######## systolic_skew_feeder ########
==> systolic_skew_feeder/layers.png <==
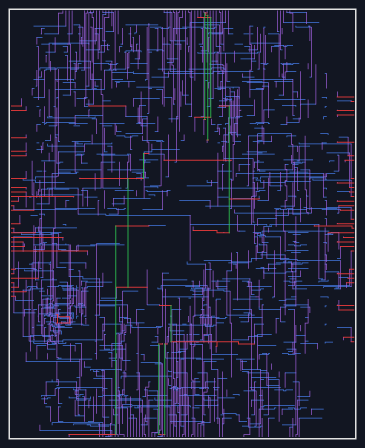

### src/rtl/systolic_skew_feeder.sv
// ---------------------------------------------------------------------------
// systolic_skew_feeder
//
// Upstream operand feeder for a 2-D array of 3-stage MAC PEs. Each accepted
// beat carries one K-step: a column of ROWS activations and a row of COLS
// weights. Every lane is delayed diagonally (row r by 1+r cycles, column c
// by 1+c cycles) so that operands meet at the right PE at the right time.
// The first beat of a tile carries clr so PE accumulators load fresh. After
// the last beat the feeder stops accepting, flushes the skew lines and
// pulses tile_done when the last beat has reached the longest lane.
//
// Handshake: a beat transfers on a rising clk edge where in_valid and
// in_ready are both high. in_valid/in_last/in_x/in_w must stay stable while
// in_valid is high and in_ready is low; in_last is ignored without in_valid.
//
// Ports:
//   clk, rst        clock, asynchronous active-high reset
//   in_valid/ready  beat handshake
//   in_last         beat is the last K-step of the tile
//   in_x            ROWS activation lanes, lane r = [r*IP_size +: IP_size]
//   in_w            COLS weight lanes, lane c = [c*IP_size +: IP_size]
//   x_edge          skewed activations to PE(r,0).x_new
//   w_edge          skewed weights to PE(0,c).w_new
//   en_edge         per-row enable, aligned with x lane r
//   clr_edge        per-row clear, aligned with x lane r
//   busy            high while streaming or flushing a tile
//   tile_done       one-cycle pulse when the tile has fully left the lines
//   state_o         current FSM state (debug visibility)
// ---------------------------------------------------------------------------
module systolic_skew_feeder #(
  parameter int ROWS    = 4,
  parameter int COLS    = 4,
  parameter int IP_size = 8
) (
  input  logic                    clk,
  input  logic                    rst,
  input  logic                    in_valid,
  output logic                    in_ready,
  input  logic                    in_last,
  input  logic [ROWS*IP_size-1:0] in_x,
  input  logic [COLS*IP_size-1:0] in_w,
  output logic [ROWS*IP_size-1:0] x_edge,
  output logic [COLS*IP_size-1:0] w_edge,
  output logic [ROWS-1:0]         en_edge,
  output logic [ROWS-1:0]         clr_edge,
  output logic                    busy,
  output logic                    tile_done,
  output logic [1:0]              state_o
);

  // Extra skew depth of the longest lane beyond the 1-cycle base latency.
  localparam int D  = ((ROWS > COLS) ? ROWS : COLS) - 1;
  localparam int CW = (D > 0) ? $clog2(D + 1) : 1;
  // The counter holds the number of flush cycles still to go after the
  // current one. tile_done is registered, so it lands on the same cycle the
  // last beat appears on lane D; one flush cycle is the minimum.
  localparam logic [CW-1:0] FLUSH_LOAD = CW'((D > 0) ? D - 1 : 0);

  typedef enum logic [1:0] {
    S_IDLE   = 2'd0,
    S_STREAM = 2'd1,
    S_FLUSH  = 2'd2
  } state_t;

  state_t          state_q, state_d;
  logic [CW-1:0]   cnt_q, cnt_d;
  logic            done_q, done_d;

  logic            accept;
  logic            inj_en;
  logic            inj_clr;
  logic [ROWS*IP_size-1:0] inj_x;
  logic [COLS*IP_size-1:0] inj_w;

  assign state_o = state_q;

  // ---------------- FSM: state register ----------------
  always_ff @(posedge clk or posedge rst) begin
    if (rst) begin
      state_q <= S_IDLE;
      cnt_q   <= '0;
      done_q  <= 1'b0;
    end else begin
      state_q <= state_d;
      cnt_q   <= cnt_d;
      done_q  <= done_d;
    end
  end

  // ---------------- FSM: next-state logic ----------------
  always_comb begin
    state_d = state_q;
    cnt_d   = cnt_q;
    done_d  = 1'b0;
    case (state_q)
      S_IDLE: begin
        if (accept) begin
          cnt_d   = FLUSH_LOAD;
          state_d = in_last ? S_FLUSH : S_STREAM;
        end
      end
      S_STREAM: begin
        if (accept && in_last) begin
          cnt_d   = FLUSH_LOAD;
          state_d = S_FLUSH;
        end
      end
      S_FLUSH: begin
        if (cnt_q == '0) begin
          done_d  = 1'b1;
          state_d = S_IDLE;
        end else begin
          cnt_d = cnt_q - CW'(1);
        end
      end
      default: state_d = S_IDLE;
    endcase
  end

  // ---------------- FSM: outputs ----------------
  always_comb begin
    in_ready = 1'b0;
    busy     = 1'b0;
    case (state_q)
      S_IDLE:   in_ready = ~rst;
      S_STREAM: begin
        in_ready = ~rst;
        busy     = 1'b1;
      end
      S_FLUSH:  busy = 1'b1;
      default:  ;
    endcase
  end

  assign tile_done = done_q;

  // Stage-0 injection: cycles without an accepted beat inject a zero bubble
  // on every lane so gaps stay aligned across the diagonal.
  assign accept  = in_valid & in_ready;
  assign inj_en  = accept;
  assign inj_clr = accept & (state_q == S_IDLE);
  assign inj_x   = accept ? in_x : '0;
  assign inj_w   = accept ? in_w : '0;

  // ---------------- Row lines: x, en, clr (depth 1+r) ----------------
  for (genvar r = 0; r < ROWS; r++) begin : g_row
    logic [IP_size-1:0] x_l_q   [0:r];
    logic               en_l_q  [0:r];
    logic               clr_l_q [0:r];

    always_ff @(posedge clk or posedge rst) begin
      if (rst) begin
        for (int s = 0; s <= r; s++) begin
          x_l_q[s]   <= '0;
          en_l_q[s]  <= 1'b0;
          clr_l_q[s] <= 1'b0;
        end
      end else begin
        x_l_q[0]   <= inj_x[r*IP_size +: IP_size];
        en_l_q[0]  <= inj_en;
        clr_l_q[0] <= inj_clr;
        for (int s = 1; s <= r; s++) begin
          x_l_q[s]   <= x_l_q[s-1];
          en_l_q[s]  <= en_l_q[s-1];
          clr_l_q[s] <= clr_l_q[s-1];
        end
      end
    end

    assign x_edge[r*IP_size +: IP_size] = x_l_q[r];
    assign en_edge[r]                   = en_l_q[r];
    assign clr_edge[r]                  = clr_l_q[r];
  end

  // ---------------- Column lines: w (depth 1+c) ----------------
  for (genvar c = 0; c < COLS; c++) begin : g_col
    logic [IP_size-1:0] w_l_q [0:c];

    always_ff @(posedge clk or posedge rst) begin
      if (rst) begin
        for (int s = 0; s <= c; s++) begin
          w_l_q[s] <= '0;
        end
      end else begin
        w_l_q[0] <= inj_w[c*IP_size +: IP_size];
        for (int s = 1; s <= c; s++) begin
          w_l_q[s] <= w_l_q[s-1];
        end
      end
    end

    assign w_edge[c*IP_size +: IP_size] = w_l_q[c];
  end

endmodule

### config.mk
export PLATFORM = sky130hd
export DESIGN_NAME = systolic_skew_feeder
export DESIGN_NICKNAME = d
export VERILOG_FILES = /design/src/rtl/systolic_skew_feeder.sv
export SDC_FILE = /design/constraint.sdc
export NUM_CORES = 1
export LEC_CHECK = 0
export ABC_AREA = 1
export CAP_MARGIN = 10
export CORE_ASPECT_RATIO = 1.25
export CORE_MARGIN = 2
export CORE_UTILIZATION = 47
export DETAILED_ROUTE_END_ITERATION = 8
export PLACE_DENSITY = 0.73
export SYNTH_ARGS = -nofsm -noshare
export SYNTH_HDL_FRONTEND = slang
export SYNTH_SLANG_ARGS = --single-unit
export TNS_END_PERCENT = 5
### constraint.sdc
create_clock -name clk -period 9.9 [get_ports clk]
set_input_delay 1.98 -clock clk [delete_from_list [all_inputs] [get_ports clk]]
set_output_delay 1.98 -clock clk [all_outputs]
set_load 0.01 [all_outputs]
######## ctrl_pipe_hazard ########
===== src/rtl/ctrl_pipe_hazard.sv =====
// ctrl_pipe_hazard: 5-stage pipeline control decode, load-use stall, flush bubbles and EX forwarding selects
module ctrl_pipe_hazard #(
  parameter int         REG_AW  = 5,
  parameter int         ALU_W   = 4,
  parameter logic [5:0] OP_LW   = 6'b100011,
  parameter logic [5:0] OP_SW   = 6'b001101,
  parameter logic [5:0] OP_ADDI = 6'b001000,
  parameter logic [5:0] OP_BEQ  = 6'b000100,
  parameter logic [5:0] OP_J    = 6'b000010,
  parameter bit         FWD_EN  = 1'b1
) (
  input  logic              clk,
  input  logic              rst,
  input  logic              id_valid,
  input  logic [5:0]        opcode,
  input  logic [5:0]        funct,
  input  logic [REG_AW-1:0] id_rs,
  input  logic [REG_AW-1:0] id_rt,
  input  logic [REG_AW-1:0] id_rd,
  input  logic              flush,
  output logic              stall,
  output logic              illegal,
  output logic              ex_valid,
  output logic              ex_alu_src,
  output logic [ALU_W-1:0]  ex_alu_ctrl,
  output logic              ex_branch,
  output logic              ex_jump,
  output logic [REG_AW-1:0] ex_rs,
  output logic [REG_AW-1:0] ex_rt,
  output logic [REG_AW-1:0] ex_dest,
  output logic [1:0]        forward_a,
  output logic [1:0]        forward_b,
  output logic              mem_valid,
  output logic              mem_read,
  output logic              mem_write,
  output logic [REG_AW-1:0] mem_dest,
  output logic              wb_valid,
  output logic              wb_reg_write,
  output logic              wb_mem_to_reg,
  output logic [REG_AW-1:0] wb_dest
);
  typedef struct packed {
    logic              valid;
    logic              ill;
    logic              rw;
    logic              mr;
    logic              mw;
    logic              m2r;
    logic              as;
    logic              br;
    logic              j;
    logic [ALU_W-1:0]  alu;
    logic [REG_AW-1:0] rs;
    logic [REG_AW-1:0] rt;
    logic [REG_AW-1:0] dest;
  } ex_t;
  typedef struct packed {
    logic              valid;
    logic              rw;
    logic              mr;
    logic              mw;
    logic              m2r;
    logic [REG_AW-1:0] dest;
  } mem_t;
  typedef struct packed {
    logic              valid;
    logic              rw;
    logic              m2r;
    logic [REG_AW-1:0] dest;
  } wb_t;
  ex_t  dec, ex_d, ex_q;
  mem_t mem_d, mem_q;
  wb_t  wb_d, wb_q;
  logic uses_rt, load;
  logic fa_mem, fa_wb, fb_mem, fb_wb;
  // ID-stage decode of the incoming instruction into a full control bundle
  always_comb begin
    dec       = '0;
    uses_rt   = 1'b0;
    dec.valid = 1'b1;
    dec.rs    = id_rs;
    dec.rt    = id_rt;
    if (opcode == 6'b000000) begin
      uses_rt  = 1'b1;
      dec.rw   = 1'b1;
      dec.dest = id_rd;
      case (funct)
        6'b100000: dec.alu = ALU_W'(4'b0010);
        6'b100010: dec.alu = ALU_W'(4'b0110);
        6'b100100: dec.alu = ALU_W'(4'b0000);
        6'b100101: dec.alu = ALU_W'(4'b0001);
        6'b100110: dec.alu = ALU_W'(4'b0111);
        6'b101010: dec.alu = ALU_W'(4'b1000);
        default: begin
          dec.rw   = 1'b0;
          dec.dest = '0;
          dec.ill  = 1'b1;
        end
      endcase
    end else if (opcode == OP_LW) begin
      dec.rw   = 1'b1;
      dec.mr   = 1'b1;
      dec.m2r  = 1'b1;
      dec.as   = 1'b1;
      dec.alu  = ALU_W'(4'b0010);
      dec.dest = id_rt;
    end else if (opcode == OP_SW) begin
      uses_rt = 1'b1;
      dec.mw  = 1'b1;
      dec.as  = 1'b1;
      dec.alu = ALU_W'(4'b0010);
    end else if (opcode == OP_ADDI) begin
      dec.rw   = 1'b1;
      dec.as   = 1'b1;
      dec.alu  = ALU_W'(4'b0010);
      dec.dest = id_rt;
    end else if (opcode == OP_BEQ) begin
      uses_rt = 1'b1;
      dec.br  = 1'b1;
      dec.alu = ALU_W'(4'b0110);
    end else if (opcode == OP_J) begin
      dec.j = 1'b1;
    end else begin
      dec.ill = 1'b1;
    end
    if (dec.dest == '0) dec.rw = 1'b0;
  end
  assign stall = id_valid & ex_q.valid & ex_q.mr & (ex_q.dest != '0) &
                 ((ex_q.dest == id_rs) | (uses_rt & (ex_q.dest == id_rt)));
  assign load  = id_valid & ~flush & ~stall;
  assign ex_d  = load ? dec : '0;
  assign mem_d = '{ex_q.valid, ex_q.rw, ex_q.mr, ex_q.mw, ex_q.m2r, ex_q.dest};
  assign wb_d  = '{mem_q.valid, mem_q.rw, mem_q.m2r, mem_q.dest};
  // Pipeline registers; EX/MEM and MEM/WB advance unconditionally
  always_ff @(posedge clk or posedge rst) begin
    if (rst) begin
      ex_q  <= '0;
      mem_q <= '0;
      wb_q  <= '0;
    end else begin
      ex_q  <= ex_d;
      mem_q <= mem_d;
      wb_q  <= wb_d;
    end
  end
  assign fa_mem    = mem_q.valid & mem_q.rw & (mem_q.dest != '0) & (mem_q.dest == ex_q.rs);
  assign fa_wb     = wb_q.valid & wb_q.rw & (wb_q.dest != '0) & (wb_q.dest == ex_q.rs);
  assign fb_mem    = mem_q.valid & mem_q.rw & (mem_q.dest != '0) & (mem_q.dest == ex_q.rt);
  assign fb_wb     = wb_q.valid & wb_q.rw & (wb_q.dest != '0) & (wb_q.dest == ex_q.rt);
  assign forward_a = !FWD_EN ? 2'b00 : fa_mem ? 2'b10 : fa_wb ? 2'b01 : 2'b00;
  assign forward_b = !FWD_EN ? 2'b00 : fb_mem ? 2'b10 : fb_wb ? 2'b01 : 2'b00;
  assign illegal       = ex_q.ill;
  assign ex_valid      = ex_q.valid;
  assign ex_alu_src    = ex_q.as;
  assign ex_alu_ctrl   = ex_q.alu;
  assign ex_branch     = ex_q.br;
  assign ex_jump       = ex_q.j;
  assign ex_rs         = ex_q.rs;
  assign ex_rt         = ex_q.rt;
  assign ex_dest       = ex_q.dest;
  assign mem_valid     = mem_q.valid;
  assign mem_read      = mem_q.mr;
  assign mem_write     = mem_q.mw;
  assign mem_dest      = mem_q.dest;
  assign wb_valid      = wb_q.valid;
  assign wb_reg_write  = wb_q.rw;
  assign wb_mem_to_reg = wb_q.m2r;
  assign wb_dest       = wb_q.dest;
endmodule


===== config.mk =====
export PLATFORM = sky130hd
export DESIGN_NAME = ctrl_pipe_hazard
export DESIGN_NICKNAME = d
export VERILOG_FILES = /design/src/rtl/ctrl_pipe_hazard.sv
export SDC_FILE = /design/constraint.sdc
export NUM_CORES = 1
export LEC_CHECK = 0
export CORE_MARGIN = 4
export CORE_UTILIZATION = 41
export DETAILED_ROUTE_END_ITERATION = 7
export PLACE_DENSITY = 0.76
export SETUP_SLACK_MARGIN = 0.05
export SLEW_MARGIN = 20
export SYNTH_ARGS = -nofsm -noshare
export SYNTH_HDL_FRONTEND = slang
export SYNTH_SLANG_ARGS = --single-unit

===== constraint.sdc =====
create_clock -name clk -period 1.7 [get_ports clk]
set_input_delay 0.255 -clock clk [delete_from_list [all_inputs] [get_ports clk]]
set_output_delay 0.255 -clock clk [all_outputs]
set_load 0.005 [all_outputs]

==> ctrl_pipe_hazard/layers.png <==
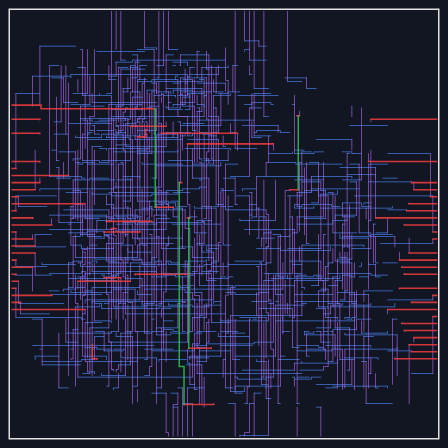
[M1] blue | wire length: 2,650 µm
[M3] red | wire length: 388 µm
[M2] purple | wire length: 3,760 µm
[M4] green | wire length: 102 µm

==> summary.txt, ctrl_pipe_hazard <==
Numbers from the implementation run.

The run finished, with violations left. The checks that failed: setup timing. The data required time reported for the critical path is around 1.4 ns.

The final number of hold-violating endpoints is 0. The multi-input combinational cells in the finished layout cover a total of approximately 0.0012 mm². Per the synthesis report, the adder-cell share of the synthesized area is less than 1%. The number of placement rows is 26. After the last flow step, the layout net total stands at roughly 370.

Leaving out fill and tap cells, the most frequent cells in the layout are clkdlybuf4s50_1, buf_4, dfrtp_1. After layout, the worst setup slack is -0.5321 ns. For this design the ratio of total power to cell area is between 500 and 600 mW/mm². The logic gate fraction of the total cell area is between 30% and 40%. The power share of the sequential group is 47.4%. Post-CTS repair ended up resizing around 83 cells.

According to the I/O placement log, the pin count is about 76. The end-of-flow timing check tallies setup violations at 32. For this run, combinational gates with multiple inputs come to 125. The worst setup slack before clock tree synthesis is -0.6011 ns. The effective utilization at floorplan is between 40% and 50%. The residual overflow from global routing is 0.
[ctrl_pipe_hazard: worst max-delay path: cells and delay by family (launching register included)]
kind	cells	cell delay (ns)
and+or+nand+nor	3	0.68
buffers and inverters	3	0.45
AOI/OAI and AO/OA	1	0.17
DFF	1	0.39
[ctrl_pipe_hazard: layer usage]
metal  vias to the layer above  part of all wire [%]  GRT usage (%)
met5                         -                     0              0
met4                         0                   1.5          6.863
met3                         9                   5.6          4.338
met2                        78                    54          38.62
met1                       998                    38          24.86
li1                        951                     -              -
==> systolic_skew_feeder/ff_map.png <==
Other sequential cells in the stronger gray, the rest of the logic in the fainter gray.
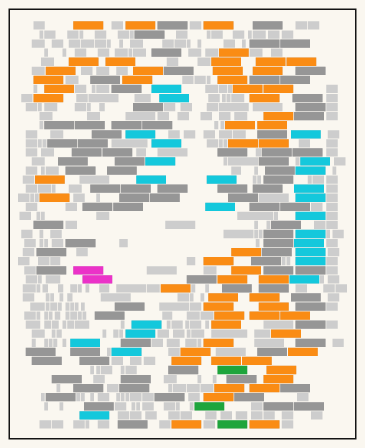
[g_col.w_l_q] orange | placed flops: 56
[g_row.en_l_q] green | placed flops: 3
[cnt_q] magenta | placed flops: 2
[x_edge] cyan | placed flops: 24
not colored: 88

==> systolic_skew_feeder/pinout.png <==
Pins as bars across the die edge, other pins in gray.
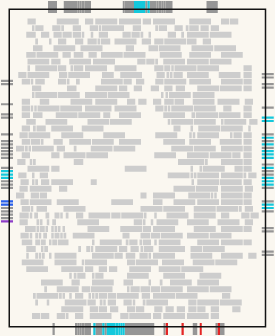
[in_ready] purple | pins: 1 | direction: output | edge: left
[en_edge] red | pins: 4 | direction: output | edge: bottom
[state_o] blue | pins: 2 | direction: output | edge: left
[x_edge] cyan | pins: 32 | direction: output | edge: 13 right, 10 bottom, 6 top, 3 left

About systolic_skew_feeder/layers.png:
[M1] blue | wire length: 3,220 µm
[M4] green | wire length: 305 µm
[M2] purple | wire length: 4,700 µm
[M3] red | wire length: 408 µm

==> summary.txt, systolic_skew_feeder <==
Numbers from the implementation run.

The flow ran to the end, and the final reports show no timing, DRC or antenna violations. Looking at area per cell type in the netlist, the leader is dfrtp_1. Counting flops and latches in the post-synthesis netlist gives about 170.

In the post-route analysis, the smallest setup slack over all paths is about 4.6 ns. The clock buffers instantiated in the layout total 19. The met3 wirelength from detailed routing is 407 µm.

The cell-mix breakdown from Yosys lists the adder-cell area share as 0.8600%. After detailed routing, no signal wire sits above met4. The number of global-route vias before repair is approximately 2,900.

The logs give a warning total of 28. The count of distinct cell types in the synthesized netlist is 18. The fraction of cell area in non-clock buffers is between 10% and 20%. The transition time recorded at the tightest slew-check pin is ~0.96 ns. The number of maximum-capacitance violations recorded for the run is 0. The fraction of area in clock buffers and inverters is 8.032%. The script extracted a total leakage power of around 0.0038 µW. After detailed routing, the total wire length is between 8000 and 9000 µm.

In the hold report, the worst path ends at x_edge[14]. The logic area is slightly above 700 µm². The multi-input combinational cell count is 96. STA classifies the critical path startpoint as a primary input. The H-tree was split into 4 levels. Port buffering added around 140 buffers.

The parity-gate share of the synthesized area counting xor and xnor cells is 0%. Yosys mapped a number of flops with a built-in enable equal to 0. The die outline area is ~0.013 mm². The report puts the hold buffer count at CTS at 0. The clock tree from TritonCTS is built. Synthesis produced 402 cells. Entering global routing, the biggest net connects between 90 and 100 pins.

From bottom edge to top edge, the die measures approximately 130 µm. The cell that appears most often on the critical path is clkdlybuf4s50_1. For the final database, setup skew stands at about 0.012 ns. The critical path ends at in_ready. Adding up every negative setup slack in the final design gives 0 ns. The most common logic cells in the final layout are dfrtp_1, clkdlybuf4s50_1, inv_1. OpenSTA lists the critical path startpoint as rst.
==> systolic_skew_feeder: where the power goes <==
group,total [µW],switching [µW],internal (µW),leakage (µW)
clock,673,260,413,0.000302
sequential,818,28.0,790,0.00236
combinational,280,145,135,0.00119
total,1770,433,1340,0.00385
==> systolic_skew_feeder: state kept, by name, summed over array words and instances, names as in the netlist <==
register and cells:
w_edge 24, g_row.en_l_q 3, g_row.clr_l_q 3, en_edge 1
state_o 2, g_row.x_l_q 56, tile_done 1, clr_edge 1
g_col.w_l_q 56, cnt_q 2, x_edge 24

######## systolic_tile_feeder ########
==> systolic_tile_feeder/clock_nets.png <==
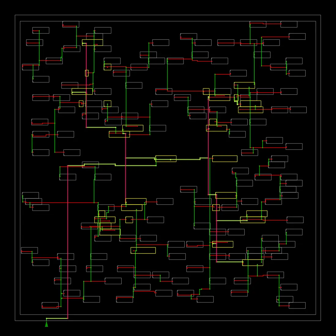

--- config.mk ---
export PLATFORM = sky130hd
export DESIGN_NAME = systolic_tile_feeder
export DESIGN_NICKNAME = d
export VERILOG_FILES = /design/src/rtl/systolic_tile_feeder.sv
export SDC_FILE = /design/constraint.sdc
export NUM_CORES = 1
export LEC_CHECK = 0
export CELL_PAD_IN_SITES_DETAIL_PLACEMENT = 1
export CELL_PAD_IN_SITES_GLOBAL_PLACEMENT = 1
export CORE_MARGIN = 2
export CORE_UTILIZATION = 31
export DETAILED_ROUTE_END_ITERATION = 10
export MAX_ROUTING_LAYER = met4
export PLACE_DENSITY = 0.84
export SYNTH_ARGS = -nofsm -noshare
export SYNTH_HDL_FRONTEND = slang
export SYNTH_SLANG_ARGS = --single-unit
--- constraint.sdc ---
create_clock -name clk -period 2.8 [get_ports clk]
set_clock_uncertainty 0.1 [all_clocks]
set_input_delay 0.42 -clock clk [delete_from_list [all_inputs] [get_ports clk]]
set_output_delay 0.42 -clock clk [all_outputs]
set_load 0.03 [all_outputs]
--- src/rtl/systolic_tile_feeder.sv ---
// rtl/systolic_tile_feeder.sv - sequences A/B tile pairs into the 2x2 systolic array, one pair per inner-dimension step
module systolic_tile_feeder #(
    parameter int WIDTH           = 16,
    parameter int FRAC_WIDTH      = 8,
    parameter int BLOCK_SIZE      = 2,
    parameter int CHUNK_SIZE      = 4,
    parameter int INNER_DIMENSION = 64
) (
    input  logic                          clk,
    input  logic                          rst_n,
    input  logic                          start,
    input  logic [WIDTH*CHUNK_SIZE-1:0]   a_in,
    input  logic                          a_valid,
    output logic                          a_ready,
    input  logic [WIDTH*CHUNK_SIZE-1:0]   b_in,
    input  logic                          b_valid,
    output logic                          b_ready,
    output logic [WIDTH*CHUNK_SIZE-1:0]   sys_a,
    output logic [WIDTH*CHUNK_SIZE-1:0]   sys_b,
    output logic                          sys_start,
    output logic                          sys_first,
    output logic                          sys_last,
    input  logic                          systolic_done,
    output logic                          busy,
    output logic                          block_done
);

    localparam int K_TILES = INNER_DIMENSION / BLOCK_SIZE;
    localparam int CNT_W   = (K_TILES > 1) ? $clog2(K_TILES) : 1;
    localparam logic [CNT_W-1:0] LAST_TILE = CNT_W'(K_TILES - 1);

    // Elements are opaque fixed-point words; the only use of FRAC_WIDTH is a sanity bound.
    generate
        if ((INNER_DIMENSION % BLOCK_SIZE) != 0 || INNER_DIMENSION < BLOCK_SIZE) begin : g_bad_inner
            $error("INNER_DIMENSION must be a non-zero multiple of BLOCK_SIZE");
        end
        if (CHUNK_SIZE != BLOCK_SIZE * BLOCK_SIZE || FRAC_WIDTH > WIDTH) begin : g_bad_tile
            $error("tile geometry or fixed-point format inconsistent");
        end
    endgenerate

    typedef enum logic [1:0] {
        IDLE  = 2'd0,
        FETCH = 2'd1,
        ISSUE = 2'd2,
        WAIT  = 2'd3
    } state_t;

    state_t           state;
    state_t           next_state;
    logic [CNT_W-1:0] tile_cnt;
    logic             a_held;
    logic             b_held;
    logic             a_fire;
    logic             b_fire;
    logic             cnt_is_last;

    assign a_fire      = a_valid && a_ready;
    assign b_fire      = b_valid && b_ready;
    assign cnt_is_last = (tile_cnt == LAST_TILE);

    always_ff @(posedge clk) begin
        if (!rst_n) begin
            state <= IDLE;
        end else begin
            state <= next_state;
        end
    end

    always_comb begin
        next_state = state;
        a_ready    = 1'b0;
        b_ready    = 1'b0;
        sys_start  = 1'b0;
        sys_first  = 1'b0;
        sys_last   = 1'b0;
        busy       = 1'b1;
        case (state)
            IDLE: begin
                busy = 1'b0;
                if (start) begin
                    next_state = FETCH;
                end
            end
            FETCH: begin
                a_ready = ~a_held;
                b_ready = ~b_held;
                // A side and B side may complete in either order or together.
                if ((a_held || (a_valid && ~a_held)) && (b_held || (b_valid && ~b_held))) begin
                    next_state = ISSUE;
                end
            end
            ISSUE: begin
                sys_start  = 1'b1;
                sys_first  = (tile_cnt == '0);
                sys_last   = cnt_is_last;
                next_state = WAIT;
            end
            WAIT: begin
                if (systolic_done) begin
                    next_state = cnt_is_last ? IDLE : FETCH;
                end
            end
            default: begin
                next_state = IDLE;
            end
        endcase
    end

    always_ff @(posedge clk) begin
        if (!rst_n) begin
            tile_cnt   <= '0;
            a_held     <= 1'b0;
            b_held     <= 1'b0;
            sys_a      <= '0;
            sys_b      <= '0;
            block_done <= 1'b0;
        end else begin
            block_done <= 1'b0;
            case (state)
                IDLE: begin
                    if (start) begin
                        tile_cnt <= '0;
                    end
                end
                FETCH: begin
                    if (a_fire) begin
                        sys_a  <= a_in;
                        a_held <= 1'b1;
                    end
                    if (b_fire) begin
                        sys_b  <= b_in;
                        b_held <= 1'b1;
                    end
                end
                ISSUE: begin
                    a_held <= 1'b0;
                    b_held <= 1'b0;
                end
                WAIT: begin
                    if (systolic_done) begin
                        if (cnt_is_last) begin
                            tile_cnt   <= '0;
                            block_done <= 1'b1;
                        end else begin
                            tile_cnt <= tile_cnt + 1'b1;
                        end
                    end
                end
                default: begin
                end
            endcase
        end
    end

endmodule

######## wbm ########
==> src/rtl/wbm.sv <==
// wbm: writeback stage. Buffers execute-stage results in an in-order queue,
//      commits them to the register-file write port, forwards pending writes
//      and counts retired instructions.
// Latency: a result accepted into an empty queue is presented on reg_write_o
//          the next cycle. Backpressure: input_ready_o drops when the queue is
//          full, and is derived from registered state only (no ready-to-ready path).
// Ports:
//   clk_i, rst_i                      clock, synchronous active-high reset
//   input_valid_i / input_ready_o     result handshake from execute
//   result_write_i/_addr_i/result_i   result fields (write enable, rd, value)
//   reg_write_o/_waddr_o/_wdata_o     register-file write request (head entry)
//   reg_write_ready_i                 register file accepts the write
//   fwd_addr_i / fwd_hit_o/_data_o    lookup of buffered, uncommitted writes
//   instret_o                         64-bit retired-instruction counter
module wbm #(
    parameter int DEPTH = 2
) (
    input  logic        clk_i,
    input  logic        rst_i,
    input  logic        input_valid_i,
    output logic        input_ready_o,
    input  logic        result_write_i,
    input  logic [4:0]  result_addr_i,
    input  logic [31:0] result_i,
    output logic        reg_write_o,
    output logic [4:0]  reg_waddr_o,
    output logic [31:0] reg_wdata_o,
    input  logic        reg_write_ready_i,
    input  logic [4:0]  fwd_addr_i,
    output logic        fwd_hit_o,
    output logic [31:0] fwd_data_o,
    output logic [63:0] instret_o
);

    localparam int AW = $clog2(DEPTH);
    localparam logic [AW:0] FULL = (AW+1)'(DEPTH);

    logic        ent_write [DEPTH];
    logic [4:0]  ent_addr  [DEPTH];
    logic [31:0] ent_data  [DEPTH];

    logic [AW-1:0] wr_ptr;
    logic [AW-1:0] rd_ptr;
    logic [AW:0]   count;
    logic [63:0]   instret;

    logic head_needs;
    logic accept;
    logic retire;

    // Writes to x0 are architecturally dropped, so such entries never
    // request the register file and retire without waiting for it.
    assign head_needs    = ent_write[rd_ptr] && (ent_addr[rd_ptr] != 5'd0);
    assign input_ready_o = (count != FULL);
    assign accept        = input_valid_i && input_ready_o;
    assign retire        = (count != '0) && (!head_needs || reg_write_ready_i);

    assign reg_write_o = (count != '0) && head_needs;
    assign reg_waddr_o = reg_write_o ? ent_addr[rd_ptr] : 5'd0;
    assign reg_wdata_o = reg_write_o ? ent_data[rd_ptr] : 32'd0;
    assign instret_o   = instret;

    // Scan from oldest to youngest; a later match overwrites an earlier one,
    // so the youngest pending write wins. Entries addressing x0 never match
    // because they do not need a write.
    logic [AW-1:0] scan_idx;
    always_comb begin
        fwd_hit_o  = 1'b0;
        fwd_data_o = 32'd0;
        scan_idx   = '0;
        for (int i = 0; i < DEPTH; i++) begin
            scan_idx = rd_ptr + AW'(i);
            if (((AW+1)'(i) < count) && ent_write[scan_idx] &&
                (ent_addr[scan_idx] != 5'd0) &&
                (ent_addr[scan_idx] == fwd_addr_i)) begin
                fwd_hit_o  = 1'b1;
                fwd_data_o = ent_data[scan_idx];
            end
        end
    end

    always_ff @(posedge clk_i) begin
        if (rst_i) begin
            wr_ptr  <= '0;
            rd_ptr  <= '0;
            count   <= '0;
            instret <= 64'd0;
            for (int i = 0; i < DEPTH; i++) begin
                ent_write[i] <= 1'b0;
                ent_addr[i]  <= 5'd0;
                ent_data[i]  <= 32'd0;
            end
        end else begin
            if (accept) begin
                ent_write[wr_ptr] <= result_write_i;
                ent_addr[wr_ptr]  <= result_addr_i;
                ent_data[wr_ptr]  <= result_i;
                wr_ptr            <= wr_ptr + AW'(1);
            end
            if (retire) begin
                rd_ptr  <= rd_ptr + AW'(1);
                instret <= instret + 64'd1;
            end
            case ({accept, retire})
                2'b10:   count <= count + (AW+1)'(1);
                2'b01:   count <= count - (AW+1)'(1);
                default: count <= count;
            endcase
        end
    end

endmodule

==> config.mk <==
export PLATFORM = sky130hd
export DESIGN_NAME = wbm
export DESIGN_NICKNAME = d
export VERILOG_FILES = /design/src/rtl/wbm.sv
export SDC_FILE = /design/constraint.sdc
export NUM_CORES = 1
export LEC_CHECK = 0
export ABC_AREA = 1
export CORE_ASPECT_RATIO = 0.8
export CORE_MARGIN = 10
export CORE_UTILIZATION = 25
export CTS_BUF_LIST = sky130_fd_sc_hd__clkbuf_8
export DETAILED_ROUTE_END_ITERATION = 6
export PLACE_DENSITY = 0.56
export SYNTH_ARGS = -nofsm -noshare
export SYNTH_HDL_FRONTEND = slang
export SYNTH_SLANG_ARGS = --single-unit
==> constraint.sdc <==
create_clock -name clk_i -period 4.6 [get_ports clk_i]
set_input_delay 0.92 -clock clk_i [delete_from_list [all_inputs] [get_ports clk_i]]
set_output_delay 0.92 -clock clk_i [all_outputs]
set_load 0.02 [all_outputs]
######## correction_scanner ########
[config.mk]
export PLATFORM = sky130hd
export DESIGN_NAME = correction_scanner
export DESIGN_NICKNAME = d
export VERILOG_FILES = /design/src/rtl/correction_scanner.sv
export SDC_FILE = /design/constraint.sdc
export NUM_CORES = 1
export LEC_CHECK = 0
export ABC_AREA = 1
export CORE_ASPECT_RATIO = 0.6
export CORE_MARGIN = 2
export CORE_UTILIZATION = 40
export CTS_CLUSTER_SIZE = 40
export DETAILED_ROUTE_END_ITERATION = 8
export SYNTH_ARGS = -nofsm -noshare
export SYNTH_HDL_FRONTEND = slang
export SYNTH_SLANG_ARGS = --single-unit
export TNS_END_PERCENT = 100
[constraint.sdc]
create_clock -name clk -period 3.7 [get_ports clk]
set_input_delay 0.37 -clock clk [delete_from_list [all_inputs] [get_ports clk]]
set_output_delay 0.37 -clock clk [all_outputs]
set_load 0.05 [all_outputs]
[src/rtl/correction_scanner.sv]
// Exhaustively drives every {A,B} operand pair into an external combinational
// multiplier and emits a correction entry (key, exact product) for each wrong result.
module correction_scanner #(
  parameter int W      = 2,
  parameter int SETTLE = 1
) (
  input  logic             clk,
  input  logic             rst,
  input  logic             start,
  output logic [W-1:0]     A,
  output logic [W-1:0]     B,
  input  logic [2*W-1:0]   P,
  output logic             busy,
  output logic             done,
  output logic             corr_valid,
  input  logic             corr_ready,
  output logic [2*W-1:0]   corr_key,
  output logic [2*W-1:0]   corr_value,
  output logic [2*W:0]     err_count,
  output logic [2*W-1:0]   max_err
);

  localparam int KW = 2 * W;

  localparam logic [2:0] IDLE  = 3'd0;
  localparam logic [2:0] DRIVE = 3'd1;
  localparam logic [2:0] WAIT  = 3'd2;
  localparam logic [2:0] CHECK = 3'd3;
  localparam logic [2:0] EMIT  = 3'd4;
  localparam logic [2:0] FIN   = 3'd5;

  localparam logic [1:0]  WAIT_LAST = 2'((SETTLE > 1) ? (SETTLE - 2) : 0);
  localparam logic [KW-1:0] KEY_ONE = KW'(1);
  localparam logic [KW:0]   ERR_ONE = (KW + 1)'(1);

  logic [2:0]    state;
  logic [KW-1:0] key;
  logic [1:0]    wait_cnt;
  logic [KW-1:0] exact;
  logic [KW-1:0] abs_diff;
  logic          mismatch;
  logic          key_last;

  // Operands come straight from the key so they stay frozen until the key advances.
  assign A = key[KW-1:W];
  assign B = key[W-1:0];

  assign exact    = {{W{1'b0}}, A} * {{W{1'b0}}, B};
  assign mismatch = (P != exact);
  assign abs_diff = (P > exact) ? (P - exact) : (exact - P);
  assign key_last = &key;

  assign busy       = (state == DRIVE) || (state == WAIT) ||
                      (state == CHECK) || (state == EMIT);
  assign done       = (state == FIN);
  assign corr_valid = (state == EMIT);

  always_ff @(posedge clk or posedge rst) begin
    if (rst) begin
      state      <= IDLE;
      key        <= '0;
      wait_cnt   <= '0;
      corr_key   <= '0;
      corr_value <= '0;
      err_count  <= '0;
      max_err    <= '0;
    end else begin
      case (state)
        IDLE: begin
          if (start) begin
            key       <= '0;
            err_count <= '0;
            max_err   <= '0;
            state     <= DRIVE;
          end
        end
        DRIVE: begin
          wait_cnt <= '0;
          state    <= (SETTLE > 1) ? WAIT : CHECK;
        end
        WAIT: begin
          if (wait_cnt == WAIT_LAST) begin
            state <= CHECK;
          end else begin
            wait_cnt <= wait_cnt + 2'd1;
          end
        end
        CHECK: begin
          if (mismatch) begin
            err_count  <= err_count + ERR_ONE;
            if (abs_diff > max_err) begin
              max_err <= abs_diff;
            end
            corr_key   <= key;
            corr_value <= exact;
            state      <= EMIT;
          end else if (key_last) begin
            state <= FIN;
          end else begin
            key   <= key + KEY_ONE;
            state <= DRIVE;
          end
        end
        // The payload registers are untouched here, so a stalled entry holds steady.
        EMIT: begin
          if (corr_ready) begin
            if (key_last) begin
              state <= FIN;
            end else begin
              key   <= key + KEY_ONE;
              state <= DRIVE;
            end
          end
        end
        FIN: begin
          state <= IDLE;
        end
        default: begin
          state <= IDLE;
        end
      endcase
    end
  end

endmodule

######## trap_sequencer ########
--- src/rtl/cotm32_pkg.sv ---
// cotm32_pkg: shared types and constants for the cotm32 trap machinery.
//   trap_seq_state_e : trap sequencer FSM states
//   CSR_*            : machine-mode CSR addresses written by the sequencer
//   IRQ_*            : machine interrupt cause codes (also their mie/mip bit index)
//   MSTATUS_*        : mstatus bit positions
package cotm32_pkg;

  typedef enum logic [2:0] {
    IDLE        = 3'd0,
    SAVE_EPC    = 3'd1,
    SAVE_CAUSE  = 3'd2,
    SAVE_TVAL   = 3'd3,
    SAVE_STATUS = 3'd4,
    RET_STATUS  = 3'd5,
    REDIRECT    = 3'd6
  } trap_seq_state_e;

  localparam logic [11:0] CSR_MSTATUS = 12'h300;
  localparam logic [11:0] CSR_MEPC    = 12'h341;
  localparam logic [11:0] CSR_MCAUSE  = 12'h342;
  localparam logic [11:0] CSR_MTVAL   = 12'h343;

  localparam logic [4:0] IRQ_MEI = 5'd11;
  localparam logic [4:0] IRQ_MSI = 5'd3;
  localparam logic [4:0] IRQ_MTI = 5'd7;

  localparam int MSTATUS_MIE    = 3;
  localparam int MSTATUS_MPIE   = 7;
  localparam int MSTATUS_MPP_LO = 11;
  localparam int MSTATUS_MPP_HI = 12;

endpackage

--- src/rtl/trap_prio_enc.sv ---
// trap_prio_enc: combinational trap request arbiter.
// Masks the interrupt lines with mstatus.MIE and the matching mie bit, then
// picks exception > MEI > MSI > MTI.
// Ports:
//   exc_valid_i, exc_cause_i : synchronous exception request and code
//   irq_mei_i/msi_i/mti_i    : pending interrupt lines
//   mstatus_mie_i            : global machine interrupt enable
//   mie_i                    : mie CSR (bits 11/3/7 used)
//   valid_o, is_irq_o, cause_o : selected request, interrupt flag, cause code
module trap_prio_enc
  import cotm32_pkg::*;
#(
  parameter int XLEN = 32
) (
  input  logic            exc_valid_i,
  input  logic [4:0]      exc_cause_i,
  input  logic            irq_mei_i,
  input  logic            irq_msi_i,
  input  logic            irq_mti_i,
  input  logic            mstatus_mie_i,
  input  logic [XLEN-1:0] mie_i,
  output logic            valid_o,
  output logic            is_irq_o,
  output logic [4:0]      cause_o
);

  logic mei_ok, msi_ok, mti_ok;
  logic unused_mie;

  assign mei_ok = mstatus_mie_i & mie_i[IRQ_MEI] & irq_mei_i;
  assign msi_ok = mstatus_mie_i & mie_i[IRQ_MSI] & irq_msi_i;
  assign mti_ok = mstatus_mie_i & mie_i[IRQ_MTI] & irq_mti_i;

  // Only the three machine interrupt enables matter here.
  assign unused_mie = ^{mie_i[XLEN-1:12], mie_i[10:8], mie_i[6:4], mie_i[2:0]};

  always_comb begin
    valid_o  = 1'b0;
    is_irq_o = 1'b0;
    cause_o  = 5'd0;
    if (exc_valid_i) begin
      valid_o = 1'b1;
      cause_o = exc_cause_i;
    end else if (mei_ok) begin
      valid_o  = 1'b1;
      is_irq_o = 1'b1;
      cause_o  = IRQ_MEI;
    end else if (msi_ok) begin
      valid_o  = 1'b1;
      is_irq_o = 1'b1;
      cause_o  = IRQ_MSI;
    end else if (mti_ok) begin
      valid_o  = 1'b1;
      is_irq_o = 1'b1;
      cause_o  = IRQ_MTI;
    end
  end

endmodule

--- src/rtl/trap_sequencer.sv ---
// trap_sequencer: M-mode trap entry / MRET sequencer for the cotm32 core.
// On an accepted trap it flushes, then writes mepc, mcause, mtval, mstatus
// (one CSR per cycle) and redirects fetch to the handler. On MRET it writes
// mstatus and redirects to mepc. o_trap_mode tracks "inside a handler".
// Optional feature macro: COTM32_VECTORED_IRQ_EN (vectored interrupt targets
// when mtvec[1:0] == 2'b01); undefined means direct mode only.
// Ports:
//   i_clk, i_rst (async, active-high)
//   i_exc_*          : exception request, cause, pc, tval
//   i_irq_mei/msi/mti: pending interrupts; i_cur_pc: interrupt mepc
//   i_mret           : MRET at commit
//   i_mstatus/i_mie/i_mtvec/i_mepc : current CSR values
//   o_flush, o_busy  : pipeline control
//   o_csr_we/addr/wdata : single CSR write port
//   o_redirect, o_redirect_pc : fetch redirect
//   o_trap_mode      : core-wide trap-mode flag
//   o_dbg_state      : FSM state for observation
// Handshake: a request is consumed in the cycle o_flush is high (state IDLE);
// while o_busy is high the pipeline holds its requests unchanged and they are
// re-arbitrated once the sequencer is back in IDLE.
module trap_sequencer
  import cotm32_pkg::*;
#(
  parameter int XLEN = 32
) (
  input  logic            i_clk,
  input  logic            i_rst,
  input  logic            i_exc_valid,
  input  logic [4:0]      i_exc_cause,
  input  logic [XLEN-1:0] i_exc_pc,
  input  logic [XLEN-1:0] i_exc_tval,
  input  logic            i_irq_mei,
  input  logic            i_irq_msi,
  input  logic            i_irq_mti,
  input  logic [XLEN-1:0] i_cur_pc,
  input  logic            i_mret,
  input  logic [XLEN-1:0] i_mstatus,
  input  logic [XLEN-1:0] i_mie,
  input  logic [XLEN-1:0] i_mtvec,
  input  logic [XLEN-1:0] i_mepc,
  output logic            o_flush,
  output logic            o_busy,
  output logic            o_csr_we,
  output logic [11:0]     o_csr_addr,
  output logic [XLEN-1:0] o_csr_wdata,
  output logic            o_redirect,
  output logic [XLEN-1:0] o_redirect_pc,
  output logic            o_trap_mode,
  output trap_seq_state_e o_dbg_state
);

  localparam logic [XLEN-1:0] ALIGN_MASK = {{(XLEN-2){1'b1}}, 2'b00};

  trap_seq_state_e state_q;
  logic [XLEN-1:0] epc_q, cause_q, tval_q, target_q, status_q;
  logic            ret_q;
  logic            csr_we_q, redirect_q, trap_mode_q;
  logic [11:0]     csr_addr_q;
  logic [XLEN-1:0] csr_wdata_q, redirect_pc_q;

  logic            req_valid, req_irq;
  logic [4:0]      req_cause;
  logic            accept_trap, accept_mret;
  logic [XLEN-1:0] epc_d, cause_d, tval_d, trap_base, target_d;
  logic [XLEN-1:0] trap_status_d, ret_status_d;

  trap_prio_enc #(.XLEN(XLEN)) u_prio (
    .exc_valid_i   (i_exc_valid),
    .exc_cause_i   (i_exc_cause),
    .irq_mei_i     (i_irq_mei),
    .irq_msi_i     (i_irq_msi),
    .irq_mti_i     (i_irq_mti),
    .mstatus_mie_i (i_mstatus[MSTATUS_MIE]),
    .mie_i         (i_mie),
    .valid_o       (req_valid),
    .is_irq_o      (req_irq),
    .cause_o       (req_cause)
  );

  // An exception in the same cycle as MRET wins; the MRET is dropped.
  assign accept_trap = (state_q == IDLE) & req_valid;
  assign accept_mret = (state_q == IDLE) & ~req_valid & i_mret;

  // Gated by reset so every output reads 0 while reset is asserted.
  assign o_flush = ~i_rst & (accept_trap | accept_mret);
  assign o_busy  = (state_q != IDLE) | o_flush;

  assign epc_d     = (req_irq ? i_cur_pc : i_exc_pc) & ALIGN_MASK;
  assign cause_d   = {req_irq, {(XLEN-6){1'b0}}, req_cause};
  assign tval_d    = req_irq ? '0 : i_exc_tval;
  assign trap_base = i_mtvec & ALIGN_MASK;

`ifdef COTM32_VECTORED_IRQ_EN
  assign target_d = (req_irq && (i_mtvec[1:0] == 2'b01))
                  ? trap_base + {{(XLEN-7){1'b0}}, req_cause, 2'b00}
                  : trap_base;
`else
  assign target_d = trap_base;
`endif

  always_comb begin
    trap_status_d = i_mstatus;
    trap_status_d[MSTATUS_MPIE] = i_mstatus[MSTATUS_MIE];
    trap_status_d[MSTATUS_MIE]  = 1'b0;
    trap_status_d[MSTATUS_MPP_HI:MSTATUS_MPP_LO] = 2'b11;

    ret_status_d = i_mstatus;
    ret_status_d[MSTATUS_MIE]  = i_mstatus[MSTATUS_MPIE];
    ret_status_d[MSTATUS_MPIE] = 1'b1;
    ret_status_d[MSTATUS_MPP_HI:MSTATUS_MPP_LO] = 2'b11;
  end

  // Outputs are registered on the transition into the state that owns them,
  // so each CSR write is visible for exactly the cycle spent in that state.
  always_ff @(posedge i_clk or posedge i_rst) begin
    if (i_rst) begin
      state_q       <= IDLE;
      epc_q         <= '0;
      cause_q       <= '0;
      tval_q        <= '0;
      target_q      <= '0;
      status_q      <= '0;
      ret_q         <= 1'b0;
      csr_we_q      <= 1'b0;
      csr_addr_q    <= '0;
      csr_wdata_q   <= '0;
      redirect_q    <= 1'b0;
      redirect_pc_q <= '0;
      trap_mode_q   <= 1'b0;
    end else begin
      case (state_q)
        IDLE: begin
          if (accept_trap) begin
            epc_q       <= epc_d;
            cause_q     <= cause_d;
            tval_q      <= tval_d;
            target_q    <= target_d;
            status_q    <= trap_status_d;
            ret_q       <= 1'b0;
            csr_we_q    <= 1'b1;
            csr_addr_q  <= CSR_MEPC;
            csr_wdata_q <= epc_d;
            state_q     <= SAVE_EPC;
          end else if (accept_mret) begin
            target_q    <= i_mepc;
            ret_q       <= 1'b1;
            csr_we_q    <= 1'b1;
            csr_addr_q  <= CSR_MSTATUS;
            csr_wdata_q <= ret_status_d;
            state_q     <= RET_STATUS;
          end
        end
        SAVE_EPC: begin
          csr_addr_q  <= CSR_MCAUSE;
          csr_wdata_q <= cause_q;
          state_q     <= SAVE_CAUSE;
        end
        SAVE_CAUSE: begin
          csr_addr_q  <= CSR_MTVAL;
          csr_wdata_q <= tval_q;
          state_q     <= SAVE_TVAL;
        end
        SAVE_TVAL: begin
          csr_addr_q  <= CSR_MSTATUS;
          csr_wdata_q <= status_q;
          state_q     <= SAVE_STATUS;
        end
        SAVE_STATUS, RET_STATUS: begin
          csr_we_q      <= 1'b0;
          csr_addr_q    <= '0;
          csr_wdata_q   <= '0;
          redirect_q    <= 1'b1;
          redirect_pc_q <= target_q;
          state_q       <= REDIRECT;
        end
        REDIRECT: begin
          redirect_q    <= 1'b0;
          redirect_pc_q <= '0;
          trap_mode_q   <= ~ret_q;
          state_q       <= IDLE;
        end
        default: state_q <= IDLE;
      endcase
    end
  end

  assign o_csr_we      = csr_we_q;
  assign o_csr_addr    = csr_addr_q;
  assign o_csr_wdata   = csr_wdata_q;
  assign o_redirect    = redirect_q;
  assign o_redirect_pc = redirect_pc_q;
  assign o_trap_mode   = trap_mode_q;
  assign o_dbg_state   = state_q;

endmodule

--- config.mk ---
export PLATFORM = sky130hd
export DESIGN_NAME = trap_sequencer
export DESIGN_NICKNAME = d
export VERILOG_FILES = /design/src/rtl/cotm32_pkg.sv /design/src/rtl/trap_prio_enc.sv /design/src/rtl/trap_sequencer.sv
export SDC_FILE = /design/constraint.sdc
export NUM_CORES = 1
export LEC_CHECK = 0
export CORE_MARGIN = 2
export CORE_UTILIZATION = 45
export CTS_CLUSTER_SIZE = 30
export DETAILED_ROUTE_END_ITERATION = 8
export MAX_ROUTING_LAYER = met4
export PLACE_DENSITY = 0.88
export RECOVER_POWER = 100
export SYNTH_ARGS = -nofsm -noshare
export SYNTH_HDL_FRONTEND = slang
export SYNTH_SLANG_ARGS = --single-unit
export TNS_END_PERCENT = 30
--- constraint.sdc ---
create_clock -name i_clk -period 8.3 [get_ports i_clk]
set_clock_uncertainty 0.05 [all_clocks]
set_input_delay 0.83 -clock i_clk [delete_from_list [all_inputs] [get_ports i_clk]]
set_output_delay 0.83 -clock i_clk [all_outputs]
set_load 0.03 [all_outputs]
==> correction_scanner/gates.png <==
Scale bar: 20 µm.
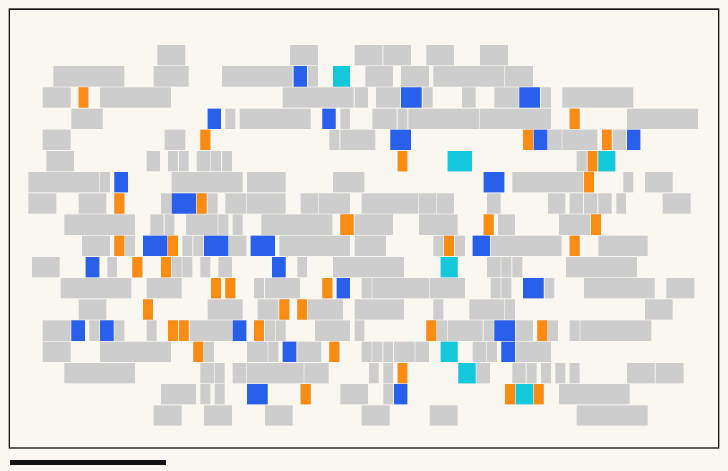
[aoi and oai cells] blue | cells: 27
[and/or cells] cyan | cells: 7
[inv cells] orange | cells: 36

==> summary.txt, correction_scanner <==
Numbers from the implementation run.

In this run the deepest clock path goes through 2 buffers. Global routing consumed, on the met2 layer, 21.54% of the routing resources. For reference, the critical path is launched at key[2]. The run finished with clean final reports. For this run, the detailed router reports a per-instance via density of between 4 and 5. After synthesis the cells add up to about 0.0018 mm².

After detailed routing, the number of remaining DRC violations is 0. Hold analysis shows the worst path with a depth of 1. Per the OpenROAD floorplan log, the height of the die is ~56 µm. For the pin with the worst max-slew slack, the measured transition is 1.024 ns. TritonRoute output was used to compute an average wire per cell of 11.94 µm. The area recorded from the Yosys report for this design is ~0.0018 mm². The number of warnings reported in the stage logs is 27. The final number of hold-violating endpoints is 0. TritonCTS built the clock tree.

Looking at the hold checks, the worst path lands on wait_cnt[0]. STA reports the tightest min-delay check as being of type register to register. Buffers inserted during clock tree synthesis total 3. In this run the critical register-to-register path is launched from key[2]. RePlAce ended its routability-driven mode at a weighted congestion of 0.7842. The commonest cells after synthesis are nand2_1, inv_1, dfrtp_1, nand3_1, ha_1.

The number of nets in the layout is around 280. The setup path with the least slack is of type register to register. The critical path depth is 24. The critical path ends at max_err[2].

The top flip-flop cell by instance count after synthesis is dfrtp_1. Global routing used between 10% and 20% of the available tracks. Sorting the synthesis cell report by count puts at the top nand2_1. The data arrival time of the critical path is about 3.5 ns. The capture point of the worst register-to-register path is recorded as max_err[2].

The clock latency reported for the late side of the worst-skew pair is 0.27 ns. The post-route report lists met1 wire length as 2176 µm. The number of placed cells counting well taps is 313. The final layout contains routed wiring with a total length of about 3800 µm. During synthesis, Yosys emitted a total of 0 warnings. For this run, global-route usage on met3 was measured as roughly 3.8%. At the floorplan stage, the core utilization is reported as 42.76%. The utilization after layout is 53.07%.

The required time at the worst endpoint is listed as approximately 3.9 ns. The critical path in the final layout is reported with a setup slack of 0.4018 ns. The post-route setup TNS is 0 ns.
[correction_scanner: power breakdown]
part           internal, µW  switching (µW)
Sequential              361            71.7
Clock                  95.1            89.2
Combinational           334             674
[correction_scanner: cell type report]
type	count	area, µm²
Clock buffer	4	55.05
Fill cell	421	1987
Inverter	36	136.4
Multi-Input combinational cell	158	1005
Sequential cell	26	650.6
Tap cell	60	75.07
Timing Repair Buffer	33	325.3
[correction_scanner: flip-flops by register name (all words and copies together), names as in the netlist]
name and count:
corr_key 4, state 3, wait_cnt 2, max_err 4, err_count 5, corr_value 4, key 4
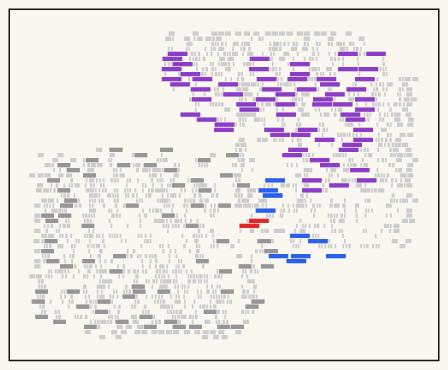
(wbm/ff_map.png)
Other sequential cells in the stronger gray, the rest of the logic in the fainter gray.
[ent_write] red | placed flops: 2
[ent_addr] blue | placed flops: 10
[ent_data] purple | placed flops: 64
not colored: 69

==> wbm/gates.png <==
Scale bar: 50 µm.
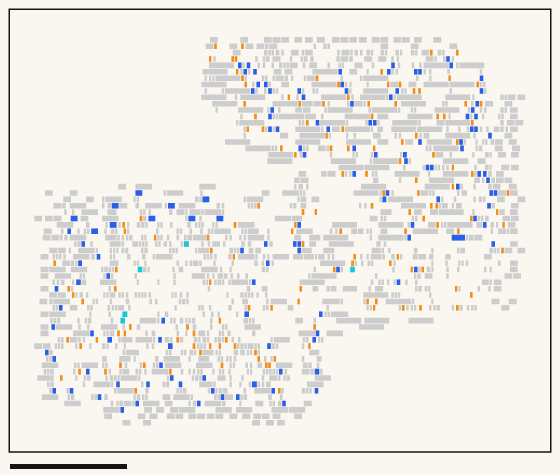
[aoi and oai cells] blue | cells: 131 | where: all over the die
[and/or cells] cyan | cells: 5 | where: left middle
[inv cells] orange | cells: 142 | where: all over the die

==> summary.txt, wbm <==
Numbers from the implementation run.

The final timing report lists a hold violation count of 0. The layout report gives the register share of total cell area as 31.95%. The logs give a warning total of 28. According to the cell report, flip-flops and latches in the layout number 145. After detailed routing, the wire length on met1 is 15,310 µm. TritonCTS built the clock tree. The hold-critical path depth is 2. Before placement the cells fill between 20 and 30% of the core. The number of enable-type register cells in the synthesized netlist is approximately 76.

The worst setup slack before clock tree synthesis is around 0.50 ns. STA puts the critical path data required time at between 3 and 4 ns. Of the total standard cell area in the layout, the multi-input combinational portion is between 30% and 40%. The timing startpoint of the critical path is fwd_addr_i[3]. The run finished, with violations left. After layout, the setup clock skew is reported as around 0.012 ns. The number of buffers created by CTS is 17. Global routing used under 10% of the available met3 tracks. The first global-routing pass estimated slightly below 50,000 µm of wire.

According to the floorplan report, the placeable core area is approximately 0.035 mm². The met2 track demand over resource in global routing is between 20% and 30%. The met3 wirelength from detailed routing is between 2000 and 2500 µm. CTS placed an instance of clkbuf_8 at the clock tree root. The global-route met1 utilization is approximately a fifth. The die width is between 200 and 250 µm.

The class of the tightest hold or removal check is register to register. The analysis attributes to cell leakage a power of approximately 0.0045 µW. In this run, flip-flops and latches consume 39.1% of the power. The post-synthesis cell area is about 0.009 mm². Global routing consumed, over all layers together, between 10 and 15% of the routing resources. The residual overflow from global routing is 0. The number of cells on the worst reg-to-reg path is 10.

The capture instance of the worst register-to-register path is instret_o[49]. Per the OpenROAD power report, switching power amounts to 1601 µW. edfxtp_1 takes more of the synthesized area than any other cell.

The checks that failed: DRC. The synthesis run shows the most used standard cells to be nand2_1, nor2_1, inv_1, nand3_1, edfxtp_1. In the final timing run, aggregate negative setup slack is 0 ns. The DRC violation count after routing is 1. The number of antenna violations at the first check in global routing was 3. The max-slew check reports its worst relative slack as 60.17%. The worst setup slack after layout is ~0.50 ns.
wbm: cell families after synthesis:
group	count (synthesis)	synth area share, %
simple gates	853	39.42
buf+inv	200	9.667
fa+ha+maj	5	0.7077
flops	145	41.44
compound gates	137	8.563
xor+xnor	2	0.1982
wbm: metrics by stage:
step | power [µW] | hold WS (ns)
5_1_grt | 4225 | 0.5315
3_5_place_dp | 2917 | 0.4872
4_1_cts | 4012 | 0.5050
3_3_place_gp | 2907 | 0.4763
2_1_floorplan | 2445 | 0.4611
6_report | 3959 | 0.4995
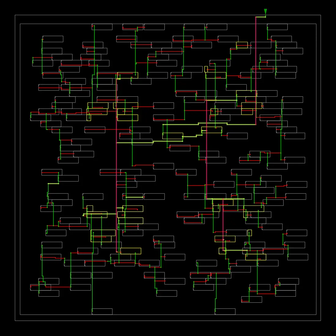
(trap_sequencer/clock_nets.png)
total clock network power: 839 µW
Num CTS Buffers: 17
total number of clock tree sinks: 175
Insertion Delay late pin: 0.42 ns

==> trap_sequencer/ff_map.png <==
Other sequential cells in the stronger gray, the rest of the logic in the fainter gray.
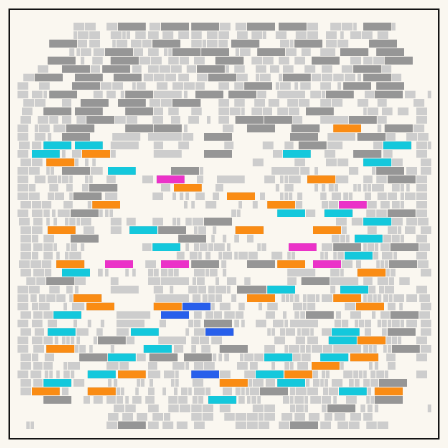
[status_q] orange | placed flops: 30
[cause_q] magenta | placed flops: 6
[o_csr_addr] blue | placed flops: 4 | where: bottom middle
[tval_q] cyan | placed flops: 32

==> summary.txt, trap_sequencer <==
Numbers from the implementation run.

The capturing element of the worst setup path is tval_q[30]. The time the final worst path needs with I/O delays and setup is approximately 5.8 ns. The met2 track demand over resource in global routing is ~44%. The number of placed cells counting well taps is around 1,200.

The DRC violation count after routing is 0. In this run the maximum-capacitance check reported violations numbering 10. The number of warnings in the stage logs is roughly 65. The leakage power figure is just over 0.005 µW. The area of all sequential standard cells is roughly 0.0044 mm².

After synthesis, flip-flops and latches occupy 54.81% of the total area. Setup repair after global routing left no endpoint under its margin. The first-pass GRT wire length is about 39,000 µm.

The slowest library cell on the worst path is nand2_1. The final count of pins violating max slew is 425. The final reports fail on capacitance limit, slew limit.

Looking at the cell usage after synthesis, the top flip-flop cell is dfrtp_1. The total track usage is around 28%. The met3 wirelength from detailed routing is 1982 µm. Per the synthesis report, the adder-cell share of the synthesized area is 0%. The run finished, with violations left. The final timing summary puts the cycle share of the worst path at 69.78%. The peak ir drop on the vdd network is 0.1798 mV. Yosys mapped the design onto between 40 and 50 distinct sky130hd cell types. The worst setup slack after layout is around 2.5 ns. The fraction of layout instances using a drive strength above 1 is under 10%. Synthesis inferred approximately 180 register bits. The effective utilization at floorplan is between 40% and 50%.
==> trap_sequencer: where the power goes <==
group	total, µW	leakage (µW)	internal (µW)	switching (µW)
clock network	839	0.000302	493	346
registers	1490	0.00219	1270	223
logic	2190	0.00266	895	1290
total	4520	0.00514	2660	1860
==> trap_sequencer: area by class of cell <==
| cell class | count | area share (%) |
|---|---|---|
| Inverter | 49 | 1.630 |
| Clock inverter | 12 | 1.377 |
| Tap cell | 225 | 2.478 |
| Multi-Input combinational cell | 487 | 27.21 |
| Clock buffer | 20 | 4.020 |
| Sequential cell | 175 | 38.56 |
| Timing Repair Buffer | 285 | 24.72 |
==> systolic_tile_feeder/gates.png <==
Scale bar: 50 µm.
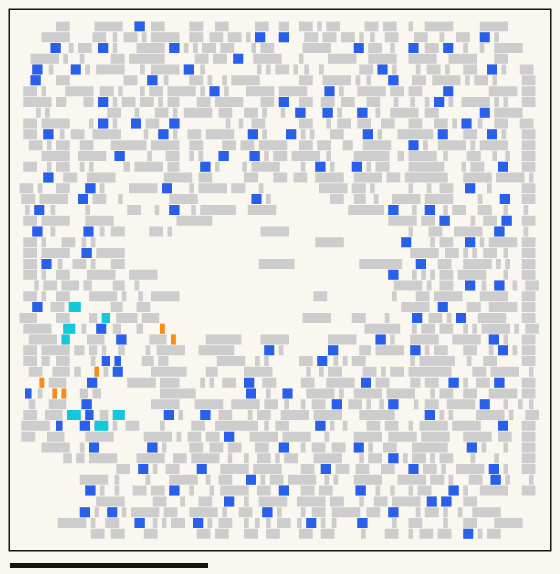
[and/or cells] cyan | cells: 7 | where: left middle
[aoi and oai cells] blue | cells: 139 | where: all over the die
[inv cells] orange | cells: 6

==> systolic_tile_feeder/ff_map.png <==
Other sequential cells in the stronger gray, the rest of the logic in the fainter gray.
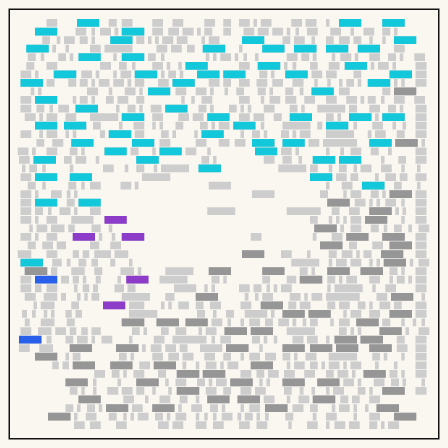
[state] blue | placed flops: 2
[sys_b] cyan | placed flops: 64
[tile_cnt] purple | placed flops: 5 | where: left middle

Notes on systolic_tile_feeder/clock_nets.png above:
total clock network power: 2410 µW
total number of clock tree sinks: 138

==> summary.txt, systolic_tile_feeder <==
Numbers from the implementation run.

The peak ir drop on the vdd network is a little under 0.5 mV. Entering global routing, the biggest net connects ~65 pins. Of the total standard cell area in the layout, the sequential portion is between 30% and 40%. The Yosys chip area is about 0.0054 mm². The transition time of the tightest slew-check pin is 0.5191 ns.

The placeable core area is 0.01718 mm². Of the combinational cells, the family taking the most area is simple AND/OR/NAND/NOR gates. The signal on the critical path passes through inv_1, ha_1, and2b_4, clkdlybuf4s50_1. Per the synthesis report, the adder-cell share of the synthesized area is approximately 1.9%. In this run the critical register-to-register path is launched from state[1]. In this run, the synthesized area fraction spent on xor and xnor cells is recorded as less than 1%.

The cell family with the largest share of critical-path delay is buffers and inverters. The flow ran to the end, and the final reports show no timing, DRC or antenna violations. Sorting the synthesized cells by how often they occur yields nand2_1, dfxtp_1, a21boi_1, clkbuf_1, buf_6.

The final hold violation count recorded for this run is 0. The fraction of cell area in multi-input combinational cells is reported as between 20% and 30%. The synthesized instance count is ~630.

The data arrival time of the critical path is around 2.0 ns. The capture instance of the worst register-to-register path is sys_a[48]. The tightest hold path in the finished design has a slack of 0.3510 ns. The layout buffer count excluding clock buffers is between 200 and 300. For this run, the leading register cell type out of synthesis is dfxtp_1.

On the worst setup and hold paths after CTS, the clock-pin slew comes to approximately 0.060 ns. The fraction of cell area in non-clock buffers is approximately a third. For reference, the top cells by area after synthesis are dfxtp_1, nand2_1, a21boi_1. The top cell type's share of synthesized area is between 50% and 60%. The analysis attributes to cell leakage a power of around 0.0032 µW. The final layout contains about 1,000 nets. In this run the tool buffered the top-level ports with 268 buffer cells. The longest clock path from root to sink contains 2 buffers.
## systolic_tile_feeder: metal layers
| metal | share of wire [%] | vias up | GRT usage (%) |
|---|---|---|---|
| met4 | 3.5 | 0 | 9.201 |
| met3 | 6.1 | 38 | 5.220 |
| met5 | 0 | - | - |
| met2 | 51 | 151 | 33.75 |
| li1 | - | 2529 | - |
| met1 | 39 | 2422 | 20.65 |
## systolic_tile_feeder: report_power, final
part	switching, µW	leakage, µW	internal, µW
sequential	157	0.00112	2260
clock	888	0.000304	1520
combinational	1470	0.00179	1050
total	2520	0.00321	4830

######## tinyalu_responder ########
==> tinyalu_responder/pinout.png <==
Pins as bars across the die edge, other pins in gray.
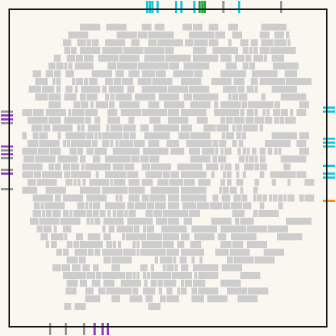

===== config.mk =====
export PLATFORM = sky130hd
export DESIGN_NAME = tinyalu_responder
export DESIGN_NICKNAME = d
export VERILOG_FILES = /design/src/rtl/tinyalu_pkg.sv /design/src/rtl/tinyalu_mul_pipe.sv /design/src/rtl/tinyalu_responder.sv
export SDC_FILE = /design/constraint.sdc
export NUM_CORES = 1
export LEC_CHECK = 0
export CAP_MARGIN = 20
export CORE_MARGIN = 4
export CORE_UTILIZATION = 50
export DETAILED_ROUTE_END_ITERATION = 10
export PLACE_DENSITY = 0.7
export SETUP_SLACK_MARGIN = 0.3
export SYNTH_ARGS = -nofsm -noshare
export SYNTH_HDL_FRONTEND = slang
export SYNTH_SLANG_ARGS = --single-unit

===== constraint.sdc =====
create_clock -name clk -period 2.6 [get_ports clk]
set_input_delay 0.39 -clock clk [delete_from_list [all_inputs] [get_ports clk]]
set_output_delay 0.39 -clock clk [all_outputs]
set_load 0.01 [all_outputs]

===== src/rtl/tinyalu_pkg.sv =====
// tinyalu_pkg: opcode and FSM state types shared by the TinyALU responder.
// Holds the single-cycle logic helper used by the SINGLE state.
package tinyalu_pkg;

    localparam int unsigned MUL_LATENCY_MAX = 8;
    localparam int unsigned CNT_W = $clog2(MUL_LATENCY_MAX);

    typedef enum logic [2:0] {
        no_op  = 3'b000,
        add_op = 3'b001,
        and_op = 3'b010,
        xor_op = 3'b011,
        mul_op = 3'b100,
        rst_op = 3'b111
    } operation_t;

    typedef enum logic [1:0] {
        IDLE,
        SINGLE,
        MUL,
        HOLD
    } state_t;

    function automatic logic [15:0] alu_single(
        input logic [7:0] a,
        input logic [7:0] b,
        input logic [2:0] o
    );
        logic [15:0] r;
        r = '0;
        unique case (o)
            add_op:  r = {7'b0, {1'b0, a} + {1'b0, b}};
            and_op:  r = {8'b0, a & b};
            xor_op:  r = {8'b0, a ^ b};
            default: r = '0;
        endcase
        return r;
    endfunction

endpackage


===== src/rtl/tinyalu_mul_pipe.sv =====
// tinyalu_mul_pipe: registered 8x8 unsigned multiplier, LATENCY stages.
// A valid bit travels alongside each product; reset clears only the valids.
module tinyalu_mul_pipe #(
    parameter int unsigned LATENCY = 3
) (
    input  logic        clk,
    input  logic        reset_n,
    input  logic        valid_i,
    input  logic [7:0]  a_i,
    input  logic [7:0]  b_i,
    output logic        valid_o,
    output logic [15:0] prod_o
);

    logic [LATENCY-1:0] vld_q;
    logic [15:0]        prod_q [LATENCY];

    always_ff @(posedge clk or negedge reset_n) begin
        if (!reset_n) begin
            vld_q <= '0;
        end else begin
            vld_q[0] <= valid_i;
            for (int i = 1; i < LATENCY; i++) begin
                vld_q[i] <= vld_q[i-1];
            end
        end
    end

    // Data path needs no reset: it is qualified by the valid chain.
    always_ff @(posedge clk) begin
        prod_q[0] <= 16'(a_i) * 16'(b_i);
        for (int i = 1; i < LATENCY; i++) begin
            prod_q[i] <= prod_q[i-1];
        end
    end

    assign valid_o = vld_q[LATENCY-1];
    assign prod_o  = prod_q[LATENCY-1];

endmodule


===== src/rtl/tinyalu_responder.sv =====
// tinyalu_responder: responder end of the TinyALU start/done protocol.
// Define TINYALU_ILLEGAL_OP_ERR_EN to add the err pulse for codes 101/110.
module tinyalu_responder
    import tinyalu_pkg::*;
#(
    parameter int unsigned MUL_LATENCY = 3
) (
    input  logic        clk,
    input  logic        reset_n,
    input  logic [7:0]  A,
    input  logic [7:0]  B,
    input  logic [2:0]  op,
    input  logic        start,
    output logic        done,
    output logic [15:0] result
`ifdef TINYALU_ILLEGAL_OP_ERR_EN
    ,
    output logic        err
`endif
);

    localparam logic [CNT_W-1:0] CNT_INIT = CNT_W'(MUL_LATENCY - 1);

    state_t           state_q, state_d;
    logic [CNT_W-1:0] cnt_q, cnt_d;
    logic [7:0]       a_q, a_d;
    logic [7:0]       b_q, b_d;
    logic [2:0]       op_q, op_d;
    logic [15:0]      result_q, result_d;
    logic             done_q, done_d;

    logic             is_single;
    logic             is_mul;
    logic             mul_go;
    logic             mul_vld;
    logic [15:0]      mul_prod;

    assign is_single = (op == add_op) || (op == and_op) || (op == xor_op);
    assign is_mul    = (op == mul_op);

`ifdef TINYALU_ILLEGAL_OP_ERR_EN
    logic is_ill;
    logic err_q, err_d;

    assign is_ill = (op == 3'b101) || (op == 3'b110);
    assign err    = err_q;
`endif

    tinyalu_mul_pipe #(
        .LATENCY (MUL_LATENCY)
    ) u_mul (
        .clk     (clk),
        .reset_n (reset_n),
        .valid_i (mul_go),
        .a_i     (A),
        .b_i     (B),
        .valid_o (mul_vld),
        .prod_o  (mul_prod)
    );

    always_ff @(posedge clk or negedge reset_n) begin
        if (!reset_n) begin
            state_q  <= IDLE;
            cnt_q    <= '0;
            a_q      <= '0;
            b_q      <= '0;
            op_q     <= '0;
            result_q <= '0;
            done_q   <= 1'b0;
`ifdef TINYALU_ILLEGAL_OP_ERR_EN
            err_q    <= 1'b0;
`endif
        end else begin
            state_q  <= state_d;
            cnt_q    <= cnt_d;
            a_q      <= a_d;
            b_q      <= b_d;
            op_q     <= op_d;
            result_q <= result_d;
            done_q   <= done_d;
`ifdef TINYALU_ILLEGAL_OP_ERR_EN
            err_q    <= err_d;
`endif
        end
    end

    always_comb begin
        state_d  = state_q;
        cnt_d    = cnt_q;
        a_d      = a_q;
        b_d      = b_q;
        op_d     = op_q;
        result_d = result_q;
        done_d   = 1'b0;
        mul_go   = 1'b0;
`ifdef TINYALU_ILLEGAL_OP_ERR_EN
        err_d    = 1'b0;
`endif
        unique case (state_q)
            IDLE: begin
                if (start) begin
                    unique case (1'b1)
                        is_single: begin
                            a_d     = A;
                            b_d     = B;
                            op_d    = op;
                            state_d = SINGLE;
                        end
                        is_mul: begin
                            a_d     = A;
                            b_d     = B;
                            op_d    = op;
                            cnt_d   = CNT_INIT;
                            mul_go  = 1'b1;
                            state_d = MUL;
                        end
`ifdef TINYALU_ILLEGAL_OP_ERR_EN
                        is_ill: begin
                            err_d   = 1'b1;
                            state_d = HOLD;
                        end
`endif
                        default: ;
                    endcase
                end
            end
            SINGLE: begin
                result_d = alu_single(a_q, b_q, op_q);
                done_d   = 1'b1;
                state_d  = HOLD;
            end
            MUL: begin
                if (cnt_q != '0) begin
                    cnt_d = cnt_q - 1'b1;
                end
                // Counter and valid chain reach the end on the same edge.
                if (mul_vld) begin
                    result_d = mul_prod;
                    done_d   = 1'b1;
                    state_d  = HOLD;
                end
            end
            HOLD: begin
                if (!start) begin
                    state_d = IDLE;
                end
            end
            default: state_d = IDLE;
        endcase
    end

    assign done   = done_q;
    assign result = result_q;

endmodule


######## if_stage ########
`src/rtl/mips_pkg.sv`:
```
// Shared MIPS decode constants, instruction field positions and fetch-stage types.
// Pure declarations: no logic, no latency, no backpressure.
package mips_pkg;

  localparam logic [5:0] OP_RTYPE = 6'h00;
  localparam logic [5:0] OP_J     = 6'h02;
  localparam logic [5:0] OP_JAL   = 6'h03;
  localparam logic [5:0] OP_BEQ   = 6'h04;
  localparam logic [5:0] OP_BNE   = 6'h05;
  localparam logic [5:0] OP_ADDIU = 6'h09;
  localparam logic [5:0] OP_LW    = 6'h23;
  localparam logic [5:0] OP_SW    = 6'h2B;

  localparam logic [5:0] FN_SLL   = 6'h00;
  localparam logic [5:0] FN_JR    = 6'h08;
  localparam logic [5:0] FN_ADDU  = 6'h21;
  localparam logic [5:0] FN_SUBU  = 6'h23;

  // All-zero word decodes as sll $0,$0,0: no write, no memory access, no control flow.
  localparam logic [31:0] BUBBLE_INSTR = 32'h0000_0000;

  localparam int OPCODE_MSB = 31;
  localparam int OPCODE_LSB = 26;
  localparam int RS_MSB     = 25;
  localparam int RS_LSB     = 21;
  localparam int RT_MSB     = 20;
  localparam int RT_LSB     = 16;
  localparam int RD_MSB     = 15;
  localparam int RD_LSB     = 11;
  localparam int FUNCT_MSB  = 5;
  localparam int FUNCT_LSB  = 0;
  localparam int IMM_MSB    = 15;
  localparam int IMM_LSB    = 0;

  typedef enum logic {
    ST_BOOT = 1'b0,
    ST_RUN  = 1'b1
  } if_state_e;

  typedef struct packed {
    logic [31:0] instr;
    logic [31:0] pc;
    logic [31:0] pc_plus4;
  } ifid_t;

endpackage

```
`src/rtl/if_id_reg.sv`:
```
// IF/ID pipeline register with clear (bubble) > hold > load priority.
// One-cycle latency from load to outputs; holds its contents while hold or idle.
module if_id_reg
  import mips_pkg::*;
(
  input  logic        clk,
  input  logic        rst_n,
  input  logic        clr,
  input  logic        hold,
  input  logic        load,
  input  logic [31:0] instr,
  input  logic [31:0] pc,
  input  logic [31:0] pc_plus4,
  output logic        id_valid,
  output logic [31:0] id_pc,
  output logic [31:0] id_pc_plus4,
  output logic [5:0]  id_opcode,
  output logic [4:0]  id_rs,
  output logic [4:0]  id_rt,
  output logic [4:0]  id_rd,
  output logic [5:0]  id_funct,
  output logic [15:0] id_imm
);

  localparam ifid_t BUBBLE = '{instr: BUBBLE_INSTR, pc: 32'h0, pc_plus4: 32'h0};

  ifid_t data_d, data_q;
  logic  valid_d, valid_q;

  always_comb begin
    data_d  = data_q;
    valid_d = valid_q;
    if (clr) begin
      data_d  = BUBBLE;
      valid_d = 1'b0;
    end else if (hold) begin
      data_d  = data_q;
      valid_d = valid_q;
    end else if (load) begin
      data_d  = '{instr: instr, pc: pc, pc_plus4: pc_plus4};
      valid_d = 1'b1;
    end
  end

  always_ff @(posedge clk or negedge rst_n) begin
    if (!rst_n) begin
      data_q  <= BUBBLE;
      valid_q <= 1'b0;
    end else begin
      data_q  <= data_d;
      valid_q <= valid_d;
    end
  end

  assign id_valid    = valid_q;
  assign id_pc       = data_q.pc;
  assign id_pc_plus4 = data_q.pc_plus4;
  assign id_opcode   = data_q.instr[OPCODE_MSB:OPCODE_LSB];
  assign id_rs       = data_q.instr[RS_MSB:RS_LSB];
  assign id_rt       = data_q.instr[RT_MSB:RT_LSB];
  assign id_rd       = data_q.instr[RD_MSB:RD_LSB];
  assign id_funct    = data_q.instr[FUNCT_MSB:FUNCT_LSB];
  assign id_imm      = data_q.instr[IMM_MSB:IMM_LSB];

endmodule

```
`src/rtl/if_stage.sv`:
```
// Instruction fetch: PC, boot/run control and redirect > flush > stall > ready priority.
// One instruction per cycle, one-cycle fetch-to-IF/ID latency; stall or !imem_ready holds the PC.
module if_stage
  import mips_pkg::*;
#(
  parameter logic [31:0] RESET_PC = 32'h0000_0000
) (
  input  logic        clk,
  input  logic        rst_n,
  output logic        imem_req,
  output logic [31:0] imem_addr,
  input  logic        imem_ready,
  input  logic [31:0] imem_rdata,
  input  logic        stall,
  input  logic        flush,
  input  logic        redirect,
  input  logic [31:0] redirect_pc,
  output logic        id_valid,
  output logic [31:0] id_pc,
  output logic [31:0] id_pc_plus4,
  output logic [5:0]  id_opcode,
  output logic [4:0]  id_rs,
  output logic [4:0]  id_rt,
  output logic [4:0]  id_rd,
  output logic [5:0]  id_funct,
  output logic [15:0] id_imm
);

  if_state_e   state_d, state_q;
  logic [31:0] pc_d, pc_q;
  logic [31:0] pc_plus4;
  logic        run;
  logic        accept;
  logic        ifid_clr;
  logic        ifid_hold;
  logic        unused_rdpc_lo;

  assign run      = (state_q == ST_RUN);
  assign pc_plus4 = pc_q + 32'd4;
  assign unused_rdpc_lo = ^redirect_pc[1:0];

  // Every non-accept RUN cycle that is not a stall leaves a bubble behind.
  assign accept    = run && imem_ready && !stall && !flush && !redirect;
  assign ifid_clr  = run && (redirect || flush || (!stall && !imem_ready));
  assign ifid_hold = run && stall;

  always_comb begin
    state_d = ST_RUN;
    pc_d    = pc_q;
    if (run) begin
      if (redirect) begin
        pc_d = {redirect_pc[31:2], 2'b00};
      end else if (accept) begin
        pc_d = pc_plus4;
      end
    end
  end

  always_ff @(posedge clk or negedge rst_n) begin
    if (!rst_n) begin
      state_q <= ST_BOOT;
      pc_q    <= {RESET_PC[31:2], 2'b00};
    end else begin
      state_q <= state_d;
      pc_q    <= pc_d;
    end
  end

  assign imem_req  = run && !stall;
  assign imem_addr = pc_q;

  if_id_reg u_if_id_reg (
    .clk         (clk),
    .rst_n       (rst_n),
    .clr         (ifid_clr),
    .hold        (ifid_hold),
    .load        (accept),
    .instr       (imem_rdata),
    .pc          (pc_q),
    .pc_plus4    (pc_plus4),
    .id_valid    (id_valid),
    .id_pc       (id_pc),
    .id_pc_plus4 (id_pc_plus4),
    .id_opcode   (id_opcode),
    .id_rs       (id_rs),
    .id_rt       (id_rt),
    .id_rd       (id_rd),
    .id_funct    (id_funct),
    .id_imm      (id_imm)
  );

endmodule
```
`config.mk`:
```
export PLATFORM = sky130hd
export DESIGN_NAME = if_stage
export DESIGN_NICKNAME = d
export VERILOG_FILES = /design/src/rtl/mips_pkg.sv /design/src/rtl/if_id_reg.sv /design/src/rtl/if_stage.sv
export SDC_FILE = /design/constraint.sdc
export NUM_CORES = 1
export LEC_CHECK = 0
export ABC_AREA = 0
export CELL_PAD_IN_SITES_DETAIL_PLACEMENT = 2
export CELL_PAD_IN_SITES_GLOBAL_PLACEMENT = 2
export CORE_MARGIN = 2
export CORE_UTILIZATION = 25
export CTS_CLUSTER_DIAMETER = 100
export DETAILED_ROUTE_END_ITERATION = 7
export GPL_ROUTABILITY_DRIVEN = 0
export GPL_TIMING_DRIVEN = 0
export PLACE_DENSITY = 0.75
export SLEW_MARGIN = 20
export SYNTH_ARGS = -nofsm -noshare
export SYNTH_HDL_FRONTEND = slang
export SYNTH_SLANG_ARGS = --single-unit
```
`constraint.sdc`:
```
create_clock -name clk -period 5.7 [get_ports clk]
set_input_delay 0.57 -clock clk [delete_from_list [all_inputs] [get_ports clk]]
set_output_delay 0.57 -clock clk [all_outputs]
set_load 0.02 [all_outputs]
```
######## fact_accel_flat ########
<file path="src/rtl/fact_if.sv">
// fact_accel data-memory bus bundle.
// CPU side drives a/we/wd; accelerator drives rd/done/busy.
interface fact_if;
  logic [1:0]  a;
  logic        we;
  logic [31:0] wd;
  logic [31:0] rd;
  logic        done;
  logic        busy;

  modport master (
    output a,
    output we,
    output wd,
    input  rd,
    input  done,
    input  busy
  );

  modport slave (
    input  a,
    input  we,
    input  wd,
    output rd,
    output done,
    output busy
  );
endinterface

</file>
<file path="src/rtl/fact_accel.sv">
// Memory-mapped iterative factorial accelerator.
// One 32x4 multiply and one decrement per cycle in MULT.
module fact_accel #(
  parameter int MAX_N = 12
) (
  input logic   clk,
  input logic   rst,
  fact_if.slave bus
);

  localparam logic [0:0] S_IDLE = 1'b0;
  localparam logic [0:0] S_MULT = 1'b1;

  localparam logic [1:0] A_N      = 2'd0;
  localparam logic [1:0] A_GO     = 2'd1;
  localparam logic [1:0] A_STATUS = 2'd2;
  localparam logic [1:0] A_RESULT = 2'd3;

  localparam logic [3:0] MAX_N4 = 4'(MAX_N);

  logic [0:0]  r_state;
  logic [3:0]  r_n;
  logic [3:0]  r_cnt;
  logic [31:0] r_prod;
  logic [31:0] r_result;
  logic        r_done;
  logic        r_err;

  logic        w_wr_n;
  logic        w_go;
  logic        w_n_ok;
  logic        w_busy;
  logic        w_more;
  logic [31:0] w_mul;
  logic        w_unused;

  assign w_wr_n = bus.we && (bus.a == A_N);
  assign w_go   = bus.we && (bus.a == A_GO)
                  && bus.wd[0];
  assign w_n_ok = (r_n <= MAX_N4);
  assign w_busy = (r_state == S_MULT);
  assign w_more = (r_cnt > 4'd1);
  assign w_mul  = r_prod * {28'd0, r_cnt};

  assign w_unused = ^bus.wd[31:4];

  // Operand register; may change mid-job without effect on cnt.
  always_ff @(posedge clk or posedge rst) begin
    if (rst) begin
      r_n <= 4'd0;
    end else if (w_wr_n) begin
      r_n <= bus.wd[3:0];
    end
  end

  // Control FSM plus multiply/decrement datapath.
  always_ff @(posedge clk or posedge rst) begin
    if (rst) begin
      r_state  <= S_IDLE;
      r_cnt    <= 4'd0;
      r_prod   <= 32'd1;
      r_result <= 32'd0;
      r_done   <= 1'b0;
      r_err    <= 1'b0;
    end else begin
      unique case (r_state)
        S_IDLE: begin
          if (w_go && w_n_ok) begin
            r_cnt   <= r_n;
            r_prod  <= 32'd1;
            r_done  <= 1'b0;
            r_err   <= 1'b0;
            r_state <= S_MULT;
          end else if (w_go) begin
            r_err    <= 1'b1;
            r_done   <= 1'b1;
            r_result <= 32'd0;
          end
        end
        S_MULT: begin
          if (w_more) begin
            r_prod <= w_mul;
            r_cnt  <= r_cnt - 4'd1;
          end else begin
            r_result <= r_prod;
            r_done   <= 1'b1;
            r_state  <= S_IDLE;
          end
        end
        default: begin
          r_state <= S_IDLE;
        end
      endcase
    end
  end

  // Combinational read mux; returns pre-edge values.
  always_comb begin
    bus.rd = 32'd0;
    unique case (bus.a)
      A_N:      bus.rd = {28'd0, r_n};
      A_GO:     bus.rd = {31'd0, w_busy};
      A_STATUS: bus.rd = {30'd0, r_err, r_done};
      A_RESULT: bus.rd = r_result;
      default:  bus.rd = 32'd0;
    endcase
  end

  assign bus.done = r_done;
  assign bus.busy = w_busy;

endmodule

</file>
<file path="src/flat_wrapper.sv">
// flat-port wrapper written by rule: the top's interface ports become plain ports
module fact_accel_flat 
#(
  parameter int MAX_N = 12
)
  (clk, rst, bus_a, bus_we, bus_wd, bus_rd, bus_done, bus_busy);
  fact_if bus_i ();
  input logic clk;
  input logic rst;
  input wire logic [$bits(bus_i.a)-1:0] bus_a;
  input wire logic [$bits(bus_i.we)-1:0] bus_we;
  input wire logic [$bits(bus_i.wd)-1:0] bus_wd;
  output wire logic [$bits(bus_i.rd)-1:0] bus_rd;
  output wire logic [$bits(bus_i.done)-1:0] bus_done;
  output wire logic [$bits(bus_i.busy)-1:0] bus_busy;
  assign bus_i.a = bus_a;
  assign bus_i.we = bus_we;
  assign bus_i.wd = bus_wd;
  assign bus_rd = bus_i.rd;
  assign bus_done = bus_i.done;
  assign bus_busy = bus_i.busy;
  fact_accel #(.MAX_N(MAX_N)) u_core (.clk(clk), .rst(rst), .bus(bus_i));
endmodule
</file>
<file path="config.mk">
export PLATFORM = sky130hd
export DESIGN_NAME = fact_accel_flat
export DESIGN_NICKNAME = d
export VERILOG_FILES = /design/src/rtl/fact_if.sv /design/src/rtl/fact_accel.sv /design/src/flat_wrapper.sv
export SDC_FILE = /design/constraint.sdc
export NUM_CORES = 1
export LEC_CHECK = 0
export CORE_MARGIN = 4
export CORE_UTILIZATION = 25
export CTS_CLUSTER_SIZE = 12
export DETAILED_ROUTE_END_ITERATION = 7
export PLACE_DENSITY = 0.51
export SLEW_MARGIN = 25
export SYNTH_ARGS = -nofsm -noshare
export SYNTH_HDL_FRONTEND = slang
export SYNTH_SLANG_ARGS = --single-unit
</file>
<file path="constraint.sdc">
create_clock -name clk -period 5.8 [get_ports clk]
set_clock_uncertainty 0.05 [all_clocks]
set_input_delay 1.16 -clock clk [delete_from_list [all_inputs] [get_ports clk]]
set_output_delay 1.16 -clock clk [all_outputs]
set_load 0.05 [all_outputs]
</file>
######## seletor_opcao_flat ########
## src/rtl/seletor_opcao_if.sv

```systemverilog
// seletor_opcao_if: button, lock and selection signals between the game controller and the menu selector
interface seletor_opcao_if;
  logic habilita;
  logic botao_prox;
  logic botao_ant;
  logic botao_ok;
  logic libera;
  logic [3:0] sel;
  logic escolhido;
  logic travado;
  logic [1:0] db_estado;
  modport master (
    output habilita, botao_prox, botao_ant, botao_ok, libera,
    input sel, escolhido, travado, db_estado
  );
  modport slave (
    input habilita, botao_prox, botao_ant, botao_ok, libera,
    output sel, escolhido, travado, db_estado
  );
endinterface

```

## src/rtl/seletor_opcao.sv

```systemverilog
// seletor_opcao: wrap-around menu index for the 13-way byte mux, with confirm pulse and lock.
// Define SELETOR_AUTOREPEAT_EN to step sel automatically while a direction button is held.
module seletor_opcao #(
  parameter int N_OPCOES = 13,
  parameter int HOLD_CYCLES = 50000000,
  parameter int REPEAT_CYCLES = 10000000
) (
  input logic clock,
  input logic reset,
  seletor_opcao_if.slave bus
);
  typedef enum logic [1:0] {
    OCIOSO = 2'd0,
    NAVEGA = 2'd1,
    CONFIRMA = 2'd2,
    TRAVADO = 2'd3
  } estado_t;
  localparam logic [3:0] ULTIMO = 4'(N_OPCOES - 1);
  if (N_OPCOES < 2 || N_OPCOES > 16 || HOLD_CYCLES < 1 || REPEAT_CYCLES < 1) begin : g_cfg_invalida
    $error("seletor_opcao: parameter out of range");
  end
  estado_t estado;
  logic [3:0] sel_r;
  logic escolhido_r;
  logic travado_r;
  logic prox_q;
  logic ant_q;
  logic ok_q;
  logic prox_e;
  logic ant_e;
  logic ok_e;
  logic [3:0] sel_mais;
  logic [3:0] sel_menos;
  logic passo_auto;
  assign prox_e = bus.botao_prox & ~prox_q;
  assign ant_e = bus.botao_ant & ~ant_q;
  assign ok_e = bus.botao_ok & ~ok_q;
  assign sel_mais = sel_r == ULTIMO ? 4'd0 : sel_r + 4'd1;
  assign sel_menos = sel_r == 4'd0 ? ULTIMO : sel_r - 4'd1;
`ifdef SELETOR_AUTOREPEAT_EN
  logic [31:0] cnt;
  logic repete;
  logic segura;
  // Exactly one direction held while browsing; any new edge restarts the hold timer
  assign segura = estado == NAVEGA && bus.habilita && !ok_e && (bus.botao_prox ^ bus.botao_ant);
  assign passo_auto = segura && !prox_e && !ant_e &&
                      cnt == (repete ? 32'(REPEAT_CYCLES - 1) : 32'(HOLD_CYCLES - 1));
  always_ff @(posedge clock) begin
    if (reset || !segura || prox_e || ant_e) begin
      cnt <= '0;
      repete <= 1'b0;
    end else if (passo_auto) begin
      cnt <= '0;
      repete <= 1'b1;
    end else begin
      cnt <= cnt + 32'd1;
    end
  end
`else
  assign passo_auto = 1'b0;
`endif
  always_ff @(posedge clock) begin
    if (reset) begin
      estado <= OCIOSO;
      sel_r <= 4'd0;
      escolhido_r <= 1'b0;
      travado_r <= 1'b0;
      prox_q <= 1'b1;
      ant_q <= 1'b1;
      ok_q <= 1'b1;
    end else begin
      prox_q <= bus.botao_prox;
      ant_q <= bus.botao_ant;
      ok_q <= bus.botao_ok;
      escolhido_r <= 1'b0;
      case (estado)
        OCIOSO: if (bus.habilita) estado <= NAVEGA;
        NAVEGA: begin
          if (!bus.habilita) estado <= OCIOSO;
          else if (ok_e) begin
            estado <= CONFIRMA;
            escolhido_r <= 1'b1;
          end else if (prox_e ^ ant_e) sel_r <= prox_e ? sel_mais : sel_menos;
          else if (passo_auto) sel_r <= bus.botao_prox ? sel_mais : sel_menos;
        end
        CONFIRMA: begin
          estado <= TRAVADO;
          travado_r <= 1'b1;
        end
        TRAVADO: if (bus.libera) begin
          estado <= bus.habilita ? NAVEGA : OCIOSO;
          travado_r <= 1'b0;
        end
      endcase
    end
  end
  assign bus.sel = sel_r;
  assign bus.escolhido = escolhido_r;
  assign bus.travado = travado_r;
  assign bus.db_estado = estado;
endmodule

```

## src/flat_wrapper.sv

```systemverilog
// flat-port wrapper written by rule: the top's interface ports become plain ports
module seletor_opcao_flat 
#(
  parameter int N_OPCOES = 13,
  parameter int HOLD_CYCLES = 50000000,
  parameter int REPEAT_CYCLES = 10000000
)
  (clock, reset, bus_habilita, bus_botao_prox, bus_botao_ant, bus_botao_ok, bus_libera, bus_sel, bus_escolhido, bus_travado, bus_db_estado);
  seletor_opcao_if bus_i ();
  input logic clock;
  input logic reset;
  input wire logic [$bits(bus_i.habilita)-1:0] bus_habilita;
  input wire logic [$bits(bus_i.botao_prox)-1:0] bus_botao_prox;
  input wire logic [$bits(bus_i.botao_ant)-1:0] bus_botao_ant;
  input wire logic [$bits(bus_i.botao_ok)-1:0] bus_botao_ok;
  input wire logic [$bits(bus_i.libera)-1:0] bus_libera;
  output wire logic [$bits(bus_i.sel)-1:0] bus_sel;
  output wire logic [$bits(bus_i.escolhido)-1:0] bus_escolhido;
  output wire logic [$bits(bus_i.travado)-1:0] bus_travado;
  output wire logic [$bits(bus_i.db_estado)-1:0] bus_db_estado;
  assign bus_i.habilita = bus_habilita;
  assign bus_i.botao_prox = bus_botao_prox;
  assign bus_i.botao_ant = bus_botao_ant;
  assign bus_i.botao_ok = bus_botao_ok;
  assign bus_i.libera = bus_libera;
  assign bus_sel = bus_i.sel;
  assign bus_escolhido = bus_i.escolhido;
  assign bus_travado = bus_i.travado;
  assign bus_db_estado = bus_i.db_estado;
  seletor_opcao #(.N_OPCOES(N_OPCOES), .HOLD_CYCLES(HOLD_CYCLES), .REPEAT_CYCLES(REPEAT_CYCLES)) u_core (.clock(clock), .reset(reset), .bus(bus_i));
endmodule
```

## config.mk

```make
export PLATFORM = sky130hd
export DESIGN_NAME = seletor_opcao_flat
export DESIGN_NICKNAME = d
export VERILOG_FILES = /design/src/rtl/seletor_opcao_if.sv /design/src/rtl/seletor_opcao.sv /design/src/flat_wrapper.sv
export SDC_FILE = /design/constraint.sdc
export NUM_CORES = 1
export LEC_CHECK = 0
export CAP_MARGIN = 20
export CORE_AREA = 2 2 39 41
export DETAILED_ROUTE_END_ITERATION = 6
export DIE_AREA = 0 0 41 43
export GPL_TIMING_DRIVEN = 1
export PLACE_DENSITY = 0.77
export SYNTH_ARGS = -nofsm -noshare
export SYNTH_HDL_FRONTEND = slang
export SYNTH_SLANG_ARGS = --single-unit
```

## constraint.sdc

```tcl
create_clock -name clock -period 3.7 [get_ports clock]
set_input_delay 0.74 -clock clock [delete_from_list [all_inputs] [get_ports clock]]
set_output_delay 0.74 -clock clock [all_outputs]
set_load 0.02 [all_outputs]
```


==> layout pictures side by side <==
Sequential cells colored by netlist name.
Other sequential cells in the stronger gray, the rest of the logic in the fainter gray.
Plate I
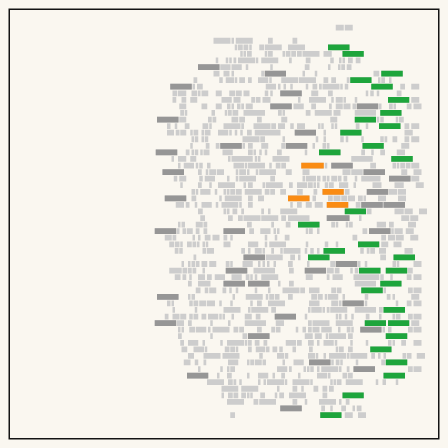
Plate II
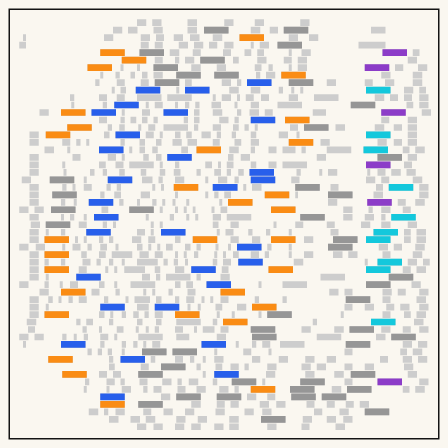
Plate III
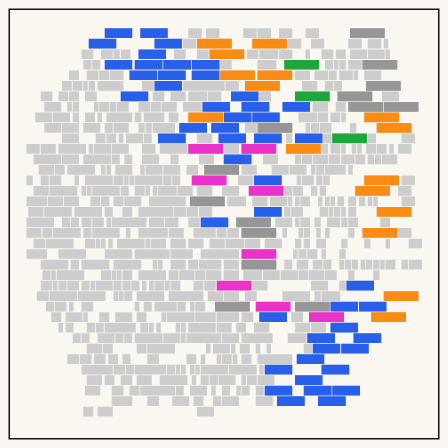
The one with the fewest cells is Plate III.
The one with the most sequential cells is Plate II.
| from | picture |
|---|---|
| tinyalu_responder | Plate III |
| fact_accel_flat | Plate I |
| if_stage | Plate II |

Key to Plate I:
[u_core.r_result] green | placed flops: 32 | where: a column on the right
[u_core.r_cnt] orange | placed flops: 4 | where: right middle
not colored: 39

==> if_stage/clock_nets.png <==
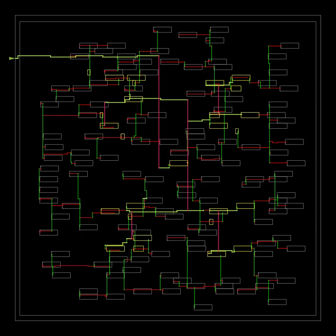
Worst Skew: 0.006600 ns
total number of clock tree sinks: 125

==> if_stage/gates.png <==
Scale bar: 50 µm.
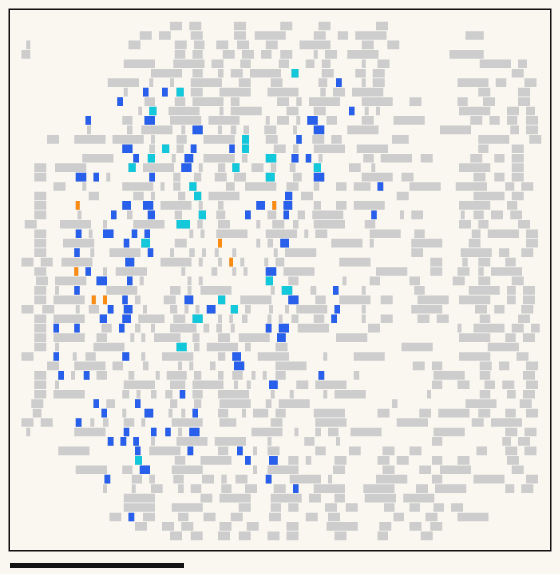
[inv cells] orange | cells: 7 | where: left middle
[and/or cells] cyan | cells: 24
[aoi and oai cells] blue | cells: 97

==> summary.txt, if_stage <==
Numbers from the implementation run.

Per the GRT congestion report, total overflow comes to 0. The cell with the most instances on the worst path is clkbuf_1. The die outline area is between 0.02 and 0.025 mm². The critical path in this run is classified as primary input to register.

The fraction of cell area in non-clock buffers is between 20 and 30%. CTS added clock buffers totalling 17. For the worst flop-to-flop path, the logic depth is 6. The post-route fraction of the period consumed by the critical path is a little under three fifths.

The final layout report lists a non-clock inverter count of 7. The post-synthesis share of cell area spent on full adders, half adders and majority gates is 0.2178%. Per the detail_route log, the uppermost layer with routed signals is met4. The global routing report lists met2 layer usage as 35.95%. Routing resource usage on met3 recorded by global route was 4.750%. The critical path goes through clkdlybuf4s50_1, inv_1, o31ai_1, clkbuf_1, clkbuf_1, a22o_1. The first global-routing pass estimated 37,890 µm of wire. The slowest library cell on the worst path is o31ai_1. The share of power burned in combinational logic is between 20% and 30%. STA puts the critical path data arrival time at roughly 3.6 ns. The class occupying the most area after layout is reported as registers.

After routing the design area is approximately 0.0087 mm². The flow measured a signed area growth from synthesis to layout of 51.38%. The number of antenna violations at the first check in global routing is 0. The clock network fraction of design power is 35.2%.

The flow ran to the end, and the final reports show no timing, DRC or antenna violations. The HPWL after detailed placement is approximately 18,000 µm. The Yosys chip area is 0.005744 mm². The maximum clock insertion buffer count is 2.

The repair_antennas step left the layout with diodes totalling 0. The placeable core area is between 0.02 and 0.025 mm². The multi-input combinational cell count is around 350. The die width is 155.6 µm. Looking at the group totals, the largest power group turns out to be registers.

STA classifies the critical path endpoint as a register. The power share of the sequential group is between 30% and 40%. The most critical min-delay path falls under primary input to async pin. The number of global-route vias before repair is 6,160. The clock network power reported by the tool is 946 µW. The wire length after detailed routing is about 24,000 µm. The buffers plus inverters on the worst setup path is 4. In the power breakdown, the internal column shows roughly 1900 µW. The logs give a warning total of 28. The number of clock buffers in the layout is 24. Setup repair after global routing left no endpoint under its margin. The top flip-flop cell by instance count after synthesis is dfrtp_1.
## if_stage: synthesized netlist by cell type, types with 3 or more instances
cell	instances
a211oi_1	4
a21oi_1	11
a22o_1	60
a22oi_1	7
a31oi_1	3
and2_1	3
and3_1	12
and4_1	3
buf_2	14
buf_4	17
clkbuf_1	26
clkbuf_2	4
dfrtp_1	125
inv_1	7
nand2_1	58
nand3_1	15
nand4_1	13
nor2_1	20
nor3_1	8
nor4_1	3
o21ai_0	42
o21ai_1	7
o2bb2ai_1	4
o311ai_1	5
xnor2_1	13
xor2_1	11
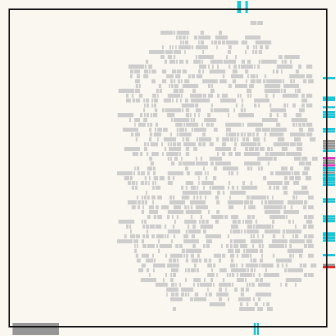
(fact_accel_flat/pinout.png)
Pins as bars across the die edge, other pins in gray.
[bus_rd] cyan | pins: 32 | direction: output | edge: 27 right, 3 top, 2 bottom
[bus_a] magenta | pins: 2 | direction: input | edge: right
[clk] red | pins: 1 | direction: input | edge: right

==> fact_accel_flat/layers.png <==
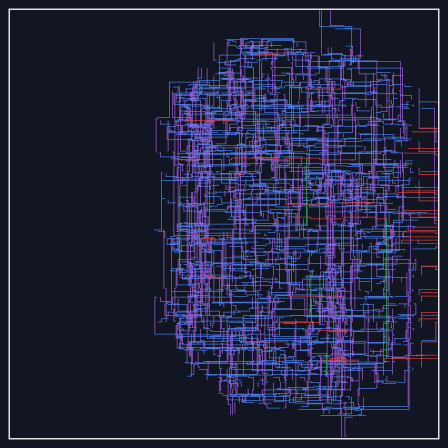
[M2] purple | wire length: 8,380 µm
[M4] green | wire length: 242 µm
[M1] blue | wire length: 9,310 µm
[M3] red | wire length: 742 µm

==> summary.txt, fact_accel_flat <==
Numbers from the implementation run.

Cell internal power was estimated by the tool at around 1500 µW. The report counts max-capacitance violations totalling 0. The core region is between 0.02 and 0.03 mm². The stat command in Yosys gives a chip area of around 0.007 mm². The category of the most critical setup path is primary input to output port. The chip occupies ~0.031 mm². The number of non-filler instances in the completed layout is between 1,000 and 1,500. The mean instance size in the synthesized netlist is about 8.4 µm². The number of antenna violations at the first check in global routing is 0. The switching part of the total is a little under half. The number of enable-type register cells in the synthesized netlist is 0. The total track usage is around 12%. The worst-case register-to-register setup slack is ~1.3 ns. The number of global-route vias before repair is 5,883. The async set-reset flop share out of synthesis is 100.0%. The number of cells upsized or downsized after cts is 0.

CTS reports a maximum clock tree buffer depth of 2. The met3 wirelength from detailed routing is 742 µm. The flow ran to the end, and the final reports show no timing, DRC or antenna violations. The routed layout has between 5,000 and 6,000 vias.

The final report gives the standard cell area, fillers excluded, as ~0.008 mm². The starting DRC count in detailed routing is between 300 and 400. The synthesis stat section lists a flop and latch total of 75. The global routing report lists met1 layer usage as 18.08%. The dominant combinational cell family by area after synthesis is simple AND/OR/NAND/NOR gates.

Post-synth the commonest register cell is dfrtp_1.
## fact_accel_flat: area by class of cell
| cell class | instances | area (µm²) |
|---|---|---|
| clock buffer | 11 | 242.7 |
| clock inverter | 5 | 86.33 |
| fill | 3072 | 19790 |
| inverter | 118 | 444.2 |
| multi-input combinational | 621 | 4603 |
| sequential | 75 | 1879 |
| tap | 378 | 473.0 |
| timing repair buffer | 52 | 495.5 |
## fact_accel_flat: worst max-delay path: stages
cell and delay (ns):
clkdlybuf4s50_1 0.90, mux4_2 0.59, clkdlybuf4s50_1 0.72
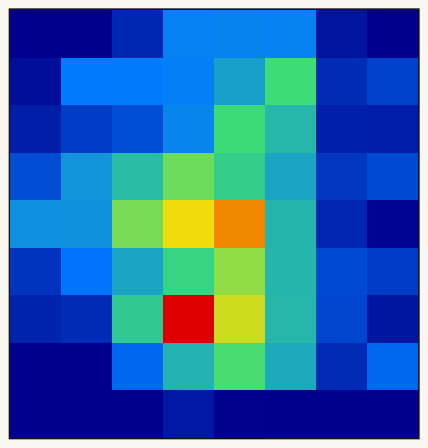
(seletor_opcao_flat/route_heat.png)
8 x 9 tiles, from dark blue (low) to red (high), scaled to the fullest tile. Values are wire area over tile area, all layers added.
nearly empty tiles: 18%
tiles over half the peak: 13%
emptiest ninth of the die: bottom left
densest ninth of the die: middle

==> seletor_opcao_flat/layers.png <==
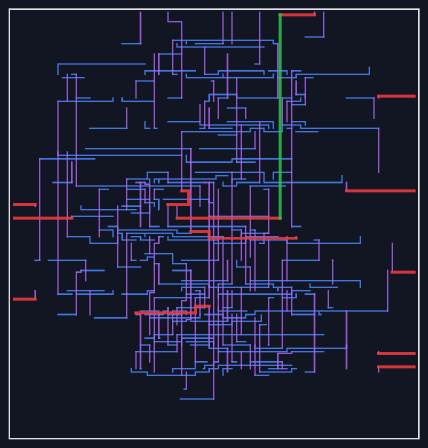
[M1] blue | wire length: 644 µm
[M3] red | wire length: 66.8 µm
[M4] green | wire length: 20.4 µm
[M2] purple | wire length: 516 µm

==> summary.txt, seletor_opcao_flat <==
Numbers from the implementation run.

The synthesis-stage register bit count is 11. In the final routing, the length of wire on met1 measures 643 µm. The number of nets with antenna violations after detailed routing is 0. met1 track demand over resource after global routing is roughly a quarter. The floorplan step records an initial core utilization of between 40 and 50%.

The share of total power dissipated in the clock network is about a third. Compared with the post-synthesis result, the final layout area differs by 25.98%. The post-detailed-placement half-perimeter wirelength is 877.4 µm.

The kind of cell with the highest combined delay along the critical path is buffers and inverters. The reported max-cap violation count is 0. The die width is approximately 40 µm. Per the detail_route report, the via count comes to just under 600. The overall die size recorded for this design is approximately 0.0018 mm². The most critical hold endpoint after final layout shows a slack of roughly 0.49 ns. The most repeated cell in the gate-level netlist after synthesis is dfxtp_1. The count of distinct cell types in the synthesized netlist is 30. STA classifies the critical path startpoint as a register. The Yosys chip area is between 600 and 700 µm². After layout, the setup clock skew is reported as 0.001757 ns. The flow ran to the end, and the final reports show no timing, DRC or antenna violations.

Power spread over the standard cell area amounts to roughly 310 mW/mm². The register with the most flip-flops in the layout has 4 of them. Leaving out filler cells and counting taps, the final layout contains around 110. For this run, the script counts the antenna cells in the layout as 0. Setup slack closes at between 1 and 1.5 ns.

The fraction of final cell area spent on clock buffers and inverters in this run is between 3 and 4%. Overall routing resource usage recorded by global route was 17.96%. The highest-utilization routing layer at the global route stage is met1.

Sequential cells consume a total of 127 µW. The starting DRC count in detailed routing is 10. Entering global routing, the biggest net connects 14 pins. On met3, the global router reports a usage of under 10%.

Wire segments on met3 add up to 66 µm in the final route. The critical path depth is 1. The power share of the sequential group is between 50% and 60%. In the final timing run, aggregate negative setup slack is 0 ns.

The synthesized netlist was found by Yosys to have 78 cells. The count of inverters other than clock inverters in the layout is 4. The number of global-route vias before repair is approximately 500. Leaving out fill and tap cells, the most frequent cells in the layout are clkdlybuf4s50_1, dfxtp_1, nand2_1, nor2_1, a21oi_1. After filler insertion, the fill cell instance count of the layout stands at between 100 and 150.
-- seletor_opcao_flat: kinds of logic (layout without fill, tap and decap cells) --
kind of cell | after synthesis | after routing | share of synthesized area (%)
buf+inv | 9 | 22 | 5.706
xor+xnor | 1 | 1 | 1.378
fa+ha+maj | 2 | 2 | 3.936
compound gates | 16 | 16 | 17.91
mux | 2 | 2 | 3.936
simple gates | 37 | 37 | 32.48
flops | 11 | 11 | 34.65
==> tinyalu_responder/gates.png <==
Scale bar: 20 µm.
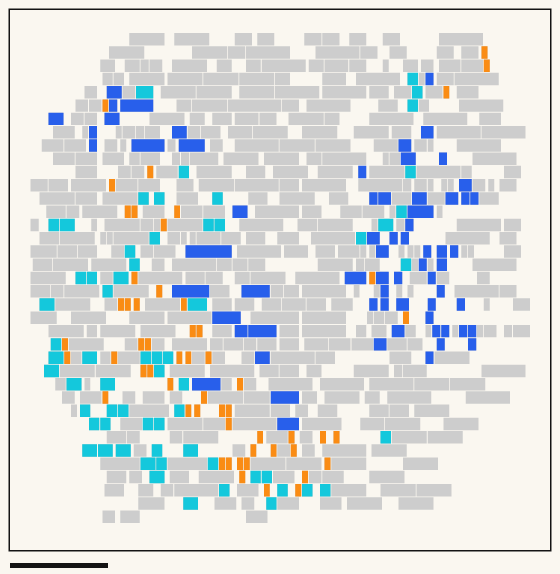
[aoi and oai cells] blue | cells: 66
[inv cells] orange | cells: 55
[and/or cells] cyan | cells: 63

## Picture notes: tinyalu_responder/pinout.png
[A] purple | pins: 8 | direction: input | edge: 5 left, 3 bottom
[reset_n] orange | pins: 1 | direction: input | edge: right
[op] green | pins: 3 | direction: input | edge: top
[result] cyan | pins: 16 | direction: output | edge: 8 right, 8 top

==> summary.txt, tinyalu_responder <==
Numbers from the implementation run.

The flow ran to the end, but the final reports show violations. The final reports fail on setup timing. The global-route met3 utilization is about 2.6%. The layout report lists the clock-cell share of area as under 10%. The synthesis-stage register bit count is roughly 89.

The synthesis report lists the most area-consuming cells as dfrtp_1, dfxtp_1, fa_1. The number of global-route vias before repair came to 4,091. The stat command in Yosys gives a chip area of 0.005276 mm².

The complex-gate fraction of the synthesized area is around 11%. The cell-mix breakdown from Yosys lists the XOR/XNOR area share as 2.158%. The cell with the most instances on the worst path is fa_1.

The dominant combinational cell family by area after synthesis is adder cells. The final RePlAce weighted congestion is approximately 0.9. Per the CTS log, the root buffer master is clkbuf_8. In the power breakdown, the internal column shows around 4600 µW.

The number of setup violations in the final report is 12. The routed design uses between 5000 and 6000 µm of met2 wire. The critical path launch point type is a primary input. Across all setup checks in the final design, the least slack found is -1.100 ns. In this run, post-CTS repair resized a total of 122 instances. The number of hold buffers added after cts is 0. More flip-flops sit in one register than any other, and that register is u_mul.prod_q. The net switching component of the power is 2837 µW. Per the synthesis report, the dominant area consumer among library cells is dfrtp_1. The number of non-filler instances in the completed layout is about 740. The synthesis report names the predominant flop master as dfxtp_1. Measured along the x axis, the die boundary spans around 110 µm.
## tinyalu_responder: layout by cell type (no fill, tap or decap), drive strengths merged, types with 4 or more instances in the layout
cell,instances
buf,75
inv,57
and2,55
dfxtp,48
ha,48
dfrtp,41
fa,37
nand2,26
o21ai,26
mux2,22
clkdlybuf4s50,21
nor2,18
a21oi,14
clkbuf,11
a22o,8
xnor2,7
xor2,6
nand3,6
a211oi,6
mux2i,5
o21a,5
nand2b,5
nor3,5
a22oi,4
o21bai,4

######## alu_arbiter ########
==> alu_arbiter/layers.png <==
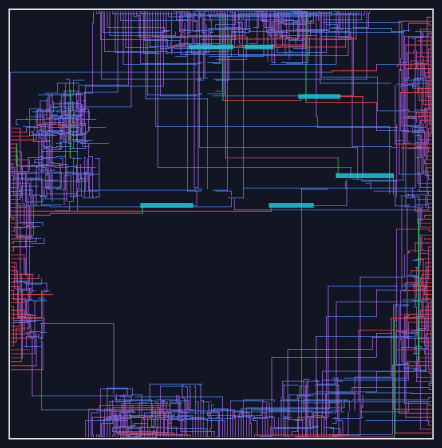

<file path="src/rtl/alu_arbiter.sv">
// Round-robin arbiter that shares one ALU among NUM_REQ execute units.
// An owner holds the ALU up to MAX_HOLD cycles while others wait, then gets preempted.
module alu_arbiter #(
   parameter int         NUM_REQ  = 4,
   parameter int         MAX_HOLD = 8,
   parameter logic [4:0] IDLE_OP  = 5'd8,
   localparam int        ID_W     = (NUM_REQ > 1) ? $clog2(NUM_REQ) : 1,
   localparam int        HOLD_W   = (MAX_HOLD > 1) ? $clog2(MAX_HOLD) : 1
) (
   input  logic                     clk,
   input  logic                     reset,
   input  logic [NUM_REQ-1:0]       req,
   input  logic [NUM_REQ-1:0][32:0] req_in_a,
   input  logic [NUM_REQ-1:0][32:0] req_in_b,
   input  logic [NUM_REQ-1:0][4:0]  req_alu_op,
   output logic [NUM_REQ-1:0]       grant,
   output logic [ID_W-1:0]          owner_id,
   output logic                     alu_valid,
   output logic [32:0]              in_a,
   output logic [32:0]              in_b,
   output logic [4:0]               alu_op,
   output logic                     preempt
);

   typedef enum logic {
      S_IDLE = 1'b0,
      S_BUSY = 1'b1
   } state_t;

   localparam logic [HOLD_W-1:0] HOLD_LAST = HOLD_W'(MAX_HOLD - 1);

   state_t               r_state;
   logic [NUM_REQ-1:0]   r_grant;
   logic [ID_W-1:0]      r_owner;
   logic                 r_valid;
   logic                 r_preempt;
   logic [HOLD_W-1:0]    r_hold;
   logic [ID_W-1:0]      r_rr_ptr;

   logic [NUM_REQ-1:0]   w_cand;
   logic                 w_found;
   logic [ID_W-1:0]      w_win;
   logic [NUM_REQ-1:0]   w_win_oh;
   logic [ID_W-1:0]      w_next_ptr;
   logic                 w_own_req;
   logic                 w_hold_last;
   logic                 w_keep;

   // Descending scan so the last hit is the first candidate at or after ptr.
   function automatic logic [ID_W:0] rr_pick(input logic [NUM_REQ-1:0] cand,
                                             input logic [ID_W-1:0]    ptr);
      logic [ID_W:0] res;
      int            idx;
      res = '0;
      for (int i = NUM_REQ - 1; i >= 0; i--) begin
         idx = (int'(ptr) + i) % NUM_REQ;
         if (cand[ID_W'(idx)]) res = {1'b1, ID_W'(idx)};
      end
      return res;
   endfunction

   // The current owner is never a candidate, which also excludes a preempted owner.
   always_comb begin
      w_cand             = req & ~r_grant;
      {w_found, w_win}   = rr_pick(w_cand, r_rr_ptr);
      w_win_oh           = '0;
      w_win_oh[w_win]    = 1'b1;
      w_next_ptr         = (w_win == ID_W'(NUM_REQ - 1)) ? '0 : w_win + 1'b1;
      w_own_req          = |(req & r_grant);
      w_hold_last        = (r_hold == HOLD_LAST);
      w_keep             = (r_state == S_BUSY) && w_own_req && !(w_hold_last && w_found);
   end

   always_ff @(posedge clk) begin
      if (reset) begin
         r_state   <= S_IDLE;
         r_grant   <= '0;
         r_owner   <= '0;
         r_valid   <= 1'b0;
         r_preempt <= 1'b0;
         r_hold    <= '0;
         r_rr_ptr  <= '0;
      end else if (w_keep) begin
         r_preempt <= 1'b0;
         if (!w_hold_last) r_hold <= r_hold + 1'b1;
      end else if (w_found) begin
         // Handover on the same edge; a still-requesting owner means forced release.
         r_state   <= S_BUSY;
         r_grant   <= w_win_oh;
         r_owner   <= w_win;
         r_valid   <= 1'b1;
         r_preempt <= w_own_req;
         r_hold    <= '0;
         r_rr_ptr  <= w_next_ptr;
      end else begin
         r_state   <= S_IDLE;
         r_grant   <= '0;
         r_owner   <= '0;
         r_valid   <= 1'b0;
         r_preempt <= 1'b0;
         r_hold    <= '0;
      end
   end

   assign grant     = r_grant;
   assign owner_id  = r_owner;
   assign alu_valid = r_valid;
   assign preempt   = r_preempt;
   assign in_a      = r_valid ? req_in_a[r_owner]   : 33'd0;
   assign in_b      = r_valid ? req_in_b[r_owner]   : 33'd0;
   assign alu_op    = r_valid ? req_alu_op[r_owner] : IDLE_OP;

endmodule

</file>
<file path="config.mk">
export PLATFORM = sky130hd
export DESIGN_NAME = alu_arbiter
export DESIGN_NICKNAME = d
export VERILOG_FILES = /design/src/rtl/alu_arbiter.sv
export SDC_FILE = /design/constraint.sdc
export NUM_CORES = 1
export LEC_CHECK = 0
export CORE_AREA = 2 2 143 145
export CTS_CLUSTER_DIAMETER = 40
export DETAILED_ROUTE_END_ITERATION = 10
export DIE_AREA = 0 0 145 147
export DONT_BUFFER_PORTS = 1
export SYNTH_ARGS = -nofsm -noshare
export SYNTH_HDL_FRONTEND = slang
export SYNTH_SLANG_ARGS = --single-unit
export TNS_END_PERCENT = 100
</file>
<file path="constraint.sdc">
create_clock -name clk -period 4.3 [get_ports clk]
set_input_delay 1.075 -clock clk [delete_from_list [all_inputs] [get_ports clk]]
set_output_delay 1.075 -clock clk [all_outputs]
set_load 0.005 [all_outputs]
</file>
######## and_or_tree_arbiter ########
[src/rtl/and_or_tree_arb_pkg.sv]
// Shared types and the AND-OR function for the and_or_tree_arbiter block.
package and_or_tree_arb_pkg;

    localparam int unsigned AOT_ARB_MAX_REQ = 16;

    typedef enum logic [1:0] {ST_IDLE, ST_EVAL, ST_RESP} arb_state_t;

    function automatic logic and_or_tree(input logic x, input logic y, input logic z);
        return (x & y) | z;
    endfunction

endpackage

[src/rtl/and_or_tree_arbiter_rr_pick.sv]
// Combinational grant picker: rotating priority from start when AND_OR_TREE_ARB_RR_EN,
// otherwise fixed lowest-index priority (start ignored).
module aot_rr_pick #(
    parameter int unsigned NUM_REQ = 4,
    parameter int unsigned ID_W    = $clog2(NUM_REQ)
) (
    input  logic [NUM_REQ-1:0] req,
    input  logic [ID_W-1:0]    start,
    output logic [NUM_REQ-1:0] gnt_onehot,
    output logic [ID_W-1:0]    gnt_id,
    output logic               any
);

`ifdef AND_OR_TREE_ARB_RR_EN
    int idx;

    always_comb begin
        gnt_onehot = '0;
        gnt_id     = '0;
        any        = 1'b0;
        idx        = 0;
        for (int k = 0; k < int'(NUM_REQ); k++) begin
            idx = int'(start) + k;
            if (idx >= int'(NUM_REQ)) idx = idx - int'(NUM_REQ);
            if (!any && req[idx]) begin
                any             = 1'b1;
                gnt_id          = ID_W'(idx);
                gnt_onehot[idx] = 1'b1;
            end
        end
    end
`else
    logic unused_start;
    assign unused_start = ^start;

    always_comb begin
        gnt_onehot = '0;
        gnt_id     = '0;
        any        = 1'b0;
        for (int i = 0; i < int'(NUM_REQ); i++) begin
            if (!any && req[i]) begin
                any           = 1'b1;
                gnt_id        = ID_W'(i);
                gnt_onehot[i] = 1'b1;
            end
        end
    end
`endif

endmodule

[src/rtl/and_or_tree_arbiter.sv]
// Arbitrates NUM_REQ requesters onto one registered (x & y) | z unit.
// AND_OR_TREE_ARB_RR_EN selects round-robin; undefined gives fixed priority.
module and_or_tree_arbiter
    import and_or_tree_arb_pkg::*;
#(
    parameter int unsigned NUM_REQ = 4,
    parameter int unsigned ID_W    = $clog2(NUM_REQ),
    parameter int unsigned CNT_W   = 16
) (
    input  logic               clk,
    input  logic               rst,
    input  logic [NUM_REQ-1:0] req_valid,
    output logic [NUM_REQ-1:0] req_ready,
    input  logic [NUM_REQ-1:0] req_x,
    input  logic [NUM_REQ-1:0] req_y,
    input  logic [NUM_REQ-1:0] req_z,
    output logic               res_valid,
    input  logic               res_ready,
    output logic               res_data,
    output logic [ID_W-1:0]    res_id,
    output logic [CNT_W-1:0]   ops_cnt
);

    arb_state_t         state_q;
    logic               x_q, y_q, z_q;
    logic               data_q;
    logic [ID_W-1:0]    id_q;
    logic [CNT_W-1:0]   cnt_q;
    logic [ID_W-1:0]    start;
    logic [NUM_REQ-1:0] gnt_onehot;
    logic [ID_W-1:0]    gnt_id;
    logic               any;

`ifdef AND_OR_TREE_ARB_RR_EN
    logic [ID_W-1:0] last_grant_q;

    // Search begins one past the last completed grant, wrapping at NUM_REQ.
    assign start = (last_grant_q == ID_W'(NUM_REQ - 1)) ? '0 : last_grant_q + ID_W'(1);
`else
    assign start = '0;
`endif

    aot_rr_pick #(
        .NUM_REQ (NUM_REQ),
        .ID_W    (ID_W)
    ) u_pick (
        .req        (req_valid),
        .start      (start),
        .gnt_onehot (gnt_onehot),
        .gnt_id     (gnt_id),
        .any        (any)
    );

    assign req_ready = (state_q == ST_IDLE) ? gnt_onehot : '0;
    assign res_valid = (state_q == ST_RESP);
    assign res_data  = data_q;
    assign res_id    = id_q;
    assign ops_cnt   = cnt_q;

    always_ff @(posedge clk) begin
        if (rst) begin
            state_q      <= ST_IDLE;
            x_q          <= 1'b0;
            y_q          <= 1'b0;
            z_q          <= 1'b0;
            data_q       <= 1'b0;
            id_q         <= '0;
            cnt_q        <= '0;
`ifdef AND_OR_TREE_ARB_RR_EN
            last_grant_q <= ID_W'(NUM_REQ - 1);
`endif
        end else begin
            unique case (state_q)
                ST_IDLE: begin
                    if (any) begin
                        x_q     <= req_x[gnt_id];
                        y_q     <= req_y[gnt_id];
                        z_q     <= req_z[gnt_id];
                        id_q    <= gnt_id;
                        state_q <= ST_EVAL;
                    end
                end
                ST_EVAL: begin
                    data_q  <= and_or_tree(x_q, y_q, z_q);
                    state_q <= ST_RESP;
                end
                ST_RESP: begin
                    if (res_ready) begin
                        cnt_q        <= cnt_q + CNT_W'(1);
`ifdef AND_OR_TREE_ARB_RR_EN
                        last_grant_q <= id_q;
`endif
                        state_q      <= ST_IDLE;
                    end
                end
                default: state_q <= ST_IDLE;
            endcase
        end
    end

endmodule

[config.mk]
export PLATFORM = sky130hd
export DESIGN_NAME = and_or_tree_arbiter
export DESIGN_NICKNAME = d
export VERILOG_FILES = /design/src/rtl/and_or_tree_arb_pkg.sv /design/src/rtl/and_or_tree_arbiter_rr_pick.sv /design/src/rtl/and_or_tree_arbiter.sv
export SDC_FILE = /design/constraint.sdc
export NUM_CORES = 1
export LEC_CHECK = 0
export CAP_MARGIN = 20
export CORE_MARGIN = 5
export CORE_UTILIZATION = 54
export CTS_CLUSTER_DIAMETER = 50
export DETAILED_ROUTE_END_ITERATION = 7
export DONT_BUFFER_PORTS = 1
export PLACE_DENSITY = 0.79
export SLEW_MARGIN = 20
export SYNTH_ARGS = -nofsm -noshare
export SYNTH_HDL_FRONTEND = slang
export SYNTH_SLANG_ARGS = --single-unit
[constraint.sdc]
create_clock -name clk -period 1.6 [get_ports clk]
set_input_delay 0.16 -clock clk [delete_from_list [all_inputs] [get_ports clk]]
set_output_delay 0.16 -clock clk [all_outputs]
set_load 0.02 [all_outputs]

==> layout pictures side by side <==
Sequential cells colored by netlist name.
Other sequential cells in the stronger gray, the rest of the logic in the fainter gray.
panel A
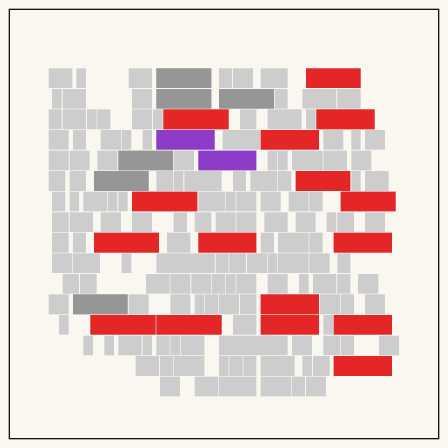
panel B
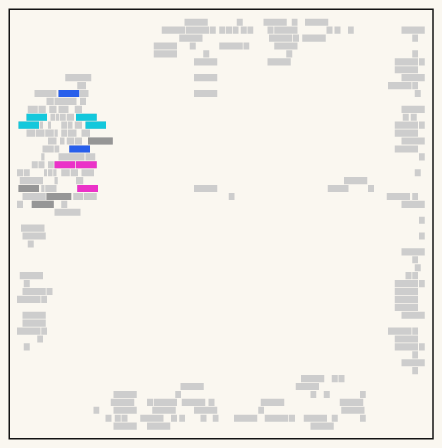
- and_or_tree_arbiter = panel A
- alu_arbiter = panel B
- most sequential cells: panel A

Key to panel B:
[r_hold] magenta | placed flops: 3
[grant] cyan | placed flops: 4 | where: top left
[r_rr_ptr] blue | placed flops: 2

==> alu_arbiter/clock_nets.png <==
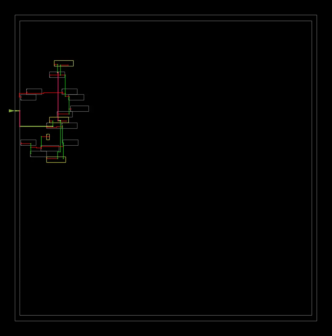
# clk buffers: 4
number of sequential storage elements: 13
total clock network power: 180 µW

About alu_arbiter/layers.png:
[M2] purple | wire length: 6,670 µm
[M1] blue | wire length: 5,030 µm
[M3] red | wire length: 1,600 µm
[M5] cyan | wire length: 83.7 µm
[M4] green | wire length: 248 µm

==> summary.txt, alu_arbiter <==
Numbers from the implementation run.

The run finished with clean final reports. The number of placement rows is 52. The post-detailed-placement half-perimeter wirelength is roughly 12,000 µm. For this run, combinational gates with multiple inputs come to approximately 190. The report lists the cells along the critical path as buf_12, mux4_2, and2_1. The yosys synthesis warning count is 0. The final hold slack is approximately 0.55 ns. Measured in cells, the most critical reg-to-reg path has a length of 3. The fraction of layout instances using a drive strength above 1 is between 40% and 50%. The timing-limited maximum frequency is 304.5 MHz. In the synthesized netlist, the cells that appear most often are and2_1, mux4_2, clkbuf_1, dfxtp_1, buf_6. Per the synth stats, the proportion of register bits with asynchronous set or reset is 0%. For this design the total switching power over the nets is approximately 530 µW. Entering global routing, the biggest net connects between 70 and 80 pins. According to the CTS report, the clock sink count is 13.

The leakage power in the latest report is 0.0008910 µW. Overall routing resource usage recorded by global route was a little under an eighth. Pin placement for this block handled 369 I/O pins. The mean instance size in the synthesized netlist is between 10 and 15 µm².
-- alu_arbiter: flip-flops by register name (all words and copies together) (netlist names) --
signal,flops
r_hold,3
alu_valid,1
owner_id,2
preempt,1
grant,4
r_rr_ptr,2
-- alu_arbiter: placed cells by master (no fill, tap or decap), types with 2 or more instances in the layout --
master	instances
mux4_2	71
nand2b_1	3
and2b_1	3
mux2i_1	3
and2_1	71
ha_1	2
nor2b_2	3
dfxtp_4	2
a22o_1	4
nor2_1	2
a22oi_1	2
xnor2_1	2
diode_2	2
clkbuf_16	3
dfxtp_1	10
nand2_1	3
a21oi_1	2
==> and_or_tree_arbiter/clock_nets.png <==
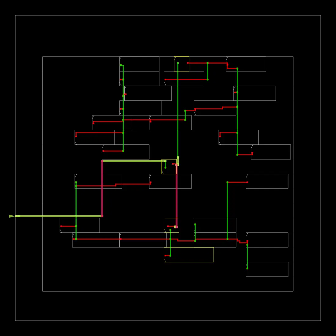
total clock network power: 376 µW
Insertion Delay late pin: 0.32 ns
Num CTS Buffers: 3
# clk buffers: 4
Worst Skew: 0.008245 ns

==> summary.txt, and_or_tree_arbiter <==
Numbers from the implementation run.

The final report lists a non-filler cell total of 194. For this run, global-route usage on met3 was measured as between 6 and 7%. Setup violations remaining at the end of the flow were counted as 3. The parity-gate share of the synthesized area counting xor and xnor cells is roughly 6%. Per the Yosys statistics, synthesis produced 141 cells.

The leakage power in the latest report is ~0.00058 µW. The final number of hold-violating endpoints is 22. The hold-critical path depth is 1. The library cell occupying the most area in the post-synthesis netlist is dfxtp_1. The final reports fail on hold timing, setup timing. The run finished, with violations left.

Across all setup checks in the final design, the least slack found is -0.04809 ns. Max fanout on the critical path was recorded as 3. The post-placement cell area is 0.001401 mm². Entering global routing, the biggest net connects 25 pins. The area fraction in mux cells is less than 1%.

The number of placement rows is 16. Data on the critical path is required at its endpoint by around 1.9 ns. The timing report lists the critical path depth as 4 cells. The tightest hold path in the finished design has a slack of -0.1183 ns.
==> and_or_tree_arbiter: area by class of cell <==
cell class / count / area share, %
clock buffers: 4 / 3.082
repair buffers: 28 / 13.95
inverters: 3 / 0.7299
flip-flops and latches: 24 / 33.17
well taps: 27 / 2.190
multi-input cells: 108 / 46.88
==> and_or_tree_arbiter: stage by stage <==
stage | TNS [ns] | hold slack, ns
after floorplan | -0.05056 | 0.2316
after global placement | 0 | 0.2253
after detailed placement | -0.06654 | 0.2283
after CTS | -0.01489 | -0.1279
after global routing | -0.4052 | -0.1264
final | -0.1048 | -0.1183


==> notes/layouts.md <==
Pictures saved along the way, in no particular order.

Routed metal, one color a layer.
image #1
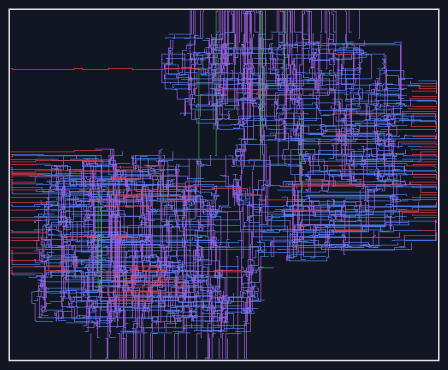
image #2
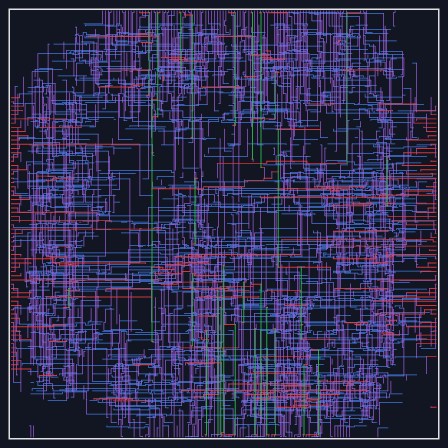
image #3
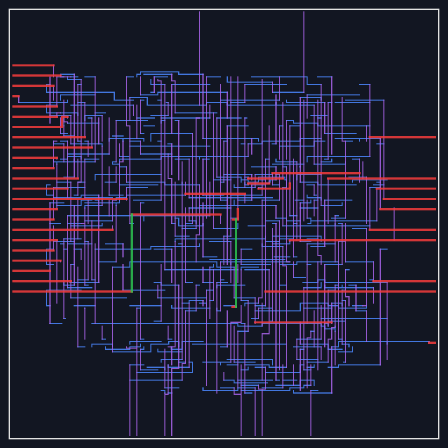
image #4
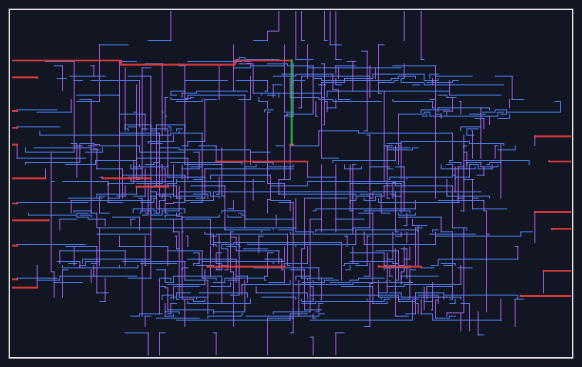
image #5
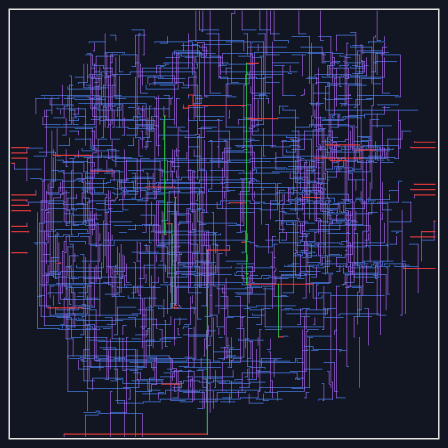
image #6
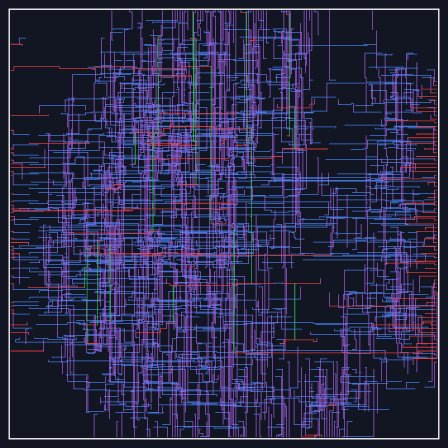
image #1 -> wbm
image #2 -> trap_sequencer
image #4 -> correction_scanner
image #3 -> and_or_tree_arbiter
image #5 -> tinyalu_responder
image #6 -> if_stage
- most wire: image #1
- least wire: image #3

Key to image #6:
[M2] purple | wire length: 12,200 µm
[M4] green | wire length: 585 µm
[M3] red | wire length: 1,340 µm
[M1] blue | wire length: 10,300 µm


## Gallery

I/O pins on the die edge.
Pins as bars across the die edge, other pins in gray.
(a)
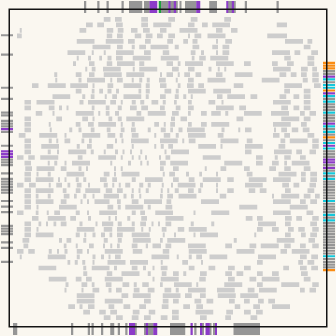
(b)
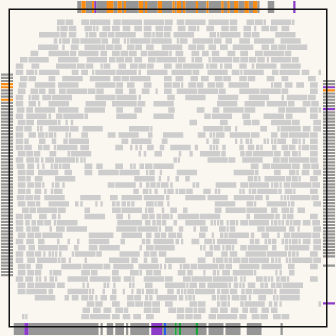
(c)
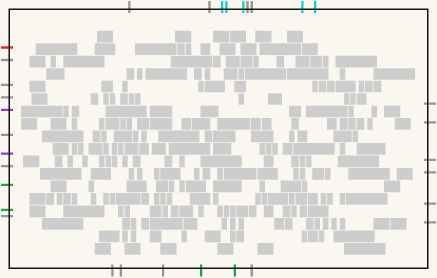
(d)
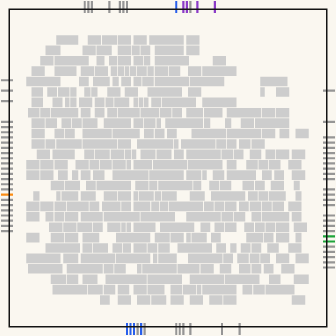
(e)
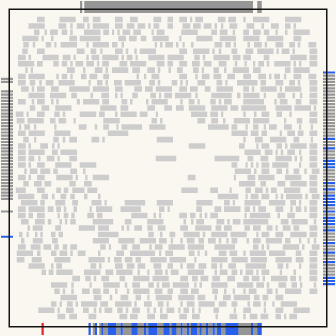
(f)
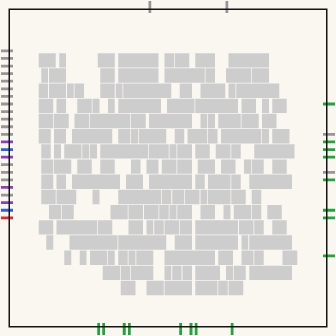
- if_stage = (a)
- trap_sequencer = (b)
- ctrl_pipe_hazard = (d)
- correction_scanner = (c)
- and_or_tree_arbiter = (f)
- systolic_tile_feeder = (e)

No activity file was given, so power comes from the tool's default toggle rates.
